# block 1

==> block_1/drive_strength.png <==
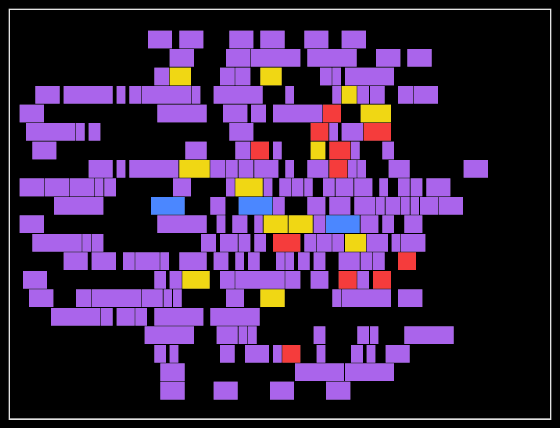

`config.mk`:
```
export PLATFORM = sky130hd
export DESIGN_NAME = prio_encoder_hs
export DESIGN_NICKNAME = d
export VERILOG_FILES = /design/src/rtl/enc_pkg.sv /design/src/rtl/prio_pick.sv /design/src/rtl/prio_encoder_hs.sv
export SDC_FILE = /design/constraint.sdc
export NUM_CORES = 1
export LEC_CHECK = 0
export CORE_ASPECT_RATIO = 0.75
export CORE_MARGIN = 1
export CORE_UTILIZATION = 30
export DETAILED_ROUTE_END_ITERATION = 8
export PLACE_DENSITY = 0.6
export SYNTH_ARGS = -nofsm -noshare
export SYNTH_HDL_FRONTEND = slang
export SYNTH_SLANG_ARGS = --single-unit
```
`constraint.sdc`:
```
create_clock -name clk -period 2.7 [get_ports clk]
set_input_delay 0.54 -clock clk [delete_from_list [all_inputs] [get_ports clk]]
set_output_delay 0.54 -clock clk [all_outputs]
set_load 0.01 [all_outputs]
```
`src/rtl/enc_pkg.sv`:
```
// ---------------------------------------------------------------------------
// enc_pkg
//   Shared types and helpers for the handshaked priority encoder.
//   - enc_state_t   : two-state issue FSM (IDLE: nothing issued, HOLD: index on output)
//   - MAX_N         : widest request vector the index helper can decode
//   - onehot_to_idx : encodes a one-hot vector (zero-extended to MAX_N) into its index
// ---------------------------------------------------------------------------
package enc_pkg;

    typedef enum logic {
        IDLE = 1'b0,
        HOLD = 1'b1
    } enc_state_t;

    localparam int unsigned MAX_N = 64;

    // OR-reduction of the set bit positions. For a true one-hot input this is
    // exactly the index; no priority chain is needed because only one bit is set.
    function automatic int unsigned onehot_to_idx(input logic [MAX_N-1:0] oh);
        int unsigned idx;
        idx = 0;
        for (int unsigned i = 0; i < MAX_N; i++) begin
            if (oh[i]) begin
                idx = idx | i;
            end
        end
        return idx;
    endfunction

endpackage

```
`src/rtl/prio_pick.sv`:
```
// ---------------------------------------------------------------------------
// prio_pick
//   Combinational lowest-set-index finder.
//   Ports:
//     vec_i     in  N  candidate vector
//     idx_o     out W  index of the lowest set bit (0 when vec_i is zero)
//     onehot_o  out N  one-hot of that bit (all zero when vec_i is zero)
//     found_o   out 1  vec_i has at least one bit set
//   N must not exceed enc_pkg::MAX_N.
// ---------------------------------------------------------------------------
module prio_pick
    import enc_pkg::*;
#(
    parameter  int N = 8,
    localparam int W = $clog2(N)
) (
    input  logic [N-1:0] vec_i,
    output logic [W-1:0] idx_o,
    output logic [N-1:0] onehot_o,
    output logic         found_o
);

    logic [N-1:0] lowest;

    // Two's-complement trick: v & -v isolates the lowest set bit within N bits.
    assign lowest   = vec_i & (~vec_i + N'(1));
    assign onehot_o = lowest;
    assign found_o  = |vec_i;
    assign idx_o    = W'(onehot_to_idx(MAX_N'(lowest)));

endmodule

```
`src/rtl/prio_encoder_hs.sv`:
```
// ---------------------------------------------------------------------------
// prio_encoder_hs
//   N:log2(N) priority encoder with a sticky pending-request register and a
//   registered valid/ready output. Requests are latched and issued one index
//   per handshake, lowest-index-first or round-robin.
//   Ports:
//     clk         in   1  rising-edge clock
//     rst         in   1  synchronous active-high reset
//     req_in      in   N  request vector
//     req_load    in   1  OR req_in into pending at this edge
//     mode_rr     in   1  0: fixed priority, 1: round-robin
//     out_ready   in   1  consumer accepts the issued index
//     out_valid   out  1  out_idx/out_onehot hold an issued request
//     out_idx     out  W  issued index (keeps last value once idle)
//     out_onehot  out  N  one-hot of out_idx, zero when idle
//     pending     out  N  latched, not-yet-issued requests
//     busy        out  1  out_valid | (|pending)
// ---------------------------------------------------------------------------
module prio_encoder_hs
    import enc_pkg::*;
#(
    parameter  int N = 8,
    localparam int W = $clog2(N)
) (
    input  logic         clk,
    input  logic         rst,
    input  logic [N-1:0] req_in,
    input  logic         req_load,
    input  logic         mode_rr,
    input  logic         out_ready,
    output logic         out_valid,
    output logic [W-1:0] out_idx,
    output logic [N-1:0] out_onehot,
    output logic [N-1:0] pending,
    output logic         busy
);

    enc_state_t   state_q, state_d;
    logic [N-1:0] pending_q, pending_d;
    logic [W-1:0] rr_ptr_q, rr_ptr_d;
    logic [W-1:0] out_idx_q, out_idx_d;
    logic [N-1:0] out_onehot_q, out_onehot_d;

    logic [N-1:0] rr_mask;
    logic [W-1:0] m_idx, u_idx, sel_idx;
    logic [N-1:0] m_oh, u_oh, sel_oh;
    logic         m_found, u_found;
    logic         issue;

    // Bits strictly above rr_ptr. Built per bit so no arithmetic wider than N
    // is needed and rr_ptr = N-1 simply yields an empty mask (forcing a wrap).
    always_comb begin
        for (int i = 0; i < N; i++) begin
            rr_mask[i] = (i > int'(rr_ptr_q));
        end
    end

    prio_pick #(.N(N)) u_pick_masked (
        .vec_i    (pending_q & rr_mask),
        .idx_o    (m_idx),
        .onehot_o (m_oh),
        .found_o  (m_found)
    );

    prio_pick #(.N(N)) u_pick_raw (
        .vec_i    (pending_q),
        .idx_o    (u_idx),
        .onehot_o (u_oh),
        .found_o  (u_found)
    );

    // Round-robin falls back to the unmasked pick when nothing lies above
    // rr_ptr; fixed mode always uses the unmasked pick.
    assign sel_idx = (mode_rr && m_found) ? m_idx : u_idx;
    assign sel_oh  = (mode_rr && m_found) ? m_oh  : u_oh;

    // ---------------- FSM: state register ----------------
    // NOTE: sequential state uses non-blocking (<=) so every register samples
    // pre-edge values regardless of process evaluation order.
    always_ff @(posedge clk) begin
        if (rst) begin
            state_q <= IDLE;
        end else begin
            state_q <= state_d;
        end
    end

    // ---------------- FSM: next-state logic ----------------
    // NOTE: every combinational output gets a default first so no path leaves
    // it unassigned, which would otherwise infer a latch.
    always_comb begin
        state_d = state_q;
        issue   = 1'b0;
        unique case (state_q)
            IDLE: begin
                if (u_found) begin
                    issue   = 1'b1;
                    state_d = HOLD;
                end
            end
            HOLD: begin
                if (out_ready) begin
                    if (u_found) begin
                        issue = 1'b1;          // back-to-back, no bubble
                    end else begin
                        state_d = IDLE;
                    end
                end
            end
            default: state_d = IDLE;
        endcase
    end

    // ---------------- FSM: output / datapath next values ----------------
    always_comb begin
        out_idx_d    = out_idx_q;
        out_onehot_d = out_onehot_q;
        rr_ptr_d     = rr_ptr_q;
        if (issue) begin
            out_idx_d    = sel_idx;
            out_onehot_d = sel_oh;
            rr_ptr_d     = sel_idx;
        end else if (state_q == HOLD && state_d == IDLE) begin
            out_onehot_d = '0;                 // out_idx deliberately keeps its value
        end
        // Clear before set: a bit re-requested in its own selection cycle stays pending.
        pending_d = (pending_q & ~(issue ? sel_oh : '0)) | (req_load ? req_in : '0);
    end

    // NOTE: the whole datapath is reset, including pending; reset also beats a
    // same-cycle req_load and drops any in-flight index without a handshake.
    always_ff @(posedge clk) begin
        if (rst) begin
            pending_q    <= '0;
            rr_ptr_q     <= W'(N - 1);         // first RR pick equals the fixed pick
            out_idx_q    <= '0;
            out_onehot_q <= '0;
        end else begin
            pending_q    <= pending_d;
            rr_ptr_q     <= rr_ptr_d;
            out_idx_q    <= out_idx_d;
            out_onehot_q <= out_onehot_d;
        end
    end

    assign out_valid  = (state_q == HOLD);
    assign out_idx    = out_idx_q;
    assign out_onehot = out_onehot_q;
    assign pending    = pending_q;
    assign busy       = out_valid | (|pending_q);

endmodule
```
# block 2

## config.mk

```make
export PLATFORM = sky130hd
export DESIGN_NAME = cut_vector_sequencer
export DESIGN_NICKNAME = d
export VERILOG_FILES = /design/src/rtl/cut_vector_sequencer.sv
export SDC_FILE = /design/constraint.sdc
export NUM_CORES = 1
export LEC_CHECK = 0
export CORE_MARGIN = 2
export CORE_UTILIZATION = 50
export CTS_BUF_LIST = sky130_fd_sc_hd__clkbuf_8
export CTS_CLUSTER_DIAMETER = 50
export DETAILED_ROUTE_END_ITERATION = 8
export GPL_ROUTABILITY_DRIVEN = 0
export PLACE_DENSITY = 0.9
export SYNTH_ARGS = -nofsm -noshare
export SYNTH_HDL_FRONTEND = slang
export SYNTH_SLANG_ARGS = --single-unit
```

## constraint.sdc

```tcl
create_clock -name i_clk -period 3.15 [get_ports i_clk]
set_clock_uncertainty 0.1 [all_clocks]
set_input_delay 0.63 -clock i_clk [delete_from_list [all_inputs] [get_ports i_clk]]
set_output_delay 0.63 -clock i_clk [all_outputs]
set_load 0.01 [all_outputs]
```

## src/rtl/cut_vector_sequencer.sv

```systemverilog
//-----------------------------------------------------------------------------
// cut_vector_sequencer
//
// Hardware test loop for a combinational circuit-under-test (CUT). For each
// vector it reads a stimulus word from a synchronous vector memory, applies
// it to the CUT through a register, waits SETTLE cycles, captures the CUT
// response and offers it on a valid/ready result stream.
//
// Ports:
//   i_clk, i_rst_n      clock (rising edge), asynchronous active-low reset
//   i_start             one-cycle run request, honoured only when idle
//   i_abort             synchronous cancel of a running sequence
//   i_num_tests         vectors to run, sampled with an accepted start
//   o_vec_rd_en         vector memory read strobe (one cycle per vector)
//   o_vec_addr          vector memory address
//   i_vec_rdata         vector memory data, valid one cycle after the strobe
//   o_cut_in            registered CUT stimulus
//   i_cut_out           CUT response
//   o_res_valid         result beat valid
//   i_res_ready         downstream accept
//   o_res_data          captured CUT response
//   o_res_index         vector index of the beat
//   o_res_last          final beat of the run
//   o_busy              high whenever the sequencer is not idle
//   o_done              one-cycle pulse on normal completion
//-----------------------------------------------------------------------------
`timescale 1ns/1ps

module cut_vector_sequencer #(
  parameter int IN_W   = 41,
  parameter int OUT_W  = 32,
  parameter int DEPTH  = 10000,
  parameter int ADDR_W = 14,
  parameter int SETTLE = 1
) (
  input  logic              i_clk,
  input  logic              i_rst_n,
  input  logic              i_start,
  input  logic              i_abort,
  input  logic [ADDR_W:0]   i_num_tests,
  output logic              o_vec_rd_en,
  output logic [ADDR_W-1:0] o_vec_addr,
  input  logic [IN_W-1:0]   i_vec_rdata,
  output logic [IN_W-1:0]   o_cut_in,
  input  logic [OUT_W-1:0]  i_cut_out,
  output logic              o_res_valid,
  input  logic              i_res_ready,
  output logic [OUT_W-1:0]  o_res_data,
  output logic [ADDR_W-1:0] o_res_index,
  output logic              o_res_last,
  output logic              o_busy,
  output logic              o_done
);

  typedef enum logic [2:0] {
    S_IDLE    = 3'd0,
    S_FETCH   = 3'd1,
    S_LOAD    = 3'd2,
    S_SETTLE  = 3'd3,
    S_CAPTURE = 3'd4,
    S_EMIT    = 3'd5,
    S_DONE    = 3'd6
  } state_t;

  // Settle counter runs 0..SETTLE-1; it keeps one bit even when unused.
  localparam int                SET_W    = (SETTLE > 1) ? $clog2(SETTLE) : 1;
  localparam logic [SET_W-1:0]  SET_LAST = SET_W'((SETTLE > 0) ? (SETTLE - 1) : 0);
  localparam logic [SET_W-1:0]  SET_ONE  = SET_W'(1);
  localparam logic [ADDR_W:0]   DEPTH_C  = (ADDR_W + 1)'(DEPTH);
  localparam logic [ADDR_W:0]   CNT_ONE  = (ADDR_W + 1)'(1);
  localparam logic [ADDR_W-1:0] IDX_ONE  = ADDR_W'(1);

  state_t              r_state,     w_state;
  logic [ADDR_W-1:0]   r_idx,       w_idx;
  logic [ADDR_W:0]     r_count,     w_count;
  logic [SET_W-1:0]    r_set_cnt,   w_set_cnt;
  logic                r_vec_rd_en, w_vec_rd_en;
  logic [ADDR_W-1:0]   r_vec_addr,  w_vec_addr;
  logic [IN_W-1:0]     r_cut_in,    w_cut_in;
  logic                r_res_valid, w_res_valid;
  logic [OUT_W-1:0]    r_res_data,  w_res_data;
  logic [ADDR_W-1:0]   r_res_index, w_res_index;
  logic                r_res_last,  w_res_last;
  logic                r_busy,      w_busy;
  logic                r_done,      w_done;
  logic                w_handshake;

  // Next-state and next-register computation for the sequencer.
  always_comb begin
    w_state     = r_state;
    w_idx       = r_idx;
    w_count     = r_count;
    w_set_cnt   = r_set_cnt;
    w_cut_in    = r_cut_in;
    w_res_valid = r_res_valid;
    w_res_data  = r_res_data;
    w_res_index = r_res_index;
    w_res_last  = r_res_last;
    w_handshake = r_res_valid & i_res_ready;

    if (i_abort && (r_state != S_IDLE)) begin
      // Cancel wins over everything; the applied stimulus is left in place.
      w_state     = S_IDLE;
      w_res_valid = 1'b0;
    end else begin
      case (r_state)
        S_IDLE: begin
          if (i_start) begin
            if (i_num_tests == '0) begin
              w_state = S_DONE;
            end else begin
              w_count = (i_num_tests > DEPTH_C) ? DEPTH_C : i_num_tests;
              w_idx   = '0;
              w_state = S_FETCH;
            end
          end else begin
            w_state = S_IDLE;
          end
        end
        S_FETCH: begin
          w_state = S_LOAD;
        end
        S_LOAD: begin
          // Memory data arrives in this cycle (one cycle after the strobe).
          w_cut_in  = i_vec_rdata;
          w_set_cnt = '0;
          if (SETTLE == 0) begin
            w_state = S_CAPTURE;
          end else begin
            w_state = S_SETTLE;
          end
        end
        S_SETTLE: begin
          if (r_set_cnt == SET_LAST) begin
            w_state = S_CAPTURE;
          end else begin
            w_set_cnt = r_set_cnt + SET_ONE;
          end
        end
        S_CAPTURE: begin
          w_res_data  = i_cut_out;
          w_res_index = r_idx;
          w_res_last  = ({1'b0, r_idx} == (r_count - CNT_ONE));
          w_res_valid = 1'b1;
          w_state     = S_EMIT;
        end
        S_EMIT: begin
          if (w_handshake) begin
            w_res_valid = 1'b0;
            if (r_res_last) begin
              w_state = S_DONE;
            end else begin
              w_idx   = r_idx + IDX_ONE;
              w_state = S_FETCH;
            end
          end else begin
            w_state = S_EMIT;
          end
        end
        S_DONE: begin
          w_state = S_IDLE;
        end
        default: begin
          w_state = S_IDLE;
        end
      endcase
    end

    // Strobe-type outputs are registered from the state being entered so
    // they line up with that state's cycle.
    w_vec_rd_en = (w_state == S_FETCH);
    w_vec_addr  = w_vec_rd_en ? w_idx : '0;
    w_busy      = (w_state != S_IDLE);
    w_done      = (w_state == S_DONE);
  end

  // State and output registers with asynchronous reset.
  always_ff @(posedge i_clk or negedge i_rst_n) begin
    if (!i_rst_n) begin
      r_state     <= S_IDLE;
      r_idx       <= '0;
      r_count     <= '0;
      r_set_cnt   <= '0;
      r_vec_rd_en <= 1'b0;
      r_vec_addr  <= '0;
      r_cut_in    <= '0;
      r_res_valid <= 1'b0;
      r_res_data  <= '0;
      r_res_index <= '0;
      r_res_last  <= 1'b0;
      r_busy      <= 1'b0;
      r_done      <= 1'b0;
    end else begin
      r_state     <= w_state;
      r_idx       <= w_idx;
      r_count     <= w_count;
      r_set_cnt   <= w_set_cnt;
      r_vec_rd_en <= w_vec_rd_en;
      r_vec_addr  <= w_vec_addr;
      r_cut_in    <= w_cut_in;
      r_res_valid <= w_res_valid;
      r_res_data  <= w_res_data;
      r_res_index <= w_res_index;
      r_res_last  <= w_res_last;
      r_busy      <= w_busy;
      r_done      <= w_done;
    end
  end

  assign o_vec_rd_en = r_vec_rd_en;
  assign o_vec_addr  = r_vec_addr;
  assign o_cut_in    = r_cut_in;
  assign o_res_valid = r_res_valid;
  assign o_res_data  = r_res_data;
  assign o_res_index = r_res_index;
  assign o_res_last  = r_res_last;
  assign o_busy      = r_busy;
  assign o_done      = r_done;

endmodule
```

# block 3

`src/rtl/la_gpio_pkg.sv`:
```
// Shared constants, IRQ mode encodings and the per-pin IRQ event helper
// for the GPIO input filter (la_gpio_infilter and its sub-blocks).
package la_gpio_pkg;

  localparam int N_DEF     = 8;
  localparam int SYNCW_DEF = 2;
  localparam int DBW_DEF   = 8;

  typedef enum logic [1:0] {
    EDGE_RISE = 2'd0,
    EDGE_FALL = 2'd1,
    LEVEL     = 2'd2
  } irq_mode_e;

  // cur = filtered value now, nxt = filtered value after this edge.
  // LEVEL looks at cur only: active while the pin sits at pol.
  function automatic logic irq_hit(
    irq_mode_e m,
    logic      cur,
    logic      nxt,
    logic      pol
  );
    irq_hit = 1'b0;
    unique case (m)
      EDGE_RISE: irq_hit = ~cur & nxt;
      EDGE_FALL: irq_hit = cur & ~nxt;
      LEVEL:     irq_hit = cur ~^ pol;
      default:   irq_hit = 1'b0;
    endcase
  endfunction

endpackage

```
`src/rtl/la_dsync.sv`:
```
// Single-bit pad synchronizer: SYNCW flops, async active-low reset.
// Ports: clk, nreset, in (async), out (synchronized). TARGET picks the cell.
module la_dsync #(
  parameter int SYNCW  = 2,
  parameter     TARGET = "DEFAULT"
) (
  input  logic clk,
  input  logic nreset,
  input  logic in,
  output logic out
);

  logic [SYNCW-1:0] sync_q;

  if (TARGET == "DEFAULT") begin : g_generic
    always_ff @(posedge clk or negedge nreset) begin
      if (!nreset) sync_q <= '0;
      else         sync_q <= {sync_q[SYNCW-2:0], in};
    end
  end else begin : g_target
    // Targets without a dedicated sync cell share the plain flop chain.
    always_ff @(posedge clk or negedge nreset) begin
      if (!nreset) sync_q <= '0;
      else         sync_q <= {sync_q[SYNCW-2:0], in};
    end
  end

  assign out = sync_q[SYNCW-1];

endmodule

```
`src/rtl/la_gpio_debounce.sv`:
```
// One pin's debounce counter plus filtered flop.
// Ports: s_i (synced pin), en_i, limit_i; filt_o (filtered), filt_d_o (next).
module la_gpio_debounce
  import la_gpio_pkg::*;
#(
  parameter int DBW = DBW_DEF
) (
  input  logic           clk,
  input  logic           nreset,
  input  logic           s_i,
  input  logic           en_i,
  input  logic [DBW-1:0] limit_i,
  output logic           filt_o,
  output logic           filt_d_o
);

  logic [DBW-1:0] cnt_q, cnt_d;
  logic           filt_q, filt_d;
  logic           bypass;
  logic           hit;

  assign bypass = !en_i || (limit_i == '0);

  // >= keeps a running count safe when limit_i drops below it.
  // The count tops out at limit_i-1, so it cannot wrap.
  assign hit = cnt_q >= (limit_i - DBW'(1));

  always_comb begin
    cnt_d  = cnt_q;
    filt_d = filt_q;
    if (bypass) begin
      filt_d = s_i;
      cnt_d  = '0;
    end else if (s_i == filt_q) begin
      cnt_d  = '0;
    end else if (hit) begin
      filt_d = s_i;
      cnt_d  = '0;
    end else begin
      cnt_d  = cnt_q + DBW'(1);
    end
  end

  always_ff @(posedge clk or negedge nreset) begin
    if (!nreset) begin
      cnt_q  <= '0;
      filt_q <= 1'b0;
    end else begin
      cnt_q  <= cnt_d;
      filt_q <= filt_d;
    end
  end

  assign filt_o   = filt_q;
  assign filt_d_o = filt_d;

endmodule

```
`src/rtl/la_gpio_infilter.sv`:
```
// GPIO input conditioning: sync, debounce, edge detect, sticky IRQ pending.
// Ports: pad_in, db_en/db_limit, irq_*_en/mask/clear -> gpio_in, irq_pending,
// gpio_irq. Define LA_GPIO_LEVEL_IRQ_EN to add irq_level/irq_pol level IRQs.
module la_gpio_infilter
  import la_gpio_pkg::*;
#(
  parameter int N      = N_DEF,
  parameter int SYNCW  = SYNCW_DEF,
  parameter int DBW    = DBW_DEF,
  parameter     TARGET = "DEFAULT"
) (
  input  logic           clk,
  input  logic           nreset,
  input  logic [N-1:0]   pad_in,
  input  logic [N-1:0]   db_en,
  input  logic [DBW-1:0] db_limit,
  input  logic [N-1:0]   irq_rise_en,
  input  logic [N-1:0]   irq_fall_en,
  input  logic [N-1:0]   irq_mask,
  input  logic [N-1:0]   irq_clear,
`ifdef LA_GPIO_LEVEL_IRQ_EN
  input  logic [N-1:0]   irq_level,
  input  logic [N-1:0]   irq_pol,
`endif
  output logic [N-1:0]   gpio_in,
  output logic [N-1:0]   irq_pending,
  output logic           gpio_irq
);

  logic [N-1:0] s;
  logic [N-1:0] filt_q, filt_d;
  logic [N-1:0] set;
  logic [N-1:0] pend_q, pend_d;
  logic         irq_q, irq_d;

  for (genvar i = 0; i < N; i++) begin : g_pin
    logic edge_set;

    la_dsync #(
      .SYNCW  (SYNCW),
      .TARGET (TARGET)
    ) u_sync (
      .clk    (clk),
      .nreset (nreset),
      .in     (pad_in[i]),
      .out    (s[i])
    );

    la_gpio_debounce #(
      .DBW (DBW)
    ) u_db (
      .clk      (clk),
      .nreset   (nreset),
      .s_i      (s[i]),
      .en_i     (db_en[i]),
      .limit_i  (db_limit),
      .filt_o   (filt_q[i]),
      .filt_d_o (filt_d[i])
    );

    assign edge_set =
      (irq_rise_en[i] & irq_hit(EDGE_RISE, filt_q[i], filt_d[i], 1'b0)) |
      (irq_fall_en[i] & irq_hit(EDGE_FALL, filt_q[i], filt_d[i], 1'b0));

`ifdef LA_GPIO_LEVEL_IRQ_EN
    assign set[i] = irq_level[i]
      ? irq_hit(LEVEL, filt_q[i], filt_d[i], irq_pol[i])
      : edge_set;
`else
    assign set[i] = edge_set;
`endif
  end

  // Set wins over clear so an edge coincident with W1C is kept.
  assign pend_d = (pend_q & ~irq_clear) | set;
  assign irq_d  = |(pend_q & ~irq_mask);

  always_ff @(posedge clk or negedge nreset) begin
    if (!nreset) begin
      pend_q <= '0;
      irq_q  <= 1'b0;
    end else begin
      pend_q <= pend_d;
      irq_q  <= irq_d;
    end
  end

  assign gpio_in     = filt_q;
  assign irq_pending = pend_q;
  assign gpio_irq    = irq_q;

endmodule

```
`config.mk`:
```
export PLATFORM = sky130hd
export DESIGN_NAME = la_gpio_infilter
export DESIGN_NICKNAME = d
export VERILOG_FILES = /design/src/rtl/la_gpio_pkg.sv /design/src/rtl/la_dsync.sv /design/src/rtl/la_gpio_debounce.sv /design/src/rtl/la_gpio_infilter.sv
export SDC_FILE = /design/constraint.sdc
export NUM_CORES = 1
export LEC_CHECK = 0
export CAP_MARGIN = 10
export CORE_MARGIN = 5
export CORE_UTILIZATION = 30
export CTS_CLUSTER_DIAMETER = 30
export DETAILED_ROUTE_END_ITERATION = 12
export GPL_TIMING_DRIVEN = 0
export SLEW_MARGIN = 40
export SYNTH_ARGS = -nofsm -noshare
export SYNTH_HDL_FRONTEND = slang
export SYNTH_HIERARCHICAL = 1
export SYNTH_SLANG_ARGS = --single-unit
```
`constraint.sdc`:
```
create_clock -name clk -period 4.5 [get_ports clk]
set_clock_uncertainty 0.05 [all_clocks]
set_input_delay 1.35 -clock clk [delete_from_list [all_inputs] [get_ports clk]]
set_output_delay 1.35 -clock clk [all_outputs]
set_load 0.05 [all_outputs]
```
# block 4

===== config.mk =====
export PLATFORM = sky130hd
export DESIGN_NAME = fetch_queue_flat
export DESIGN_NICKNAME = d
export VERILOG_FILES = /design/src/rtl/fetch_queue_if.sv /design/src/rtl/fetch_queue.sv /design/src/flat_wrapper.sv
export SDC_FILE = /design/constraint.sdc
export NUM_CORES = 1
export LEC_CHECK = 0
export ABC_CLOCK_PERIOD_IN_PS = 10870
export CAP_MARGIN = 0
export CORE_UTILIZATION = 55
export CTS_BUF_LIST = sky130_fd_sc_hd__clkbuf_4 sky130_fd_sc_hd__clkbuf_8 sky130_fd_sc_hd__clkbuf_16
export DETAILED_ROUTE_END_ITERATION = 6
export PLACE_DENSITY = 0.89
export SYNTH_ARGS = -nofsm -noshare
export SYNTH_HDL_FRONTEND = slang
export SYNTH_SLANG_ARGS = --single-unit

===== constraint.sdc =====
create_clock -name clk -period 10.87 [get_ports clk]
set_clock_uncertainty 0.1 [all_clocks]
set_input_delay 1.6305 -clock clk [delete_from_list [all_inputs] [get_ports clk]]
set_output_delay 1.6305 -clock clk [all_outputs]
set_load 0.02 [all_outputs]

===== src/rtl/fetch_queue_if.sv =====
// Fetch queue bus: instruction-memory fetch port, redirect input and IF/ID output handshake.
interface fetch_queue_if #(
    parameter int unsigned DEPTH = 4
);
    localparam int unsigned CW = $clog2(DEPTH) + 1;

    logic          fetch_enable;
    logic [63:0]   imem_addr;
    logic [31:0]   imem_data;
    logic          redirect_valid;
    logic [63:0]   redirect_pc;
    logic          out_valid;
    logic [63:0]   out_pc;
    logic [31:0]   out_instr;
    logic          out_ready;
    logic [CW-1:0] count;

    modport slave (
        input  fetch_enable, imem_data, redirect_valid, redirect_pc, out_ready,
        output imem_addr, out_valid, out_pc, out_instr, count
    );

    modport master (
        output fetch_enable, imem_data, redirect_valid, redirect_pc, out_ready,
        input  imem_addr, out_valid, out_pc, out_instr, count
    );
endinterface


===== src/rtl/fetch_queue.sv =====
// Instruction fetch queue between a combinational instruction memory and the IF/ID register.
// Define FETCH_QUEUE_BYPASS_EN for a 0-cycle path from memory to output when the queue is empty.
module fetch_queue #(
    parameter int unsigned DEPTH    = 4,
    parameter logic [63:0] RESET_PC = 64'h0
) (
    input  logic        clk,
    input  logic        reset_n,
    fetch_queue_if.slave bus
);
    localparam int unsigned PW = $clog2(DEPTH);
    localparam int unsigned CW = $clog2(DEPTH) + 1;
    localparam logic [CW-1:0] FULL = CW'(DEPTH);

    logic [63:0]   fetch_pc_q, fetch_pc_d;
    logic [PW-1:0] head_q, head_d;
    logic [PW-1:0] tail_q, tail_d;
    logic [CW-1:0] count_q, count_d;
    logic [63:0]   pc_mem_q    [DEPTH];
    logic [63:0]   pc_mem_d    [DEPTH];
    logic [31:0]   instr_mem_q [DEPTH];
    logic [31:0]   instr_mem_d [DEPTH];

    logic head_avail;
    logic rd_en;
    logic wr_en;
    logic fetch_go;

    assign head_avail    = (count_q != '0);
    assign bus.imem_addr = fetch_pc_q;
    assign bus.count     = count_q;

`ifdef FETCH_QUEUE_BYPASS_EN
    logic bypass_act;
    // Gated by reset_n so the output stays invalid while reset is held.
    assign bypass_act = reset_n & ~head_avail & bus.fetch_enable & ~bus.redirect_valid;
`endif

    always_comb begin
        rd_en    = head_avail & bus.out_ready & ~bus.redirect_valid;
        fetch_go = bus.fetch_enable & ~bus.redirect_valid & ((count_q != FULL) | rd_en);
`ifdef FETCH_QUEUE_BYPASS_EN
        // A bypassed instruction that is accepted immediately never occupies a slot.
        wr_en    = fetch_go & ~(bypass_act & bus.out_ready);
`else
        wr_en    = fetch_go;
`endif
    end

    always_comb begin
        bus.out_valid = head_avail;
        bus.out_pc    = head_avail ? pc_mem_q[head_q]    : '0;
        bus.out_instr = head_avail ? instr_mem_q[head_q] : '0;
`ifdef FETCH_QUEUE_BYPASS_EN
        if (bypass_act) begin
            bus.out_valid = 1'b1;
            bus.out_pc    = fetch_pc_q;
            bus.out_instr = bus.imem_data;
        end
`endif
    end

    always_comb begin
        fetch_pc_d  = fetch_pc_q;
        head_d      = head_q;
        tail_d      = tail_q;
        count_d     = count_q;
        pc_mem_d    = pc_mem_q;
        instr_mem_d = instr_mem_q;
        if (bus.redirect_valid) begin
            fetch_pc_d = bus.redirect_pc;
            head_d     = '0;
            tail_d     = '0;
            count_d    = '0;
        end else begin
            if (fetch_go) begin
                fetch_pc_d = fetch_pc_q + 64'd4;
            end
            // DEPTH is a power of two, so pointer overflow is the wrap to 0.
            if (wr_en) begin
                pc_mem_d[tail_q]    = fetch_pc_q;
                instr_mem_d[tail_q] = bus.imem_data;
                tail_d              = tail_q + PW'(1);
            end
            if (rd_en) begin
                head_d = head_q + PW'(1);
            end
            case ({wr_en, rd_en})
                2'b10:   count_d = count_q + CW'(1);
                2'b01:   count_d = count_q - CW'(1);
                default: count_d = count_q;
            endcase
        end
    end

    always_ff @(posedge clk or negedge reset_n) begin
        if (!reset_n) begin
            fetch_pc_q <= RESET_PC;
            head_q     <= '0;
            tail_q     <= '0;
            count_q    <= '0;
        end else begin
            fetch_pc_q <= fetch_pc_d;
            head_q     <= head_d;
            tail_q     <= tail_d;
            count_q    <= count_d;
        end
    end

    always_ff @(posedge clk) begin
        pc_mem_q    <= pc_mem_d;
        instr_mem_q <= instr_mem_d;
    end
endmodule


===== src/flat_wrapper.sv =====
// flat-port wrapper written by rule: the top's interface ports become plain ports
module fetch_queue_flat 
#(
    parameter int unsigned DEPTH    = 4,
    parameter logic [63:0] RESET_PC = 64'h0
)
  (clk, reset_n, bus_fetch_enable, bus_imem_data, bus_redirect_valid, bus_redirect_pc, bus_out_ready, bus_imem_addr, bus_out_valid, bus_out_pc, bus_out_instr, bus_count);
  fetch_queue_if #(.DEPTH(DEPTH)) bus_i ();
  input  logic clk;
  input  logic reset_n;
  input wire logic [$bits(bus_i.fetch_enable)-1:0] bus_fetch_enable;
  input wire logic [$bits(bus_i.imem_data)-1:0] bus_imem_data;
  input wire logic [$bits(bus_i.redirect_valid)-1:0] bus_redirect_valid;
  input wire logic [$bits(bus_i.redirect_pc)-1:0] bus_redirect_pc;
  input wire logic [$bits(bus_i.out_ready)-1:0] bus_out_ready;
  output wire logic [$bits(bus_i.imem_addr)-1:0] bus_imem_addr;
  output wire logic [$bits(bus_i.out_valid)-1:0] bus_out_valid;
  output wire logic [$bits(bus_i.out_pc)-1:0] bus_out_pc;
  output wire logic [$bits(bus_i.out_instr)-1:0] bus_out_instr;
  output wire logic [$bits(bus_i.count)-1:0] bus_count;
  assign bus_i.fetch_enable = bus_fetch_enable;
  assign bus_i.imem_data = bus_imem_data;
  assign bus_i.redirect_valid = bus_redirect_valid;
  assign bus_i.redirect_pc = bus_redirect_pc;
  assign bus_i.out_ready = bus_out_ready;
  assign bus_imem_addr = bus_i.imem_addr;
  assign bus_out_valid = bus_i.out_valid;
  assign bus_out_pc = bus_i.out_pc;
  assign bus_out_instr = bus_i.out_instr;
  assign bus_count = bus_i.count;
  fetch_queue #(.DEPTH(DEPTH), .RESET_PC(RESET_PC)) u_core (.clk(clk), .reset_n(reset_n), .bus(bus_i));
endmodule


==> gallery <==
Cell density map.
shot_01.png
Scale bar: 20 microns. 12 x 12 tiles, from dark blue (low) to red (high), 0 to 100% covered.
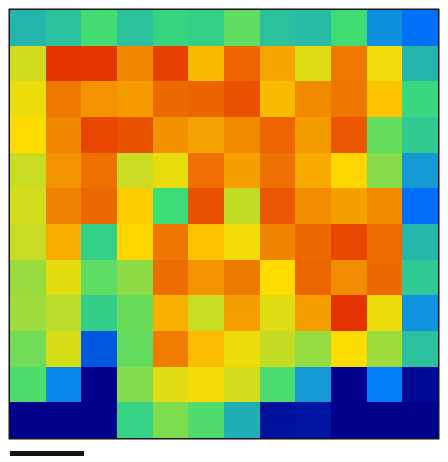
shot_02.png
Scale bar: 20 microns. 8 x 6 tiles, from dark blue (low) to red (high), 0 to 100% covered.
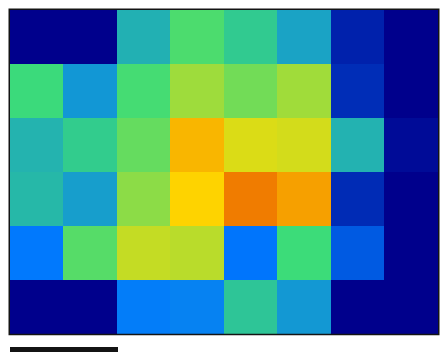
shot_03.png
Scale bar: 50 microns. 19 x 19 tiles, from dark blue (low) to red (high), 0 to 100% covered.
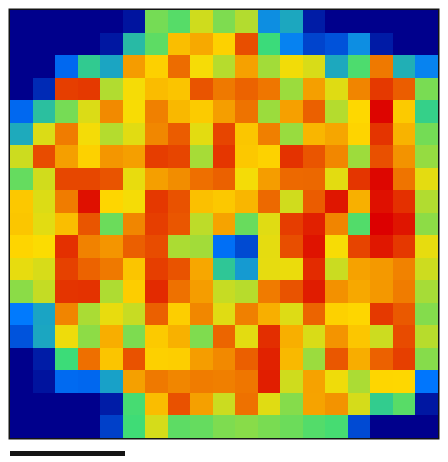
shot_04.png
Scale bar: 50 microns. 16 x 16 tiles, from dark blue (low) to red (high), 0 to 100% covered.
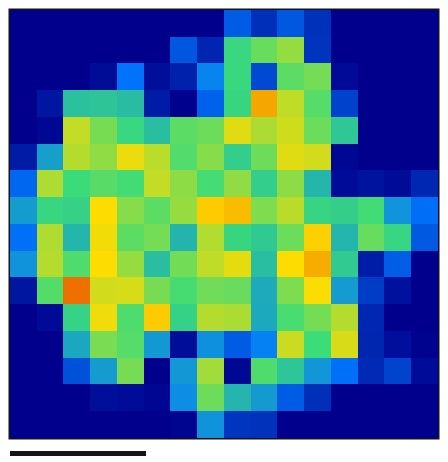
Of these, lowest utilization: shot_04.png
Of these, smallest die: shot_02.png
shot_02.png is block 1.
shot_03.png is block 4.
shot_04.png is block 3.
shot_01.png is block 2.

Key to shot_01.png:
tiles over 75% full: 43%
nearly empty tiles: 6.2%
mean over tiles: 64%
fullest tile: 94%

==> block_1/final_congestion.png <==
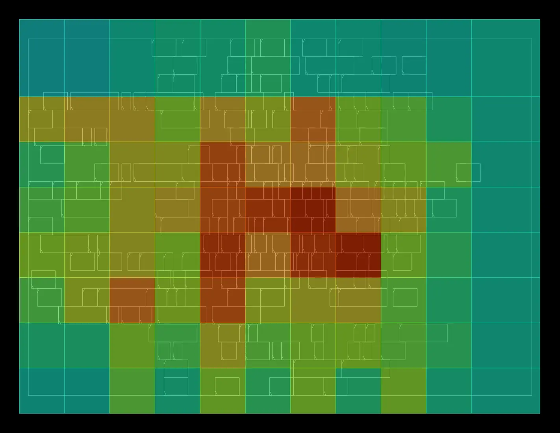
Core Util, Final: 42.8%
met1 Use GR: 26.1%

## Picture notes: block_1/drive_strength.png
[red] drive 3 to 4 | cells: 11 | most used: buf_4
[purple] drive 1 or less | cells: 177 | most used: clkdlybuf4s50_1
[yellow] drive 2 | cells: 12
[blue] drive 6 and up | cells: 3 | most used: clkbuf_8
Non-Clock Buffer Count: 40
area grow syn2layout: 32.6%
post-route cell area: 0.00179 sq mm
post-route worst setup slack: 0.110 ns

==> reports/results.txt, block 1 <==
CP required: 2.16 ns
Fp util: 32.3%
Ports: 34
Initial antenna violation count: 0
Delay-heaviest family, CP: simple AND/OR/NAND/NOR gates
Register area: 460 sq um
FF-to-FF Start: pending[7]
Logic power comb: 0.374 mW
Worst Tran Pin Value: 0.475 ns
Yosys warns: 0
Crit path DAT: 2.05 ns
CLK BUF: 3
Setup Buffers After CTS: 0
Final Critical Period: 2.59 ns
Post-DRT Antenna Nets: 0
Critical-path maximum fanout: 9
Sequential cells: 23
Psw: 0.373 mW
Die H: 60.1 microns
CTS Root Cell: clkbuf_8
CP Buf/Inv Count: 1
WP depth: 4
Clock network power: 0.231 mW
Crit-path slowest cell: or4_4
Routability cong.: 0.947
Post-synthesis register bit count: 23
PwrDens: 579 mW/mm^2
Critical path class: reg2out
Status: finished, final reports clean
Syn_nets: 185
Placed cell count: 254
Share of cells above drive strength 1: 12.8%
Row count: 20
WL met3: 400 microns
Top area cells in the synthesized netlist: dfxtp_1 34%, a21oi_1 6.3%, nand2_1 5.0%
P_int: 0.664 mW
## block 1: final timing paths
check | endpoint | slack [ns]
setup reg to reg | pending[1] | 0.45
setup / recovery | busy | 0.11
hold / removal | out_idx[0] | 0.46
hold reg to reg | out_idx[0] | 0.46
## block 1: cell families after synthesis
kind of cell | synth area share, %
AND/OR/NAND/NOR | 26.4
AND-OR/OR-AND | 30.7
flip-flops | 34.1
buffers and inverters | 6.30
multiplexers | 2.50
## block 1: what timing repair did
action / 4_1_cts / 5_1_grt
gates resized: 0 / 1
hold endpoints to repair: 0 / 0
endpoints found under the setup margin: 0 / 1
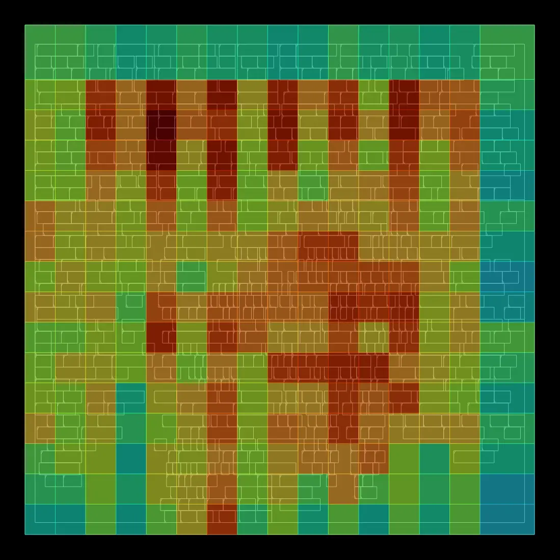
(block_2/final_congestion.png)
Routed WL per cell: 18.3 microns
GRT busiest layer: met2
met1 Use GR: 28.5%
GRT met2 Usage: 43.4%
met3 usage: 7.69%

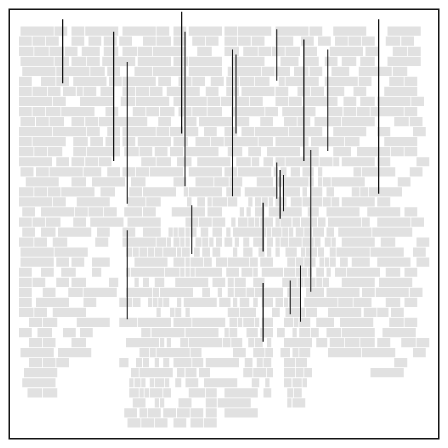
(block_2/met4.png)
main direction: vertical
wire length on this layer: 504 microns
nets with wire on the layer: 18

==> reports/results.txt, block 2 <==
Count leader, synth: dfrtp_1
Clock network power: 1.37 mW
DR pass1 iterations: 6
Slew headroom: 55.7%
Critical path class: reg2reg
Clk buf depth: 2
H-tree Lvls: 4
Sw Ratio: 34.2%
Die H: 116 microns
Register area: 0.00345 sq mm
Top area cells in the synthesized netlist: dfrtp_1 55%, mux2_2 14%, nor2_1 2.3%
Tapcell Cnt: 168
Fraction of area in registers: 39.3%
Area grow syn2layout: 40.3%
P_leak: 3.82 nW
Crit path DAT: 2.77 ns
Commonest flop: dfrtp_1
CTS Root Cell: clkbuf_8
Status: finished, final reports clean
Placed cell count: 865
Setup Buffers After CTS: 0
Psw: 2.49 mW
Crit-path slowest cell: or4b_1
Log Warnings: 26
-- block 2: cell families after synthesis --
kind of cell,Yosys count,share of synthesized area [%]
compound gates,80,9.36
flops,138,55.2
fa+ha+maj,2,0.400
simple gates,145,12.8
xor+xnor,21,2.94
buf+inv,40,3.10
mux,91,16.3
-- block 2: layer usage --
metal	vias up	share of wire, %	wire [microns]	GRT usage, %
li1	2245	-	-	-
met1	2388	36	5870	28.5
met2	264	52	8590	43.4
met3	46	8.8	1440	7.69
met4	0	3.1	503	10.5
met5	-	0	0	0
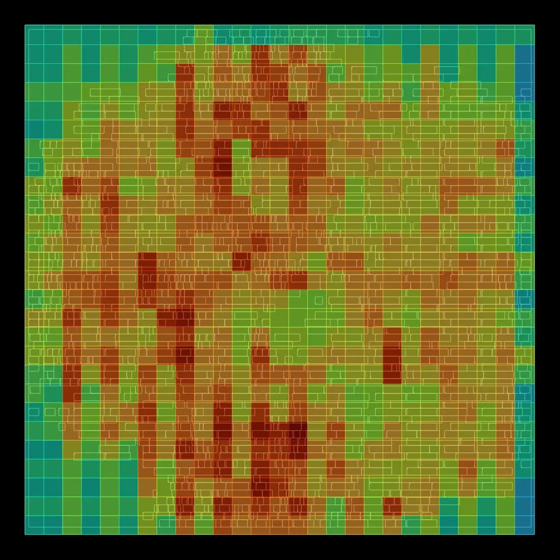
(block_4/final_congestion.png)
met3 usage: 4.16%
met1 Use GR: 35.4%
GRT busiest layer: met2

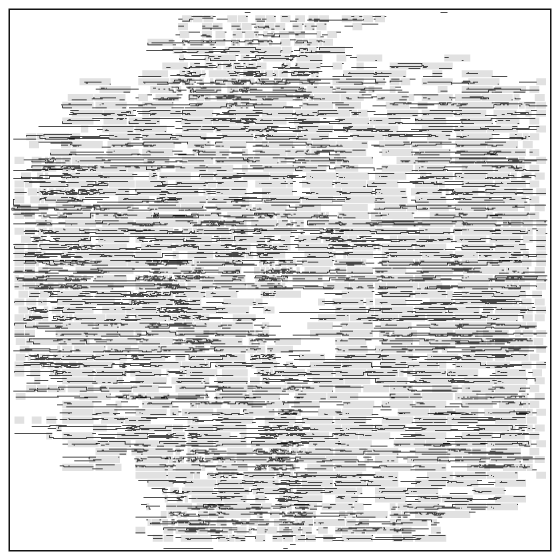
(block_4/met1.png)
main direction: horizontal
wire length on this layer: 17700 microns
via count: 11372
routed wire length: 44300 microns

==> reports/results.txt, block 4 <==
Top cells excl fill/tap: 384 x edfxtp_1, 262 x clkdlybuf4s50_1, 99 x and2_1
Hold Path Origin: u_core.bus.imem_addr[0]
Power Total: 4.38 mW
Register area: 0.0133 sq mm
Dpl cell area: 0.0218 sq mm
MUX area fraction: 11.8%
Fmax: 175 MHz
Post-synth EDFFs: 384
H-tree Lvls: 2
CTS clk-pin slew, worst paths: 0.07 ns
I/O Buffers: 264
Dpl ws: 5.37 ns
Area grow syn2layout: 24.2%
Tapcell Cnt: 448
GRT met2 Usage: 41.8%
DR pass1 iterations: 5
Status: finished, final reports clean
Setup Buffers After CTS: 0
Count leader, synth: edfxtp_1
Fraction of area in registers: 57.2%
Worst Tran Pin Value: 1.04 ns
VDD IR-drop max: 0.000121 V
Critical path class: reg2out
Crit path DAT: 3.97 ns
Dominant comb cell: multiplexers
Top area cells in the synthesized netlist: edfxtp_1 62%, mux4_2 12%, dfrtp_1 9.5%
First-pass GRT wire length: 67000 microns
Final Instance Count excl. Fillers: 1858
Clk buf depth: 3
Routability cong.: 0.806
Post-cts sizing count: 0
Die H: 187 microns
CTS tree: yes
Sequential cells: 455
Crit. Startpoint: u_core.head_q[0]
Share of cells above drive strength 1: 14.5%
-- block 4: critical path, stage by stage, from the launching register on --
cell             delay (ns)
dfrtp_4                1.05
buf_4                  0.94
mux4_2                 0.66
and2_1                 0.19
clkdlybuf4s50_1        0.54
-- block 4: report_power, final --
part           internal (mW)  switching, mW  total, mW
Clock                  0.917          0.628       1.54
Sequential              1.99          0.100       2.09
Combinational          0.372          0.373      0.745
Total                   3.27           1.10       4.38
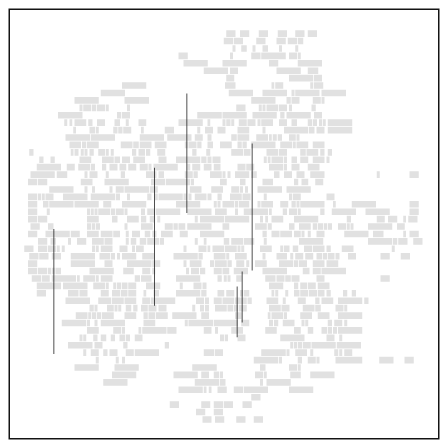
(block_3/met4.png)
nets with wire on the layer: 5
longest straight run: 50.3 microns
main direction: vertical
wire length on this layer: 222 microns
routed wire length: 14300 microns
via count: 4877

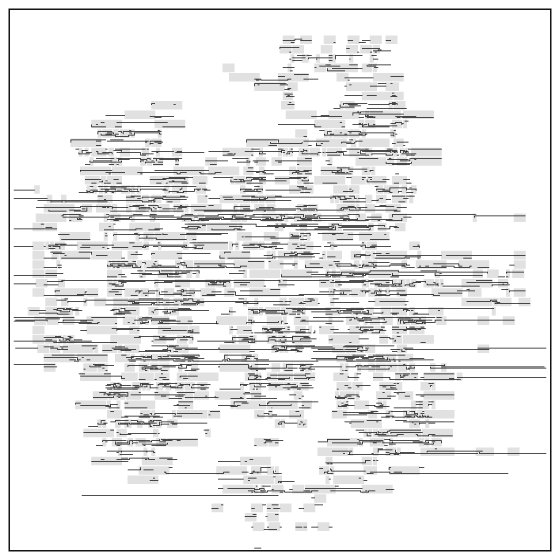
(block_3/met1.png)
share of all routed wire: 48%
longest straight run: 63.5 microns

==> reports/results.txt, block 3 <==
Status: finished, final reports clean
Final Instance Count excl. Fillers: 1029
Setup tns final: 0 ns
HP Class: reg2reg
Top cells excl fill/tap: 97 x dfrtp_1, 96 x nor2_1, 88 x ha_1
Routability cong.: 0.769
Synth cell types: 30
Vias per cell: 4.74
Dpl ws: -0.0760 ns
Crit path DAT: 4.39 ns
Clock buf/inv share: 3.61%
Post-synthesis register bit count: 97
First-pass GRT wire length: 24100 microns
Top area cells in the synthesized netlist: dfrtp_1 37%, ha_1 17%, xor2_1 7.6%
Area share of and/or/nand/nor cells after synthesis: 20.7%
Mapped Area: 0.00647 sq mm
Crit-path slowest cell: or4_4
Yosys cell count: 663
Final Critical Period: 4.20 ns
Log Warnings: 34
Multi-In Gates: 510
Final-report hold violation count: 0
Sw Ratio: 30.7%
MUX area fraction: 1.39%
Hold Path Stages: 0
Hold_ws: 0.299 ns
Data buffer area share: 9.36%
Total CTS buffers: 9
Register area: 0.00243 sq mm
FF-to-FF Start: g_pin[0].u_db/cnt_q[6]
Max Cap Viol: 0
Slew headroom: 52.8%
Fraction of area in registers: 31.0%
Ports: 75
CTS tree: yes
DR pass1 iterations: 6
Fp util: 30.6%
## block 3: power groups by stage
stage,clock network (mW),registers [mW],logic (mW)
finish,0.736,0.953,0.470
global route,0.803,0.961,0.524
CTS,0.768,0.954,0.480
detailed placement,0,0.971,0.477
global placement,0,0.971,0.472
floorplan,0,1.04,0.199
## block 3: per-layer routing
layer / up-vias / wire length (microns) / global-route usage, %
met2: 74 / 6520 / 19.9
met5: - / 0 / 0
met1: 2299 / 6830 / 15.8
met4: 0 / 222 / 3.47
li1: 2488 / - / -
met3: 16 / 695 / 2.97

# block 5

==> block_5/met1.png <==
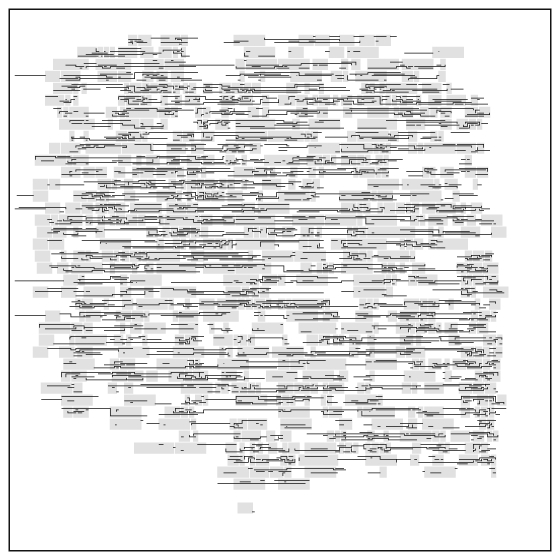

===== src/rtl/alu_pkg.sv =====
// Shared constants for the wishbone ALU: register/op addresses, flag bit
// positions and the multiplier FSM states.
package alu_pkg;

  localparam logic [7:0] ADDR_A     = 8'h00;
  localparam logic [7:0] ADDR_B     = 8'h01;
  localparam logic [7:0] ADDR_FLAGS = 8'h02;
  localparam logic [7:0] ADDR_HI    = 8'h03;

  localparam logic [7:0] OP_ADD = 8'h80;
  localparam logic [7:0] OP_ADC = 8'h81;
  localparam logic [7:0] OP_SUB = 8'h82;
  localparam logic [7:0] OP_SBC = 8'h83;
  localparam logic [7:0] OP_AND = 8'h84;
  localparam logic [7:0] OP_OR  = 8'h85;
  localparam logic [7:0] OP_XOR = 8'h86;
  localparam logic [7:0] OP_ASL = 8'h87;
  localparam logic [7:0] OP_LSR = 8'h88;
  localparam logic [7:0] OP_MUL = 8'h89;

  localparam int FLAG_C = 0;
  localparam int FLAG_Z = 1;
  localparam int FLAG_V = 2;
  localparam int FLAG_N = 3;
  localparam int FLAG_W = 4;

  typedef enum logic {ST_IDLE, ST_BUSY} state_e;

endpackage


===== src/rtl/alu_mul_seq.sv =====
// Iterative shift-add multiplier: one partial product per cycle, WIDTH cycles
// after i_start. o_prod is the accumulator value that the current step produces.
module alu_mul_seq
  import alu_pkg::*;
#(
  parameter int WIDTH = 8
) (
  input  logic                 i_clk,
  input  logic                 reset,
  input  logic                 i_start,
  input  logic [WIDTH-1:0]     i_a,
  input  logic [WIDTH-1:0]     i_b,
  output logic                 o_busy,
  output logic                 o_done,
  output logic [2*WIDTH-1:0]   o_prod
);

  localparam int CNT_W = $clog2(WIDTH + 1);

  logic [2*WIDTH-1:0] r_mcand;
  logic [2*WIDTH-1:0] r_acc;
  logic [WIDTH-1:0]   r_mplier;
  logic [CNT_W-1:0]   r_cnt;
  logic [2*WIDTH-1:0] w_acc_nxt;

  assign w_acc_nxt = r_acc + (r_mplier[0] ? r_mcand : '0);
  assign o_busy    = (r_cnt != '0);
  // Final step is in flight: o_prod now holds the complete product.
  assign o_done    = (r_cnt == CNT_W'(1));
  assign o_prod    = w_acc_nxt;

  always_ff @(posedge i_clk) begin
    if (!reset) begin
      r_mcand  <= '0;
      r_acc    <= '0;
      r_mplier <= '0;
      r_cnt    <= '0;
    end else if (i_start) begin
      r_mcand  <= {{WIDTH{1'b0}}, i_a};
      r_mplier <= i_b;
      r_acc    <= '0;
      r_cnt    <= CNT_W'(WIDTH);
    end else if (o_busy) begin
      r_acc    <= w_acc_nxt;
      r_mcand  <= r_mcand << 1;
      r_mplier <= r_mplier >> 1;
      r_cnt    <= r_cnt - CNT_W'(1);
    end
  end

endmodule


===== src/rtl/alu_wb_pipe.sv =====
// Pipelined wishbone ALU slave: A/B/FLAGS/HI registers, single-cycle ops
// computed on read with 6502-style flags, and a stalling iterative multiply.
module alu_wb_pipe
  import alu_pkg::*;
#(
  parameter int WIDTH  = 8,
  parameter int ADDR_W = 8
) (
  input  logic              i_clk,
  input  logic              reset,
  input  logic              i_wb_stb,
  input  logic              i_wb_we,
  input  logic [ADDR_W-1:0] i_wb_addr,
  input  logic [WIDTH-1:0]  i_wb_data,
  output logic              o_wb_ack,
  output logic              o_wb_stall,
  output logic [WIDTH-1:0]  o_wb_data
);

  localparam int MSB = WIDTH - 1;

  state_e              r_state, w_state_nxt;
  logic [WIDTH-1:0]    r_a, r_b, r_hi, r_data;
  logic [FLAG_W-1:0]   r_flags;
  logic                r_ack;

  logic                w_accept, w_mul_start, w_mul_busy, w_mul_done, w_mul_fin;
  logic [2*WIDTH-1:0]  w_prod;
  logic [WIDTH-1:0]    w_bop, w_res, w_rd_data;
  logic                w_cin, w_ovf, w_is_op, w_is_sub, w_use_c;
  logic [WIDTH:0]      w_sum;
  logic [FLAG_W-1:0]   w_flags_nxt;

  assign o_wb_stall = (r_state == ST_BUSY);
  assign o_wb_ack   = r_ack;
  assign o_wb_data  = r_data;
  assign w_accept   = i_wb_stb && !o_wb_stall;
  assign w_mul_fin  = (r_state == ST_BUSY) && w_mul_done;

  alu_mul_seq #(.WIDTH(WIDTH)) u_mul (
    .i_clk   (i_clk),
    .reset   (reset),
    .i_start (w_mul_start),
    .i_a     (r_a),
    .i_b     (r_b),
    .o_busy  (w_mul_busy),
    .o_done  (w_mul_done),
    .o_prod  (w_prod)
  );

  always_ff @(posedge i_clk) begin
    if (!reset) r_state <= ST_IDLE;
    else        r_state <= w_state_nxt;
  end

  always_comb begin
    w_state_nxt = r_state;
    w_mul_start = 1'b0;
    case (r_state)
      ST_IDLE: begin
        if (w_accept && !i_wb_we && (i_wb_addr == ADDR_W'(OP_MUL))) begin
          w_mul_start = 1'b1;
          w_state_nxt = ST_BUSY;
        end
      end
      ST_BUSY: begin
        if (w_mul_done || !w_mul_busy) w_state_nxt = ST_IDLE;
      end
      default: w_state_nxt = ST_IDLE;
    endcase
  end

  // Adder shared by ADD/ADC/SUB/SBC: subtraction is A + ~B + carry-in.
  assign w_is_sub = (i_wb_addr == ADDR_W'(OP_SUB)) || (i_wb_addr == ADDR_W'(OP_SBC));
  assign w_use_c  = (i_wb_addr == ADDR_W'(OP_ADC)) || (i_wb_addr == ADDR_W'(OP_SBC));
  assign w_bop    = w_is_sub ? ~r_b : r_b;
  assign w_cin    = w_use_c ? r_flags[FLAG_C] : w_is_sub;
  assign w_sum    = {1'b0, r_a} + {1'b0, w_bop} + {{WIDTH{1'b0}}, w_cin};
  assign w_ovf    = (r_a[MSB] == w_bop[MSB]) && (w_sum[MSB] != r_a[MSB]);

  always_comb begin
    w_rd_data   = '0;
    w_res       = '0;
    w_is_op     = 1'b0;
    w_flags_nxt = r_flags;
    case (i_wb_addr)
      ADDR_W'(ADDR_A):     w_rd_data = r_a;
      ADDR_W'(ADDR_B):     w_rd_data = r_b;
      ADDR_W'(ADDR_FLAGS): w_rd_data = WIDTH'(r_flags);
      ADDR_W'(ADDR_HI):    w_rd_data = r_hi;
      ADDR_W'(OP_ADD), ADDR_W'(OP_ADC), ADDR_W'(OP_SUB), ADDR_W'(OP_SBC): begin
        w_is_op             = 1'b1;
        w_res               = w_sum[WIDTH-1:0];
        w_flags_nxt[FLAG_C] = w_sum[WIDTH];
        w_flags_nxt[FLAG_V] = w_ovf;
      end
      ADDR_W'(OP_AND): begin w_is_op = 1'b1; w_res = r_a & r_b; end
      ADDR_W'(OP_OR):  begin w_is_op = 1'b1; w_res = r_a | r_b; end
      ADDR_W'(OP_XOR): begin w_is_op = 1'b1; w_res = r_a ^ r_b; end
      ADDR_W'(OP_ASL): begin
        w_is_op             = 1'b1;
        w_res               = {r_a[MSB-1:0], 1'b0};
        w_flags_nxt[FLAG_C] = r_a[MSB];
      end
      ADDR_W'(OP_LSR): begin
        w_is_op             = 1'b1;
        w_res               = {1'b0, r_a[MSB:1]};
        w_flags_nxt[FLAG_C] = r_a[0];
      end
      default: ;
    endcase
    if (w_is_op) begin
      w_rd_data           = w_res;
      w_flags_nxt[FLAG_Z] = (w_res == '0);
      w_flags_nxt[FLAG_N] = w_res[MSB];
    end
  end

  // A multiply read is acked only when the product lands, not on acceptance.
  always_ff @(posedge i_clk) begin
    if (!reset) begin
      r_a     <= '0;
      r_b     <= '0;
      r_hi    <= '0;
      r_flags <= '0;
      r_data  <= '0;
      r_ack   <= 1'b0;
    end else begin
      r_ack <= 1'b0;
      if (w_mul_fin) begin
        r_ack           <= 1'b1;
        r_data          <= w_prod[WIDTH-1:0];
        r_hi            <= w_prod[2*WIDTH-1:WIDTH];
        r_flags[FLAG_Z] <= (w_prod == '0);
        r_flags[FLAG_N] <= w_prod[2*WIDTH-1];
        r_flags[FLAG_C] <= |w_prod[2*WIDTH-1:WIDTH];
      end else if (w_accept && !w_mul_start) begin
        r_ack <= 1'b1;
        if (i_wb_we) begin
          if (i_wb_addr == ADDR_W'(ADDR_A))     r_a     <= i_wb_data;
          if (i_wb_addr == ADDR_W'(ADDR_B))     r_b     <= i_wb_data;
          if (i_wb_addr == ADDR_W'(ADDR_FLAGS)) r_flags <= i_wb_data[FLAG_W-1:0];
        end else begin
          r_data <= w_rd_data;
          if (w_is_op) r_flags <= w_flags_nxt;
        end
      end
    end
  end

endmodule

===== config.mk =====
export PLATFORM = sky130hd
export DESIGN_NAME = alu_wb_pipe
export DESIGN_NICKNAME = d
export VERILOG_FILES = /design/src/rtl/alu_pkg.sv /design/src/rtl/alu_mul_seq.sv /design/src/rtl/alu_wb_pipe.sv
export SDC_FILE = /design/constraint.sdc
export NUM_CORES = 1
export LEC_CHECK = 0
export CORE_MARGIN = 5
export CORE_UTILIZATION = 45
export DETAILED_ROUTE_END_ITERATION = 8
export PLACE_DENSITY = 0.65
export SYNTH_ARGS = -nofsm -noshare
export SYNTH_HDL_FRONTEND = slang
export SYNTH_SLANG_ARGS = --single-unit

===== constraint.sdc =====
create_clock -name i_clk -period 4.9 [get_ports i_clk]
set_input_delay 0.98 -clock i_clk [delete_from_list [all_inputs] [get_ports i_clk]]
set_output_delay 0.98 -clock i_clk [all_outputs]
set_load 0.05 [all_outputs]

# block 6

--- config.mk ---
export PLATFORM = sky130hd
export DESIGN_NAME = i2c_slave_target
export DESIGN_NICKNAME = d
export VERILOG_FILES = /design/src/rtl/i2c_slave_target.sv
export SDC_FILE = /design/constraint.sdc
export NUM_CORES = 1
export LEC_CHECK = 0
export ABC_AREA = 1
export CAP_MARGIN = 15
export CORE_MARGIN = 2
export CORE_UTILIZATION = 45
export CTS_CLUSTER_DIAMETER = 50
export DETAILED_ROUTE_END_ITERATION = 10
export PLACE_DENSITY = 0.67
export SYNTH_ARGS = -nofsm -noshare
export SYNTH_HDL_FRONTEND = slang
export SYNTH_SLANG_ARGS = --single-unit
--- constraint.sdc ---
create_clock -name clk -period 4.8 [get_ports clk]
set_input_delay 0.96 -clock clk [delete_from_list [all_inputs] [get_ports clk]]
set_output_delay 0.96 -clock clk [all_outputs]
set_load 0.05 [all_outputs]
--- src/rtl/i2c_slave_target.sv ---
// rtl/i2c_slave_target.sv - I2C target endpoint: oversampled SCL/SDA, address match, byte strobes, open-drain SDA
module i2c_slave_target #(
  parameter logic [6:0] OWN_ADDR = 7'h50,
  parameter int         DATA_LEN = 8
) (
  input  logic                clk,
  input  logic                rst_n,
  input  logic                scl_i,
  input  logic                sda_i,
  output logic                sda_oe,
  output logic [DATA_LEN-1:0] rx_data,
  output logic                rx_valid,
  input  logic [DATA_LEN-1:0] tx_data,
  output logic                tx_req,
  output logic                rw,
  output logic                busy,
  output logic                stop_det
);

  localparam logic [2:0] IDLE      = 3'd0;
  localparam logic [2:0] ADDR      = 3'd1;
  localparam logic [2:0] ADDR_ACK  = 3'd2;
  localparam logic [2:0] WR_BYTE   = 3'd3;
  localparam logic [2:0] WR_ACK    = 3'd4;
  localparam logic [2:0] RD_BYTE   = 3'd5;
  localparam logic [2:0] RD_ACK    = 3'd6;
  localparam logic [2:0] WAIT_STOP = 3'd7;

  // Shift register holds only the bits not yet consumed: the MSB of a read byte
  // is driven straight from tx_data, the last bit of a write comes from the bus.
  localparam int SHW = (DATA_LEN - 1 > 7) ? DATA_LEN - 1 : 7;

  // [0] first sync stage, [1] synced value, [2] previous synced value
  logic [2:0]     scl_sync;
  logic [2:0]     sda_sync;
  logic [2:0]     state;
  logic [3:0]     cnt;
  logic [SHW-1:0] shreg;

  logic scl_rise, scl_fall, scl_high, sda_bit, start_c, stop_c;

  always_ff @(posedge clk or negedge rst_n) begin
    if (!rst_n) begin
      scl_sync <= 3'b111;
      sda_sync <= 3'b111;
    end else begin
      scl_sync <= {scl_sync[1:0], scl_i};
      sda_sync <= {sda_sync[1:0], sda_i};
    end
  end

  // SCL must be stable high across the SDA edge, so a simultaneous change is a bit edge
  assign scl_high = scl_sync[1] & scl_sync[2];
  assign scl_rise = scl_sync[1] & ~scl_sync[2];
  assign scl_fall = ~scl_sync[1] & scl_sync[2];
  assign sda_bit  = sda_sync[1];
  assign start_c  = ~sda_sync[1] & sda_sync[2] & scl_high;
  assign stop_c   = sda_sync[1] & ~sda_sync[2] & scl_high;

  always_ff @(posedge clk or negedge rst_n) begin
    if (!rst_n) begin
      state    <= IDLE;
      cnt      <= 4'd0;
      shreg    <= '0;
      sda_oe   <= 1'b0;
      rx_data  <= '0;
      rx_valid <= 1'b0;
      tx_req   <= 1'b0;
      rw       <= 1'b0;
      busy     <= 1'b0;
      stop_det <= 1'b0;
    end else begin
      rx_valid <= 1'b0;
      tx_req   <= 1'b0;
      stop_det <= 1'b0;
      if (stop_c) begin
        state    <= IDLE;
        cnt      <= 4'd0;
        sda_oe   <= 1'b0;
        busy     <= 1'b0;
        stop_det <= 1'b1;
      end else if (start_c) begin
        state  <= ADDR;
        cnt    <= 4'd0;
        sda_oe <= 1'b0;
        busy   <= 1'b0;
      end else begin
        case (state)
          ADDR: if (scl_rise) begin
            shreg <= {shreg[SHW-2:0], sda_bit};
            if (cnt == 4'd7) begin
              cnt <= 4'd0;
              if (shreg[6:0] == OWN_ADDR) begin
                rw    <= sda_bit;
                state <= ADDR_ACK;
              end else begin
                state <= WAIT_STOP;
              end
            end else begin
              cnt <= cnt + 4'd1;
            end
          end
          ADDR_ACK: if (scl_fall) begin
            if (cnt == 4'd0) begin
              sda_oe <= 1'b1;
              busy   <= 1'b1;
              tx_req <= rw;
              cnt    <= 4'd1;
            end else if (rw) begin
              shreg  <= SHW'(tx_data[DATA_LEN-2:0]);
              sda_oe <= ~tx_data[DATA_LEN-1];
              cnt    <= 4'd1;
              state  <= RD_BYTE;
            end else begin
              sda_oe <= 1'b0;
              cnt    <= 4'd0;
              state  <= WR_BYTE;
            end
          end
          WR_BYTE: if (scl_rise) begin
            shreg <= {shreg[SHW-2:0], sda_bit};
            if (cnt == 4'(DATA_LEN - 1)) begin
              rx_data  <= {shreg[DATA_LEN-2:0], sda_bit};
              rx_valid <= 1'b1;
              cnt      <= 4'd0;
              state    <= WR_ACK;
            end else begin
              cnt <= cnt + 4'd1;
            end
          end
          WR_ACK: if (scl_fall) begin
            if (cnt == 4'd0) begin
              sda_oe <= 1'b1;
              cnt    <= 4'd1;
            end else begin
              sda_oe <= 1'b0;
              cnt    <= 4'd0;
              state  <= WR_BYTE;
            end
          end
          RD_BYTE: if (scl_fall) begin
            if (cnt == 4'(DATA_LEN)) begin
              sda_oe <= 1'b0;
              cnt    <= 4'd0;
              state  <= RD_ACK;
            end else begin
              sda_oe <= ~shreg[DATA_LEN-2];
              shreg  <= shreg << 1;
              cnt    <= cnt + 4'd1;
            end
          end
          RD_ACK: begin
            // cnt marks that the master ACKed and the next byte is being fetched
            if (scl_rise && cnt == 4'd0) begin
              if (!sda_bit) begin
                tx_req <= 1'b1;
                cnt    <= 4'd1;
              end else begin
                state <= WAIT_STOP;
              end
            end else if (scl_fall && cnt == 4'd1) begin
              shreg  <= SHW'(tx_data[DATA_LEN-2:0]);
              sda_oe <= ~tx_data[DATA_LEN-1];
              cnt    <= 4'd1;
              state  <= RD_BYTE;
            end
          end
          default: ;
        endcase
      end
    end
  end

endmodule

==> block_5/met2.png <==
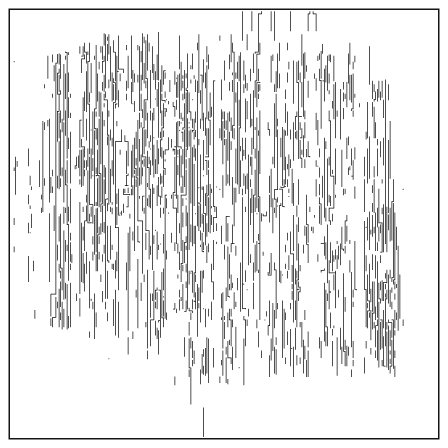
longest straight run: 66.1 microns
main direction: vertical
wire length on this layer: 6950 microns
share of all routed wire: 46%
routed wire length: 15100 microns
GRT met2 Usage: 34.5%

About block_5/met1.png:
share of all routed wire: 47%
wire length on this layer: 7130 microns
nets with wire on the layer: 722
main direction: horizontal
longest straight run: 35.9 microns

==> reports/results.txt, block 5 <==
Status: finished, final reports clean
Fmax: 223 MHz
Critical-path maximum fanout: 3
Flop pwr share: 37.8%
Row count: 41
Log Warnings: 36
Syn avg cell area: 8.03 sq um
Dpl ws: 0.146 ns
Clock Skew: 0.00741 ns
Combinational power share: 25.1%
Worst Hold Endpoint: u_mul.r_acc[4]
Routability cong.: 0.986
Slew headroom: 36.8%
Ports: 30
Worst path max stage delay: 0.45 ns
PwrDens: 295 mW/mm^2
Mapped Area: 0.00569 sq mm
Fraction of area in registers: 25.5%
Initial antenna violation count: 0
Clock network power: 0.706 mW
Data buffer area share: 5.90%
Unrepaired setup endpoints after global routing: no
First-pass GRT wire length: 25300 microns
Metal-1 WL: 7130 microns
Share of cells above drive strength 1: 6.63%
HP Class: reg2reg
Vias per cell: 5.75
==> block 5: flip-flops by register name, summed over array words and instances, names as in the netlist, 8 cells and up <==
register and cells:
r_b 8, r_a 8, u_mul.r_mplier 8, r_hi 8
o_wb_data 8, u_mul.r_acc 16, u_mul.r_mcand 16
==> block 5: metrics by stage <==
stage	cells	utilization, %	hold slack (ns)
2_1_floorplan	709	-	0.432
3_3_place_gp	880	49.0	0.441
3_5_place_dp	880	49.0	0.452
4_1_cts	896	51.5	0.459
5_1_grt	896	51.5	0.481
6_report	896	51.5	0.456
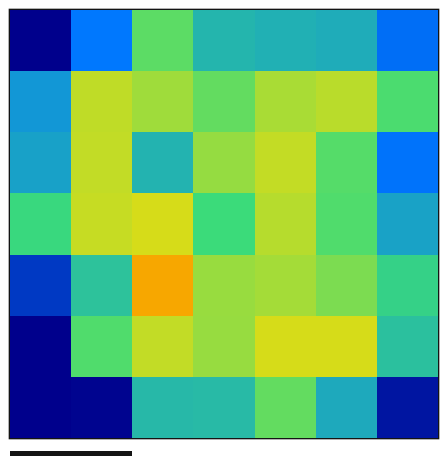
(block_6/density.png)
Scale bar: 20 microns. 7 x 7 tiles, from dark blue (low) to red (high), 0 to 100% covered.
mean over tiles: 46%
fullest tile: 81%
tiles over 75% full: 2.0%
fp util: 45.9%
core area: 0.00429 sq mm

==> reports/results.txt, block 6 <==
Status: finished, final reports clean
Non-Clock Buffer Count: 26
# setup viols final: 0
Tapcell Cnt: 52
Cells on worst reg2reg path: 10
Drc violations: 0
Max Used Layer: met4
Syn_nets: 278
Fraction of area in registers: 36.6%
Log Warnings: 28
Final-report hold violation count: 0
Clock network power: 0.227 mW
Post-synthesis adder-cell area fraction: 1.90%
Met3 usage: 3.46%
Post-route cell area: 0.00234 sq mm
Total CTS buffers: 5
Dpl ws: 2.66 ns
Synth cell types: 31
First-pass GRT wire length: 7620 microns
Combinational power share: 51.8%
DP HPWL: 3190 microns
Vias in the first global route: 1651
VDD IR-drop max: 0.000244 V
Placed cell count: 336
Clock buf/inv share: 4.06%
Post-DRT Antenna Nets: 0
H-tree Lvls: 2
ANT cells: 0
Die X: 70.2 microns
Fin nets: 306
DRT iter0 DRCs: 130
Psw: 0.662 mW
Largest class: logic gates
Area share of and/or/nand/nor cells after synthesis: 31.2%
[block 6: Yosys cell counts, drive strengths merged]
| cell type | instances |
|---|---|
| nand2 | 77 |
| nor2 | 38 |
| inv | 36 |
| o21ai | 36 |
| dfrtp | 28 |
| nand3 | 15 |
| dfstp | 6 |
| a21oi | 5 |
| nor3 | 5 |
| buf | 4 |
| ha | 3 |
| nand4 | 3 |
| a211oi | 1 |
| a22oi | 1 |
| a31oi | 1 |
| clkbuf | 1 |
| o22ai | 1 |
| xnor2 | 1 |
| xor2 | 1 |

# block 7

==> block_7/final_congestion.png <==
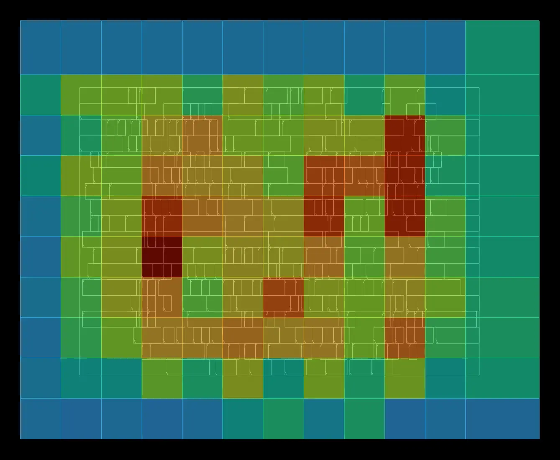

$ cat src/rtl/fifo_drain_tx.sv
// Drains bytes from an upstream FIFO and serializes each one as a UART-style frame:
// a start bit, then DATA_W data bits LSB first, then a stop bit.
module fifo_drain_tx #(
    parameter int CLKS_PER_BIT = 4,
    parameter int DATA_W       = 8
) (
    input  logic              clk,
    input  logic              reset,
    input  logic              enable,
    input  logic              fifo_empty,
    output logic              fifo_rd,
    input  logic [DATA_W-1:0] fifo_data,
    output logic              tx_out,
    output logic              busy,
    output logic              byte_done,
    output logic [7:0]        byte_count
);

    localparam int               BIT_W    = (DATA_W > 1) ? $clog2(DATA_W) : 1;
    localparam logic [7:0]       CYC_LAST = 8'(CLKS_PER_BIT - 1);
    localparam logic [BIT_W-1:0] BIT_LAST = BIT_W'(DATA_W - 1);

    typedef enum logic [2:0] {
        IDLE,
        FETCH,
        LOAD,
        START,
        DATA,
        STOP
    } state_t;

    state_t             state;
    state_t             next_state;
    logic [7:0]         cyc_cnt;
    logic [BIT_W-1:0]   bit_idx;
    logic [DATA_W-1:0]  shift_reg;
    logic               cyc_last;

    assign cyc_last = (cyc_cnt == CYC_LAST);

    always_ff @(posedge clk or posedge reset) begin
        if (reset) begin
            state <= IDLE;
        end else begin
            state <= next_state;
        end
    end

    // enable and fifo_empty only matter in IDLE; once a byte is popped the frame always completes
    always_comb begin
        next_state = state;
        case (state)
            IDLE:    if (enable && !fifo_empty) next_state = FETCH;
            FETCH:   next_state = LOAD;
            LOAD:    next_state = START;
            START:   if (cyc_last) next_state = DATA;
            DATA:    if (cyc_last && (bit_idx == BIT_LAST)) next_state = STOP;
            STOP:    if (cyc_last) next_state = IDLE;
            default: next_state = IDLE;
        endcase
    end

    always_comb begin
        tx_out    = 1'b1;
        busy      = (state != IDLE);
        byte_done = 1'b0;
        case (state)
            START:   tx_out = 1'b0;
            DATA:    tx_out = shift_reg[0];
            STOP:    byte_done = cyc_last;
            default: tx_out = 1'b1;
        endcase
    end

    // fifo_rd is registered from next_state so it is high exactly while the FSM sits in FETCH
    always_ff @(posedge clk or posedge reset) begin
        if (reset) begin
            fifo_rd    <= 1'b0;
            shift_reg  <= '0;
            cyc_cnt    <= '0;
            bit_idx    <= '0;
            byte_count <= '0;
        end else begin
            fifo_rd <= (next_state == FETCH);

            if (state == LOAD) begin
                shift_reg <= fifo_data;
            end else if (state == DATA && cyc_last) begin
                shift_reg <= shift_reg >> 1;
            end

            if (state inside {START, DATA, STOP}) begin
                cyc_cnt <= cyc_last ? 8'd0 : cyc_cnt + 8'd1;
            end else begin
                cyc_cnt <= 8'd0;
            end

            if (state == DATA) begin
                if (cyc_last) begin
                    bit_idx <= (bit_idx == BIT_LAST) ? '0 : bit_idx + BIT_W'(1);
                end
            end else begin
                bit_idx <= '0;
            end

            if (byte_done) begin
                byte_count <= byte_count + 8'd1;
            end
        end
    end

endmodule
$ cat config.mk
export PLATFORM = sky130hd
export DESIGN_NAME = fifo_drain_tx
export DESIGN_NICKNAME = d
export VERILOG_FILES = /design/src/rtl/fifo_drain_tx.sv
export SDC_FILE = /design/constraint.sdc
export NUM_CORES = 1
export LEC_CHECK = 0
export ABC_AREA = 1
export CORE_ASPECT_RATIO = 0.75
export CORE_MARGIN = 10
export CORE_UTILIZATION = 49
export DETAILED_ROUTE_END_ITERATION = 7
export GPL_TIMING_DRIVEN = 0
export PLACE_DENSITY = 0.76
export SYNTH_ARGS = -nofsm -noshare
export SYNTH_HDL_FRONTEND = slang
export SYNTH_SLANG_ARGS = --single-unit
export TNS_END_PERCENT = 1
$ cat constraint.sdc
create_clock -name clk -period 1.1 [get_ports clk]
set_input_delay 0.11 -clock clk [delete_from_list [all_inputs] [get_ports clk]]
set_output_delay 0.11 -clock clk [all_outputs]
set_load 0.1 [all_outputs]
# block 8

[config.mk]
export PLATFORM = sky130hd
export DESIGN_NAME = dcm_lock_sequencer
export DESIGN_NICKNAME = d
export VERILOG_FILES = /design/src/rtl/dcm_lock_sequencer_pkg.sv /design/src/rtl/dcm_lock_sequencer_sync2.sv /design/src/rtl/dcm_lock_sequencer.sv
export SDC_FILE = /design/constraint.sdc
export NUM_CORES = 1
export LEC_CHECK = 0
export CORE_MARGIN = 3
export CORE_UTILIZATION = 45
export DETAILED_ROUTE_END_ITERATION = 12
export PLACE_DENSITY = 0.73
export SETUP_SLACK_MARGIN = 0.3
export SLEW_MARGIN = 20
export SYNTH_ARGS = -nofsm -noshare
export SYNTH_HDL_FRONTEND = slang
export SYNTH_SLANG_ARGS = --single-unit
export TNS_END_PERCENT = 10
[constraint.sdc]
create_clock -name fclk -period 2.8 [get_ports fclk]
set_clock_uncertainty 0.1 [all_clocks]
set_input_delay 0.56 -clock fclk [delete_from_list [all_inputs] [get_ports fclk]]
set_output_delay 0.56 -clock fclk [all_outputs]
set_load 0.1 [all_outputs]
[src/rtl/dcm_lock_sequencer_pkg.sv]
// Shared state encoding and default timing constants for the frame-buffer DCM lock sequencer.
package dcm_lock_sequencer_pkg;

  typedef enum logic [2:0] {
    ST_DRST   = 3'd0,
    ST_WAIT   = 3'd1,
    ST_SETTLE = 3'd2,
    ST_RUN    = 3'd3,
    ST_FAULT  = 3'd4
  } state_t;

  localparam int DCM_RST_MIN     = 3;
  localparam int FB_RST_CYCLES   = 8;
  localparam int FB_LOCK_TIMEOUT = 65535;
  localparam int FB_SETTLE       = 256;
  localparam int FB_MAX_RETRIES  = 3;
  localparam int FB_CW           = 16;

endpackage

[src/rtl/dcm_lock_sequencer_sync2.sv]
// Generic two-flop synchronizer; both stages clear to 0 on asynchronous active-low reset.
module dcm_lock_sequencer_sync2 (
  input  logic clk_i,
  input  logic rst_ni,
  input  logic d_i,
  output logic q_o
);

  logic meta_q;
  logic sync_q;

  always_ff @(posedge clk_i or negedge rst_ni) begin
    if (!rst_ni) begin
      meta_q <= 1'b0;
      sync_q <= 1'b0;
    end else begin
      meta_q <= d_i;
      sync_q <= meta_q;
    end
  end

  assign q_o = sync_q;

endmodule

[src/rtl/dcm_lock_sequencer.sv]
// DCM reset/lock sequencer: pulses DCM RST, waits for lock with timeout, qualifies lock, retries, faults.
// Optional lock-loss counter enabled by defining DCM_LOSS_CNT_EN; otherwise loss_cnt is tied to 0.
module dcm_lock_sequencer
  import dcm_lock_sequencer_pkg::*;
#(
  parameter int RST_CYCLES    = FB_RST_CYCLES,
  parameter int LOCK_TIMEOUT  = FB_LOCK_TIMEOUT,
  parameter int SETTLE_CYCLES = FB_SETTLE,
  parameter int MAX_RETRIES   = FB_MAX_RETRIES,
  parameter int CW            = FB_CW
) (
  input  logic       fclk,
  input  logic       rst_b,
  input  logic       locked,
  input  logic       clear_fault,
  output logic       dcm_rst,
  output logic       ready,
  output logic       sys_rst_b,
  output logic       fault,
  output logic [1:0] retry_cnt,
  output logic [7:0] loss_cnt
);

  // A degenerate pulse length falls back to the DCM's own minimum.
  localparam int RST_LEN = (RST_CYCLES < 2) ? DCM_RST_MIN : RST_CYCLES;
  localparam logic [CW-1:0] RST_LAST     = CW'(RST_LEN - 1);
  localparam logic [CW-1:0] TIMEOUT_LAST = CW'(LOCK_TIMEOUT - 1);
  localparam logic [CW-1:0] SETTLE_LAST  = CW'(SETTLE_CYCLES - 1);

  state_t        state_q;
  logic [CW-1:0] cnt_q;
  logic          dcm_rst_q;
  logic          ready_q;
  logic          sys_rst_b_q;
  logic          fault_q;
  logic [1:0]    retry_q;
  logic          lk_s;
  logic          retries_spent;

  dcm_lock_sequencer_sync2 u_lock_sync (
    .clk_i  (fclk),
    .rst_ni (rst_b),
    .d_i    (locked),
    .q_o    (lk_s)
  );

  assign retries_spent = (int'(retry_q) + 1) >= MAX_RETRIES;

  always_ff @(posedge fclk or negedge rst_b) begin
    if (!rst_b) begin
      state_q     <= ST_DRST;
      cnt_q       <= '0;
      dcm_rst_q   <= 1'b1;
      ready_q     <= 1'b0;
      sys_rst_b_q <= 1'b0;
      fault_q     <= 1'b0;
      retry_q     <= 2'd0;
    end else begin
      case (state_q)
        ST_DRST: begin
          if (cnt_q == RST_LAST) begin
            state_q   <= ST_WAIT;
            cnt_q     <= '0;
            dcm_rst_q <= 1'b0;
          end else begin
            cnt_q <= cnt_q + 1'b1;
          end
        end
        ST_WAIT: begin
          // Lock takes priority over a timeout landing on the same cycle.
          if (lk_s) begin
            state_q <= ST_SETTLE;
            cnt_q   <= '0;
          end else if (cnt_q == TIMEOUT_LAST) begin
            retry_q   <= (retry_q == 2'd3) ? 2'd3 : retry_q + 2'd1;
            cnt_q     <= '0;
            dcm_rst_q <= 1'b1;
            if (retries_spent) begin
              state_q <= ST_FAULT;
              fault_q <= 1'b1;
            end else begin
              state_q <= ST_DRST;
            end
          end else begin
            cnt_q <= cnt_q + 1'b1;
          end
        end
        ST_SETTLE: begin
          if (!lk_s) begin
            state_q <= ST_WAIT;
            cnt_q   <= '0;
          end else if (cnt_q == SETTLE_LAST) begin
            state_q     <= ST_RUN;
            cnt_q       <= '0;
            ready_q     <= 1'b1;
            sys_rst_b_q <= 1'b1;
            retry_q     <= 2'd0;
          end else begin
            cnt_q <= cnt_q + 1'b1;
          end
        end
        ST_RUN: begin
          if (!lk_s) begin
            state_q     <= ST_DRST;
            cnt_q       <= '0;
            ready_q     <= 1'b0;
            sys_rst_b_q <= 1'b0;
            dcm_rst_q   <= 1'b1;
          end
        end
        ST_FAULT: begin
          if (clear_fault) begin
            state_q <= ST_DRST;
            cnt_q   <= '0;
            fault_q <= 1'b0;
            retry_q <= 2'd0;
          end
        end
        default: begin
          state_q     <= ST_DRST;
          cnt_q       <= '0;
          dcm_rst_q   <= 1'b1;
          ready_q     <= 1'b0;
          sys_rst_b_q <= 1'b0;
          fault_q     <= 1'b0;
        end
      endcase
    end
  end

`ifdef DCM_LOSS_CNT_EN
  logic       loss_event;
  logic [7:0] loss_q;
  logic [7:0] loss_d;

  assign loss_event = (state_q == ST_RUN) && !lk_s;

  always_comb begin
    loss_d = loss_q;
    if (loss_event && (loss_q != 8'hFF)) begin
      loss_d = loss_q + 8'd1;
    end
  end

  always_ff @(posedge fclk or negedge rst_b) begin
    if (!rst_b) begin
      loss_q <= 8'd0;
    end else begin
      loss_q <= loss_d;
    end
  end

  assign loss_cnt = loss_q;
`else
  assign loss_cnt = 8'd0;
`endif

  assign dcm_rst   = dcm_rst_q;
  assign ready     = ready_q;
  assign sys_rst_b = sys_rst_b_q;
  assign fault     = fault_q;
  assign retry_cnt = retry_q;

endmodule

==> block_8/met1.png <==
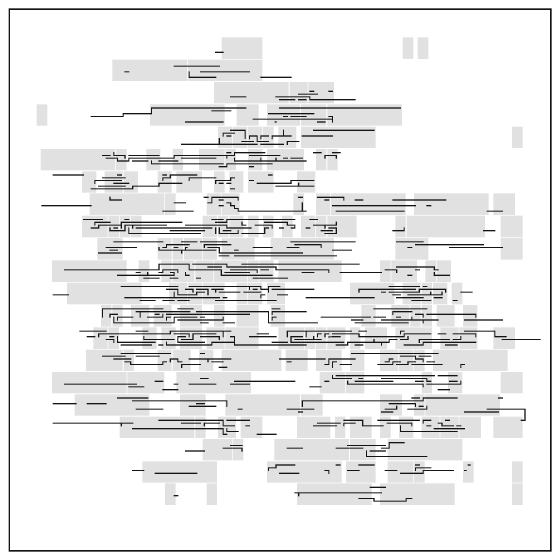
wire length on this layer: 1400 microns
main direction: horizontal
nets with wire on the layer: 169
share of all routed wire: 44%
met1 Use GR: 21.2%
routed wire length: 3140 microns
via count: 1295

==> reports/results.txt, block 8 <==
Ports: 18
Post-synthesis sequential area ratio: 40.5%
Clock buf/inv share: 2.09%
Status: finished, final reports clean
Met3 usage: 2.04%
Core Util, Final: 51.2%
Routed WL per cell: 13.4 microns
Cycle use final: 83.3%
Startpoint type of the worst setup path: flop
Synth cell types: 41
Tapcell Cnt: 46
DP HPWL: 2430 microns
Total CTS buffers: 3
Count leader, synth: dfrtp_1
Final slew viol count: 0
Psw: 0.161 mW
PwrDens: 359 mW/mm^2
Worst setup EP type: flop
Clock power share: 29.7%
CTS clk-pin slew, worst paths: 0.13 ns
Hold_ws: 0.270 ns
Largest class: logic gates
==> block 8: flip-flops by register name, summed over array words and instances (netlist names) <==
name                flops
dcm_rst                 1
cnt_q                  16
fault                   1
u_lock_sync.meta_q      1
state_q                 3
u_lock_sync.q_o         1
retry_cnt               2
sys_rst_b               1
==> block 8: worst paths after layout <==
path	endpoint	slack [ns]	depth (start not counted)
min	u_lock_sync.q_o	0.27	0
min in group asynchronous	retry_cnt[1]	0.47	1
max reg2reg	state_q[0]	0.47	5
max	state_q[0]	0.47	5
min reg2reg	u_lock_sync.q_o	0.27	0
max in group asynchronous	cnt_q[6]	1.54	2
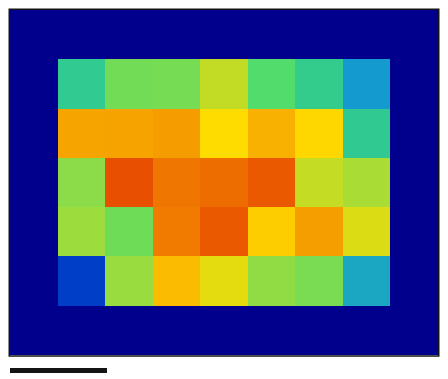
(block_7/density.png)
Scale bar: 20 microns. 9 x 7 tiles, from dark blue (low) to red (high), 0 to 100% covered.
nearly empty tiles: 44%
tiles over 75% full: 22%
mean over tiles: 37%
densest ninth of the die: middle
fullest tile: 91%
Core Util, Final: 71.5%
fp util: 51.6%
core area: 0.00333 sq mm

About block_7/final_congestion.png:
met3 usage: 4.52%
met1 Use GR: 18.4%

==> reports/results.txt, block 7 <==
Logic power comb: 0.825 mW
Vias per cell: 4.91
# setup viols final: 33
Yosys cell count: 225
Die X: 88.4 microns
Status: finished with violations
Fin nets: 284
Comb area share: 38.6%
R2R setup slack: -0.25 ns
Share of cells above drive strength 1: 29.7%
Worst Tran Pin Value: 0.688 ns
Post-route worst setup slack: -0.381 ns
Routed WL per cell: 12.7 microns
Total CTS buffers: 5
Clock buf/inv share: 3.57%
Routability cong.: 0.802
Failing checks: setup timing
Final slew viol count: 0
Hold_ws: 0.276 ns
Vias in the first global route: 1543
MUX area fraction: 0%
Crit-path most repeated cell: inv_2
Met2 WL post-DR: 1930 microns
[block 7: worst max-delay path, delay by kind of cell, from the launching register on]
family	cells	cell delay, ns
buf+inv	4	0.44
flops	1	0.43
simple gates	3	0.22
[block 7: cell usage in the layout, fill, tap and decap left out, types with 3 or more instances in the layout]
master and count:
a21oi_1 3, buf_12 5, buf_4 13, buf_6 6, buf_8 3, clkbuf_8 5
clkdlybuf4s50_1 11, dfrtp_1 22, dfrtp_2 6, dfrtp_4 3, inv_1 17, inv_2 7
nand2_1 79, nand2_2 6, nand2_4 3, nand3_1 26, nor2_1 14, nor2_2 6
nor2_4 3, o21ai_1 4, xor2_1 3

# block 9

==> block_9/met2.png <==
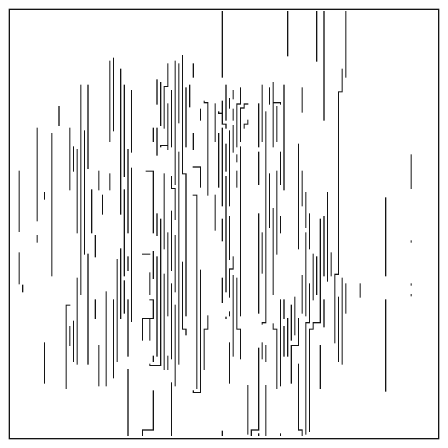

<file path="config.mk">
export PLATFORM = sky130hd
export DESIGN_NAME = rptr_empty_level
export DESIGN_NICKNAME = d
export VERILOG_FILES = /design/src/rtl/fifo_pkg.sv /design/src/rtl/gray2bin.sv /design/src/rtl/rptr_empty_level.sv
export SDC_FILE = /design/constraint.sdc
export NUM_CORES = 1
export LEC_CHECK = 0
export CAP_MARGIN = 25
export CORE_MARGIN = 3
export CORE_UTILIZATION = 40
export DETAILED_ROUTE_END_ITERATION = 16
export HOLD_SLACK_MARGIN = 0.03
export PLACE_DENSITY = 0.78
export SLEW_MARGIN = 30
export SYNTH_ARGS = -nofsm -noshare
export SYNTH_HDL_FRONTEND = slang
export SYNTH_SLANG_ARGS = --single-unit
</file>
<file path="constraint.sdc">
create_clock -name rclk -period 2.47 [get_ports rclk]
set_input_delay 0.494 -clock rclk [delete_from_list [all_inputs] [get_ports rclk]]
set_output_delay 0.494 -clock rclk [all_outputs]
set_load 0.05 [all_outputs]
</file>
<file path="src/rtl/fifo_pkg.sv">
// Shared definitions for the dual-clock FIFO pointer blocks (read and write side).
// Width-generic Gray helpers operate on a 32-bit carrier masked to the requested width.
package fifo_pkg;

    localparam logic [31:0] PTR_RST    = '0;
    localparam logic        EMPTY_RST  = 1'b1;
    localparam logic        AEMPTY_RST = 1'b1;

    function automatic int unsigned depth_of(input int unsigned addrsize);
        return 32'd1 << addrsize;
    endfunction

    function automatic logic [31:0] width_mask(input int unsigned w);
        return (w >= 32) ? '1 : ((32'd1 << w) - 32'd1);
    endfunction

    function automatic logic [31:0] bin2gray(input logic [31:0] b, input int unsigned w);
        logic [31:0] bm;
        bm = b & width_mask(w);
        return (bm >> 1) ^ bm;
    endfunction

    // Each binary bit is the XOR of all Gray bits from the MSB down to it.
    function automatic logic [31:0] gray2bin(input logic [31:0] g, input int unsigned w);
        logic [31:0] gm;
        logic [31:0] b;
        gm = g & width_mask(w);
        b  = '0;
        for (int i = 0; i < 32; i++) begin
            b[i] = ^(gm >> i);
        end
        return b;
    endfunction

endpackage

</file>
<file path="src/rtl/gray2bin.sv">
// Combinational Gray-to-binary converter; prefix XOR from the MSB down.
module gray2bin #(
    parameter int W = 5
) (
    input  logic [W-1:0] gray,
    output logic [W-1:0] bin
);

    for (genvar i = 0; i < W; i++) begin : g_bit
        assign bin[i] = ^gray[W-1:i];
    end

endmodule

</file>
<file path="src/rtl/rptr_empty_level.sv">
// Read-domain pointer and status logic of the dual-clock FIFO: binary/Gray read
// pointer, registered empty, almost-empty, fill level and sticky underflow.
module rptr_empty_level
    import fifo_pkg::*;
#(
    parameter int ADDRSIZE      = 4,
    parameter int AEMPTY_THRESH = 2
) (
    input  logic                rclk,
    input  logic                rrst_n,
    input  logic                rinc,
    input  logic [ADDRSIZE:0]   rq2_wptr,
    input  logic                rerr_clr,
    output logic [ADDRSIZE-1:0] raddr,
    output logic [ADDRSIZE:0]   rptr,
    output logic                rempty,
    output logic                raempty,
    output logic [ADDRSIZE:0]   rlevel,
    output logic                runderflow
);

    localparam int PW    = ADDRSIZE + 1;
    localparam int DEPTH = int'(depth_of(ADDRSIZE));
    // Out-of-range thresholds are clamped so the flag still means "nearly drained".
    localparam int AE_TH_INT = (AEMPTY_THRESH >= DEPTH) ? DEPTH - 1 :
                               (AEMPTY_THRESH < 0)      ? 0         : AEMPTY_THRESH;
    localparam logic [PW-1:0] AE_TH = PW'(AE_TH_INT);

    logic [PW-1:0] rbin;
    logic [PW-1:0] rbinnext;
    logic [PW-1:0] rgraynext;
    logic [PW-1:0] wbin_s;
    logic [PW-1:0] lvl_next;
    logic          rd_ok;
    logic          rempty_val;
    logic          raempty_val;

    gray2bin #(.W(PW)) u_wptr_g2b (
        .gray (rq2_wptr),
        .bin  (wbin_s)
    );

    // Modular arithmetic on PW bits keeps compare and subtraction valid across wrap.
    always_comb begin
        rd_ok       = rinc & ~rempty;
        rbinnext    = rbin + PW'(rd_ok);
        rgraynext   = PW'(bin2gray(32'(rbinnext), PW));
        lvl_next    = wbin_s - rbinnext;
        rempty_val  = (rgraynext == rq2_wptr);
        raempty_val = (lvl_next <= AE_TH);
    end

    // NOTE: all state uses non-blocking assignments so every flop samples pre-edge values.
    always_ff @(posedge rclk or negedge rrst_n) begin
        if (!rrst_n) begin
            rbin    <= PW'(PTR_RST);
            rptr    <= PW'(PTR_RST);
            rempty  <= EMPTY_RST;
            raempty <= AEMPTY_RST;
            rlevel  <= '0;
        end else begin
            rbin    <= rbinnext;
            rptr    <= rgraynext;
            rempty  <= rempty_val;
            raempty <= raempty_val;
            rlevel  <= lvl_next;
        end
    end

    // A read against an empty FIFO outranks a same-cycle clear so no error is lost.
    always_ff @(posedge rclk or negedge rrst_n) begin
        if (!rrst_n) begin
            runderflow <= 1'b0;
        end else if (rinc && rempty) begin
            runderflow <= 1'b1;
        end else if (rerr_clr) begin
            runderflow <= 1'b0;
        end
    end

    assign raddr = rbin[ADDRSIZE-1:0];

endmodule

</file>
# block 10

===== src/rtl/dotmatrix_pkg.sv =====
// Shared constants, FSM state encoding and row-strobe decode for the dot-matrix scan receiver.
// Strobes are active-low: a legal strobe has exactly one bit at zero.
package dotmatrix_pkg;

    localparam int ROWS = 8;
    localparam int COLS = 8;
    localparam logic [ROWS-1:0] ROW_OFF = 8'hFF;

    typedef enum logic [1:0] {
        ST_IDLE    = 2'd0,
        ST_SETTLE  = 2'd1,
        ST_CAPTURE = 2'd2
    } state_e;

    function automatic logic row_onehot_low(input logic [ROWS-1:0] row_n);
        int zeros;
        zeros = 0;
        for (int i = 0; i < ROWS; i++) begin
            if (!row_n[i]) zeros++;
        end
        return (zeros == 1);
    endfunction

endpackage


===== src/rtl/row_settle.sv =====
// Tracks how long row_n has been unchanged and how long the display has been dark.
// stable is combinational from the current row_n; blank is registered with a saturating count.
module row_settle
    import dotmatrix_pkg::*;
#(
    parameter int unsigned SETTLE       = 2,
    parameter int unsigned BLANK_CYCLES = 1000
) (
    input  logic            clk,
    input  logic            rst,
    input  logic [ROWS-1:0] row_n,
    output logic            stable,
    output logic            blank
);

    localparam int SW = $clog2(SETTLE + 1);
    localparam int BW = $clog2(BLANK_CYCLES + 1);
    localparam logic [SW-1:0] SETTLE_MAX = SW'(SETTLE);
    localparam logic [BW-1:0] BLANK_MAX  = BW'(BLANK_CYCLES);

    logic [ROWS-1:0] row_prev_q, row_prev_d;
    logic [SW-1:0]   settle_cnt_q, settle_cnt_d;
    logic [BW-1:0]   blank_cnt_q, blank_cnt_d;

    always_comb begin
        row_prev_d   = row_n;
        settle_cnt_d = settle_cnt_q;
        blank_cnt_d  = blank_cnt_q;
        if (row_n != row_prev_q) begin
            settle_cnt_d = '0;
        end else if (settle_cnt_q != SETTLE_MAX) begin
            settle_cnt_d = settle_cnt_q + 1'b1;
        end
        if (row_n != ROW_OFF) begin
            blank_cnt_d = '0;
        end else if (blank_cnt_q != BLANK_MAX) begin
            blank_cnt_d = blank_cnt_q + 1'b1;
        end
    end

    // Both counters saturate, so stable and blank stay asserted for as long as the condition holds.
    assign stable = (settle_cnt_d == SETTLE_MAX);
    assign blank  = (blank_cnt_q == BLANK_MAX);

    always_ff @(posedge clk or posedge rst) begin
        if (rst) begin
            row_prev_q   <= ROW_OFF;
            settle_cnt_q <= '0;
            blank_cnt_q  <= '0;
        end else begin
            row_prev_q   <= row_prev_d;
            settle_cnt_q <= settle_cnt_d;
            blank_cnt_q  <= blank_cnt_d;
        end
    end

endmodule


===== src/rtl/matrix_scan_rx.sv =====
// Rebuilds a red/green 8x8 frame from a multiplexed row scan; frame_valid rises SETTLE+3 cycles after the last row appears.
// Held frames wait for frame_ack; a frame completing while one is held unacked is dropped. MATRIX_SCAN_RX_STATS_EN adds frame_cnt/overrun.
module matrix_scan_rx
    import dotmatrix_pkg::*;
#(
    parameter int unsigned SETTLE       = 2,
    parameter int unsigned BLANK_CYCLES = 1000
) (
    input  logic                 clk,
    input  logic                 rst,
    input  logic [ROWS-1:0]      row_n,
    input  logic [COLS-1:0]      colr,
    input  logic [COLS-1:0]      colg,
    output logic [ROWS*COLS-1:0] frame_r,
    output logic [ROWS*COLS-1:0] frame_g,
    output logic                 frame_valid,
    input  logic                 frame_ack,
    output logic                 row_err,
`ifdef MATRIX_SCAN_RX_STATS_EN
    output logic [15:0]          frame_cnt,
    output logic                 overrun,
`endif
    output logic                 blank
);

    state_e                state_q, state_d;
    logic [ROWS-1:0]       prev_q, prev_d;
    logic [ROWS-1:0]       cap_row_q, cap_row_d;
    logic [COLS-1:0]       cap_r_q, cap_r_d, cap_g_q, cap_g_d;
    logic [ROWS*COLS-1:0]  shadow_r_q, shadow_r_d, shadow_g_q, shadow_g_d;
    logic [ROWS*COLS-1:0]  frame_r_q, frame_r_d, frame_g_q, frame_g_d;
    logic [ROWS-1:0]       seen_q, seen_d;
    logic                  frame_valid_q, frame_valid_d;
    logic                  row_err_q, row_err_d;
    logic                  stable, cap_ld, row_wr, row_bad, complete, frame_load;

    row_settle #(
        .SETTLE       (SETTLE),
        .BLANK_CYCLES (BLANK_CYCLES)
    ) u_row_settle (
        .clk    (clk),
        .rst    (rst),
        .row_n  (row_n),
        .stable (stable),
        .blank  (blank)
    );

    always_ff @(posedge clk or posedge rst) begin
        if (rst) state_q <= ST_IDLE;
        else     state_q <= state_d;
    end

    always_comb begin
        state_d = state_q;
        case (state_q)
            ST_IDLE:    if (row_n != prev_q) state_d = ST_SETTLE;
            ST_SETTLE:  if (stable) state_d = ST_CAPTURE;
            ST_CAPTURE: state_d = ST_IDLE;
            default:    state_d = ST_IDLE;
        endcase
    end

    always_comb begin
        cap_ld  = (state_q == ST_SETTLE) && stable;
        row_wr  = (state_q == ST_CAPTURE) && row_onehot_low(cap_row_q);
        row_bad = (state_q == ST_CAPTURE) && !row_onehot_low(cap_row_q) && (cap_row_q != ROW_OFF);
    end

    // The strobe and columns are latched on the last settle cycle so the write can land
    // after the scanner has already moved on; prev holds through CAPTURE so that move is still seen in IDLE.
    always_comb begin
        prev_d        = (state_q == ST_CAPTURE) ? prev_q : row_n;
        cap_row_d     = cap_ld ? row_n : cap_row_q;
        cap_r_d       = cap_ld ? colr  : cap_r_q;
        cap_g_d       = cap_ld ? colg  : cap_g_q;
        shadow_r_d    = shadow_r_q;
        shadow_g_d    = shadow_g_q;
        complete      = (seen_q == {ROWS{1'b1}});
        frame_load    = complete && (!frame_valid_q || frame_ack);
        seen_d        = complete ? '0 : seen_q;
        if (row_wr) begin
            seen_d = seen_d | ~cap_row_q;
            for (int i = 0; i < ROWS; i++) begin
                if (!cap_row_q[i]) begin
                    shadow_r_d[i*COLS +: COLS] = cap_r_q;
                    shadow_g_d[i*COLS +: COLS] = cap_g_q;
                end
            end
        end
        if (blank) seen_d = '0;
        frame_valid_d = (frame_valid_q && !frame_ack) || frame_load;
        frame_r_d     = frame_load ? shadow_r_q : frame_r_q;
        frame_g_d     = frame_load ? shadow_g_q : frame_g_q;
        row_err_d     = row_bad;
    end

    always_ff @(posedge clk or posedge rst) begin
        if (rst) begin
            prev_q        <= ROW_OFF;
            cap_row_q     <= ROW_OFF;
            cap_r_q       <= '0;
            cap_g_q       <= '0;
            shadow_r_q    <= '0;
            shadow_g_q    <= '0;
            seen_q        <= '0;
            frame_r_q     <= '0;
            frame_g_q     <= '0;
            frame_valid_q <= 1'b0;
            row_err_q     <= 1'b0;
        end else begin
            prev_q        <= prev_d;
            cap_row_q     <= cap_row_d;
            cap_r_q       <= cap_r_d;
            cap_g_q       <= cap_g_d;
            shadow_r_q    <= shadow_r_d;
            shadow_g_q    <= shadow_g_d;
            seen_q        <= seen_d;
            frame_r_q     <= frame_r_d;
            frame_g_q     <= frame_g_d;
            frame_valid_q <= frame_valid_d;
            row_err_q     <= row_err_d;
        end
    end

    assign frame_r     = frame_r_q;
    assign frame_g     = frame_g_q;
    assign frame_valid = frame_valid_q;
    assign row_err     = row_err_q;

`ifdef MATRIX_SCAN_RX_STATS_EN
    logic [15:0] frame_cnt_q, frame_cnt_d;
    logic        overrun_q, overrun_d;

    always_comb begin
        frame_cnt_d = frame_load ? frame_cnt_q + 16'd1 : frame_cnt_q;
        overrun_d   = overrun_q || (complete && frame_valid_q && !frame_ack);
    end

    always_ff @(posedge clk or posedge rst) begin
        if (rst) begin
            frame_cnt_q <= '0;
            overrun_q   <= 1'b0;
        end else begin
            frame_cnt_q <= frame_cnt_d;
            overrun_q   <= overrun_d;
        end
    end

    assign frame_cnt = frame_cnt_q;
    assign overrun   = overrun_q;
`endif

endmodule


===== config.mk =====
export PLATFORM = sky130hd
export DESIGN_NAME = matrix_scan_rx
export DESIGN_NICKNAME = d
export VERILOG_FILES = /design/src/rtl/dotmatrix_pkg.sv /design/src/rtl/row_settle.sv /design/src/rtl/matrix_scan_rx.sv
export SDC_FILE = /design/constraint.sdc
export NUM_CORES = 1
export LEC_CHECK = 0
export CAP_MARGIN = 20
export CORE_ASPECT_RATIO = 1.5
export CORE_UTILIZATION = 45
export DETAILED_ROUTE_END_ITERATION = 8
export PLACE_DENSITY = 0.67
export SETUP_SLACK_MARGIN = 0.4
export SLEW_MARGIN = 25
export SYNTH_ARGS = -nofsm -noshare
export SYNTH_HDL_FRONTEND = slang
export SYNTH_HIERARCHICAL = 1
export SYNTH_SLANG_ARGS = --single-unit

===== constraint.sdc =====
create_clock -name clk -period 17.8 [get_ports clk]
set_clock_uncertainty 0.15 [all_clocks]
set_input_delay 3.56 -clock clk [delete_from_list [all_inputs] [get_ports clk]]
set_output_delay 3.56 -clock clk [all_outputs]
set_load 0.05 [all_outputs]

# block 11

--- src/rtl/pipe_stage_reg.sv ---
// rtl/pipe_stage_reg.sv - two-entry skid pipeline stage register; optional perf counters via PIPE_STAGE_PERF_EN
module pipe_stage_reg #(
  parameter int         PAYLOAD_W    = 96,
  parameter logic [2:0] INVALID_TYPE = 3'd7
`ifdef PIPE_STAGE_PERF_EN
  , parameter int       CNT_W        = 16
`endif
) (
  input  logic                 clock,
  input  logic                 reset,
  input  logic                 flush,
  input  logic                 in_valid,
  output logic                 in_ready,
  input  logic [2:0]           in_type,
  input  logic [PAYLOAD_W-1:0] in_data,
  output logic                 out_valid,
  input  logic                 out_ready,
  output logic [2:0]           out_type,
  output logic [PAYLOAD_W-1:0] out_data
`ifdef PIPE_STAGE_PERF_EN
  , output logic [CNT_W-1:0]   stall_cnt,
  output logic [CNT_W-1:0]     bubble_cnt
`endif
);

  typedef enum logic [1:0] {EMPTY, ONE, TWO} state_t;

  state_t               state;
  logic [2:0]           main_type;
  logic [PAYLOAD_W-1:0] main_data;
  logic [2:0]           skid_type;
  logic [PAYLOAD_W-1:0] skid_data;

  logic accept;
  logic deliver;

  // Handshake flags come straight from the state register so in_ready never depends on inputs.
  assign in_ready  = (state != TWO);
  assign out_valid = (state != EMPTY);
  assign out_type  = out_valid ? main_type : INVALID_TYPE;
  assign out_data  = main_data;
  assign accept    = in_valid & in_ready;
  assign deliver   = out_valid & out_ready;

  // Occupancy FSM: main register feeds the output, skid catches the entry accepted during a stall.
  always_ff @(posedge clock) begin
    if (!reset || flush) begin
      state     <= EMPTY;
      main_type <= INVALID_TYPE;
      main_data <= '0;
      skid_type <= INVALID_TYPE;
      skid_data <= '0;
    end else begin
      case (state)
        EMPTY: begin
          if (accept) begin
            state     <= ONE;
            main_type <= in_type;
            main_data <= in_data;
          end
        end
        ONE: begin
          if (accept && deliver) begin
            main_type <= in_type;
            main_data <= in_data;
          end else if (accept) begin
            state     <= TWO;
            skid_type <= in_type;
            skid_data <= in_data;
          end else if (deliver) begin
            state     <= EMPTY;
            main_type <= INVALID_TYPE;
            main_data <= '0;
          end
        end
        TWO: begin
          if (deliver) begin
            state     <= ONE;
            main_type <= skid_type;
            main_data <= skid_data;
          end
        end
        default: state <= EMPTY;
      endcase
    end
  end

`ifdef PIPE_STAGE_PERF_EN
  // Saturating stall/bubble counters; only reset clears them, flush leaves history intact.
  always_ff @(posedge clock) begin
    if (!reset) begin
      stall_cnt  <= '0;
      bubble_cnt <= '0;
    end else begin
      if (out_valid && !out_ready && (stall_cnt != {CNT_W{1'b1}}))
        stall_cnt <= stall_cnt + CNT_W'(1);
      if (!out_valid && (bubble_cnt != {CNT_W{1'b1}}))
        bubble_cnt <= bubble_cnt + CNT_W'(1);
    end
  end
`endif

endmodule

--- config.mk ---
export PLATFORM = sky130hd
export DESIGN_NAME = pipe_stage_reg
export DESIGN_NICKNAME = d
export VERILOG_FILES = /design/src/rtl/pipe_stage_reg.sv
export SDC_FILE = /design/constraint.sdc
export NUM_CORES = 1
export LEC_CHECK = 0
export ABC_AREA = 1
export CORE_ASPECT_RATIO = 1.25
export CORE_UTILIZATION = 50
export CTS_BUF_LIST = sky130_fd_sc_hd__clkbuf_16
export CTS_CLUSTER_DIAMETER = 150
export DETAILED_ROUTE_END_ITERATION = 10
export PLACE_DENSITY = 0.82
export SETUP_SLACK_MARGIN = 0.5
export SYNTH_ARGS = -nofsm -noshare
export SYNTH_HDL_FRONTEND = slang
export SYNTH_SLANG_ARGS = --single-unit
--- constraint.sdc ---
create_clock -name clock -period 2.9 [get_ports clock]
set_clock_uncertainty 0.1 [all_clocks]
set_input_delay 0.435 -clock clock [delete_from_list [all_inputs] [get_ports clock]]
set_output_delay 0.435 -clock clock [all_outputs]
set_load 0.01 [all_outputs]
==> block_9/met1.png <==
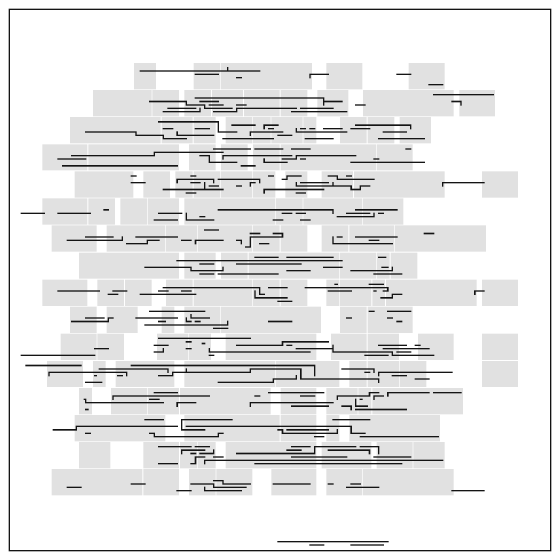
share of all routed wire: 39%
wire length on this layer: 928 microns

Notes on block_9/met2.png above:
wire length on this layer: 1340 microns
longest straight run: 26.9 microns
share of all routed wire: 56%
main direction: vertical

==> reports/results.txt, block 9 <==
DRT iter0 DRCs: 5
Share of cells above drive strength 1: 36.2%
WP depth: 11
Worst path max stage delay: 0.31 ns
Aoi share: 7.66%
Post-synthesis sequential area ratio: 46.0%
Status: finished, final reports clean
CLK BUF: 3
Largest class: logic gates
Final slew viol count: 0
Drc violations: 0
Setup tns final: 0 ns
Data buffer area share: 28.2%
Vias per cell: 4.86
Cycle use final: 90.1%
[block 9: logic make-up after synthesis]
| family | Yosys count |
|---|---|
| DFF | 17 |
| AOI/OAI and AO/OA | 9 |
| adders and majority gates | 7 |
| xor gates and xnor gates | 23 |
| muxes | 1 |
| buffers and inverters | 9 |
| and+or+nand+nor | 13 |
[block 9: per-layer routing]
layer | vias up | GRT usage [%] | routed length (microns)
li1 | 362 | - | -
met1 | 379 | 20.3 | 927
met2 | 16 | 32.1 | 1340
met3 | 6 | 3.54 | 66
met4 | 0 | 6.64 | 53
met5 | - | 0 | 0
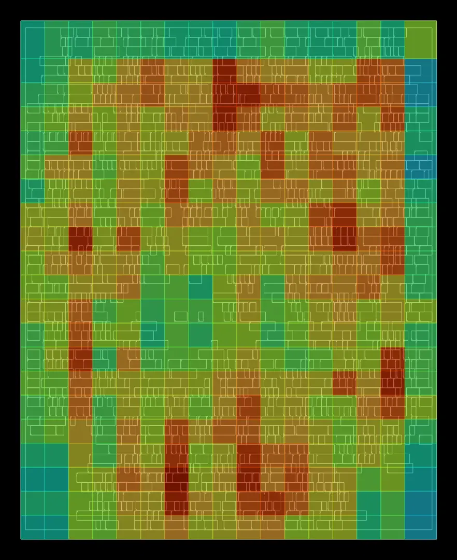
(block_11/final_congestion.png)
GRT busiest layer: met2
Core Util, Final: 67.1%

==> reports/results.txt, block 11 <==
Routability cong.: 0.813
Drc violations: 0
CTS sink count: 200
RR Endpoint: out_data[6]
Global route overflow: 0
DRT iter0 DRCs: 697
Worst Tran Pin Value: 0.580 ns
Initial antenna violation count: 1
Die X: 120 microns
Syn_nets: 1354
Log Warnings: 36
Status: finished, final reports clean
Crit path DAT: 1.75 ns
Share of cells above drive strength 1: 6.83%
Register area: 0.00401 sq mm
Worst setup EP type: primary output
FF-to-FF Start: state[1]
Row count: 53
Hold Path Stages: 2
Syn avg cell area: 6.95 sq um
Fin nets: 1504
Top area cells in the synthesized netlist: dfxtp_1 46%, nor2_1 11%, o21ai_0 11%
Area share of and/or/nand/nor cells after synthesis: 24.8%
Total die size: 0.0178 sq mm
[block 11: per-layer routing]
| metal | up-vias | track usage [%] | routed length [microns] |
|---|---|---|---|
| met5 | - | 0 | 0 |
| met4 | 0 | 7.94 | 417 |
| li1 | 4171 | - | - |
| met3 | 28 | 5.01 | 956 |
| met1 | 3660 | 30.0 | 9180 |
| met2 | 194 | 40.1 | 10400 |
[block 11: what timing repair did]
item | CTS | global route
resized | 1 | 5
endpoints found under the setup margin | 1 | 54
hold buffers | 0 | 0
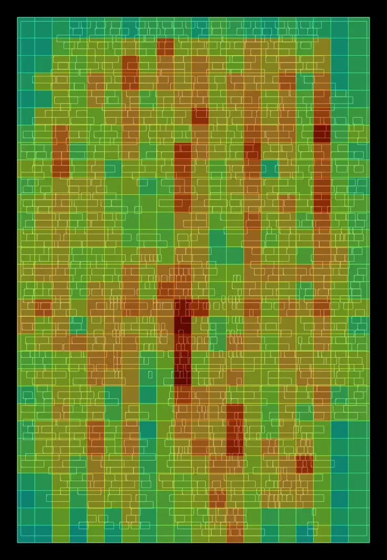
(block_10/final_congestion.png)
Routed WL per cell: 19.3 microns
GRT Overall Usage: 19.3%
GRT busiest layer: met2
GRT met2 Usage: 33.1%

==> reports/results.txt, block 10 <==
Critical path class: reg2reg
Die H: 208 microns
Post-synthesis adder-cell area fraction: 0.980%
Comb area share: 28.7%
Setup Buffers After CTS: 0
Final Critical Period: 6.43 ns
Met3 usage: 3.66%
Register area: 0.00804 sq mm
Fin nets: 1071
Status: finished, final reports clean
Max Cap Viol: 0
RR Endpoint: shadow_r_q[31]
Syn_nets: 913
Xor/xnor share: 2.43%
Fmax: 155 MHz
First-pass GRT wire length: 43800 microns
Delay-heaviest family, CP: adder cells
Aoi share: 2.79%
Core Util, Final: 56.7%
## block 10: state kept, by name (all words and copies together), names as in the netlist
register / count
u_row_settle/blank_cnt_q: 10
u_row_settle/row_prev_q: 8
u_row_settle/settle_cnt_q: 2
cap_r_q: 8
frame_g: 64
row_err: 1
state_q: 2
frame_r: 64
seen_q: 8
prev_q: 8
cap_row_q: 8
cap_g_q: 8
frame_valid: 1
shadow_g_q: 64
shadow_r_q: 64


==> notes/layouts.md <==
Pictures saved along the way, in no particular order.

Routing congestion map.
Plate I
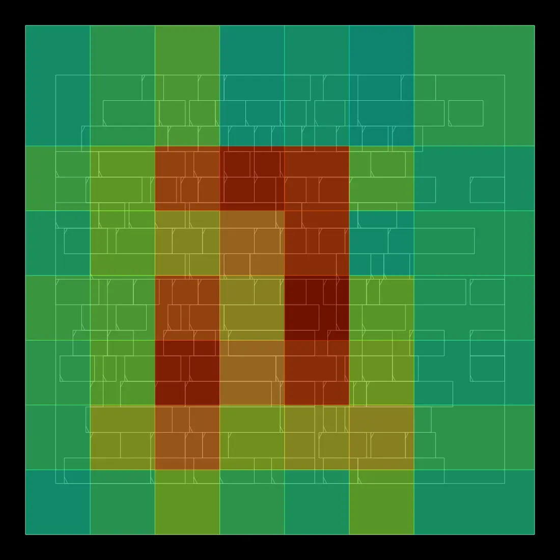
Plate II
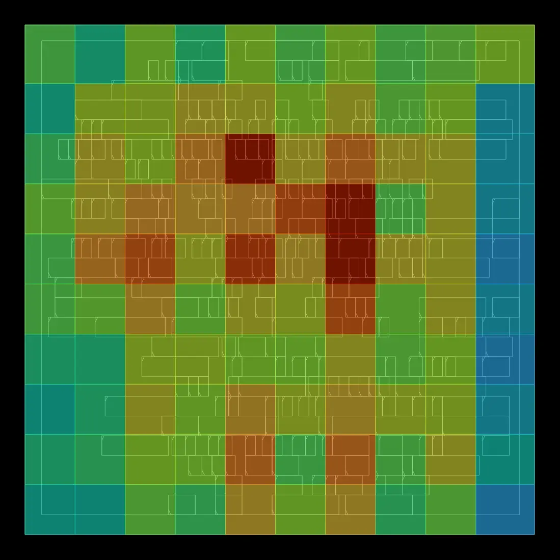
Plate III
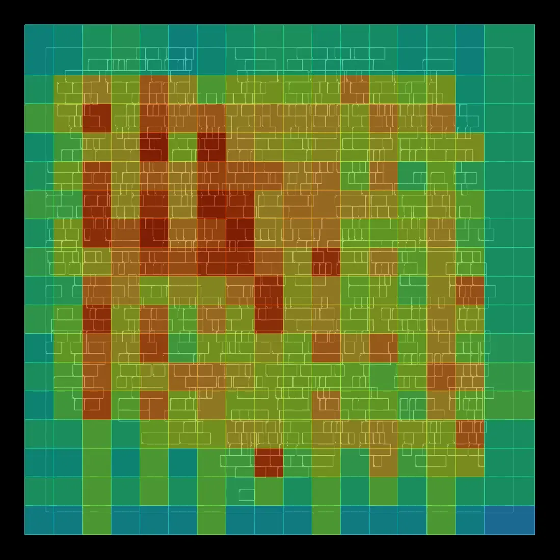
Plate IV
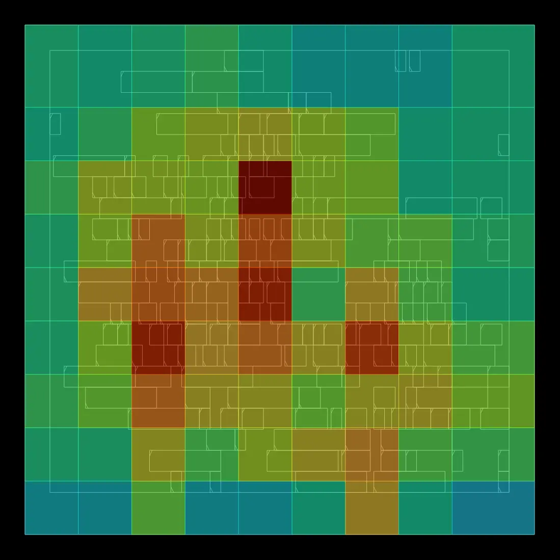
Plate V
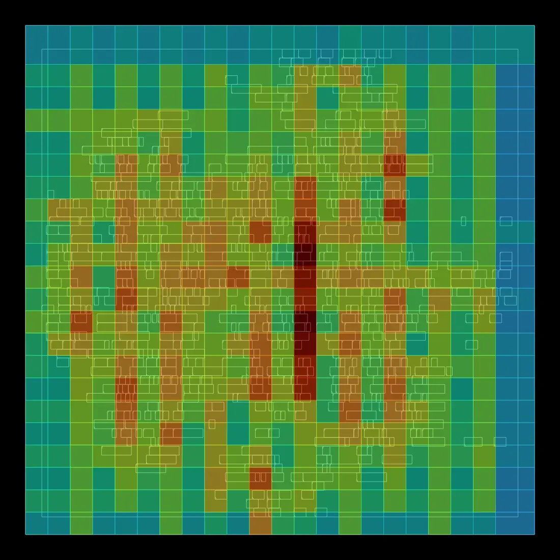
- highest utilization: Plate I
- lowest track usage: Plate V
block 3 -> Plate V
block 9 -> Plate I
block 5 -> Plate III
block 8 -> Plate IV
block 6 -> Plate II


==> gallery <==
Met4 routing.
(a)
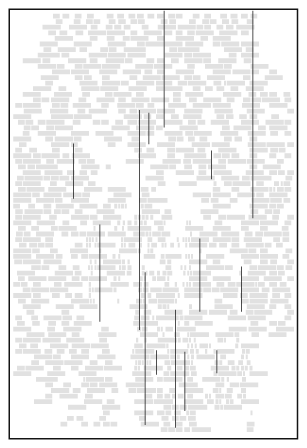
(b)
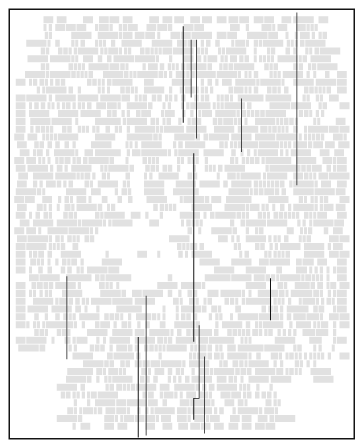
(c)
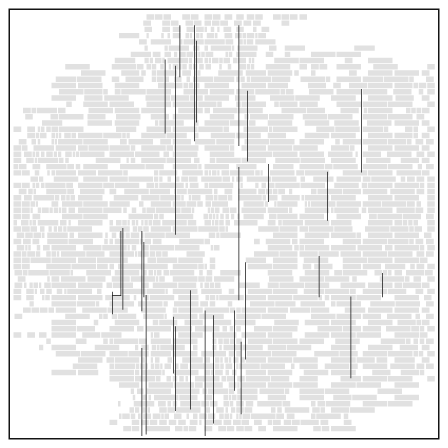
(d)
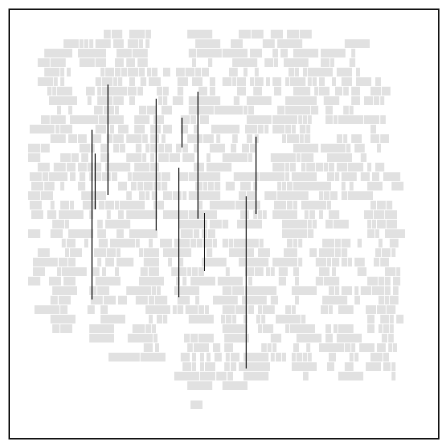
Block 4 is (c).
Block 11 is (b).
Block 10 is (a).
Block 5 is (d).

Power and IR drop assume default switching activity.
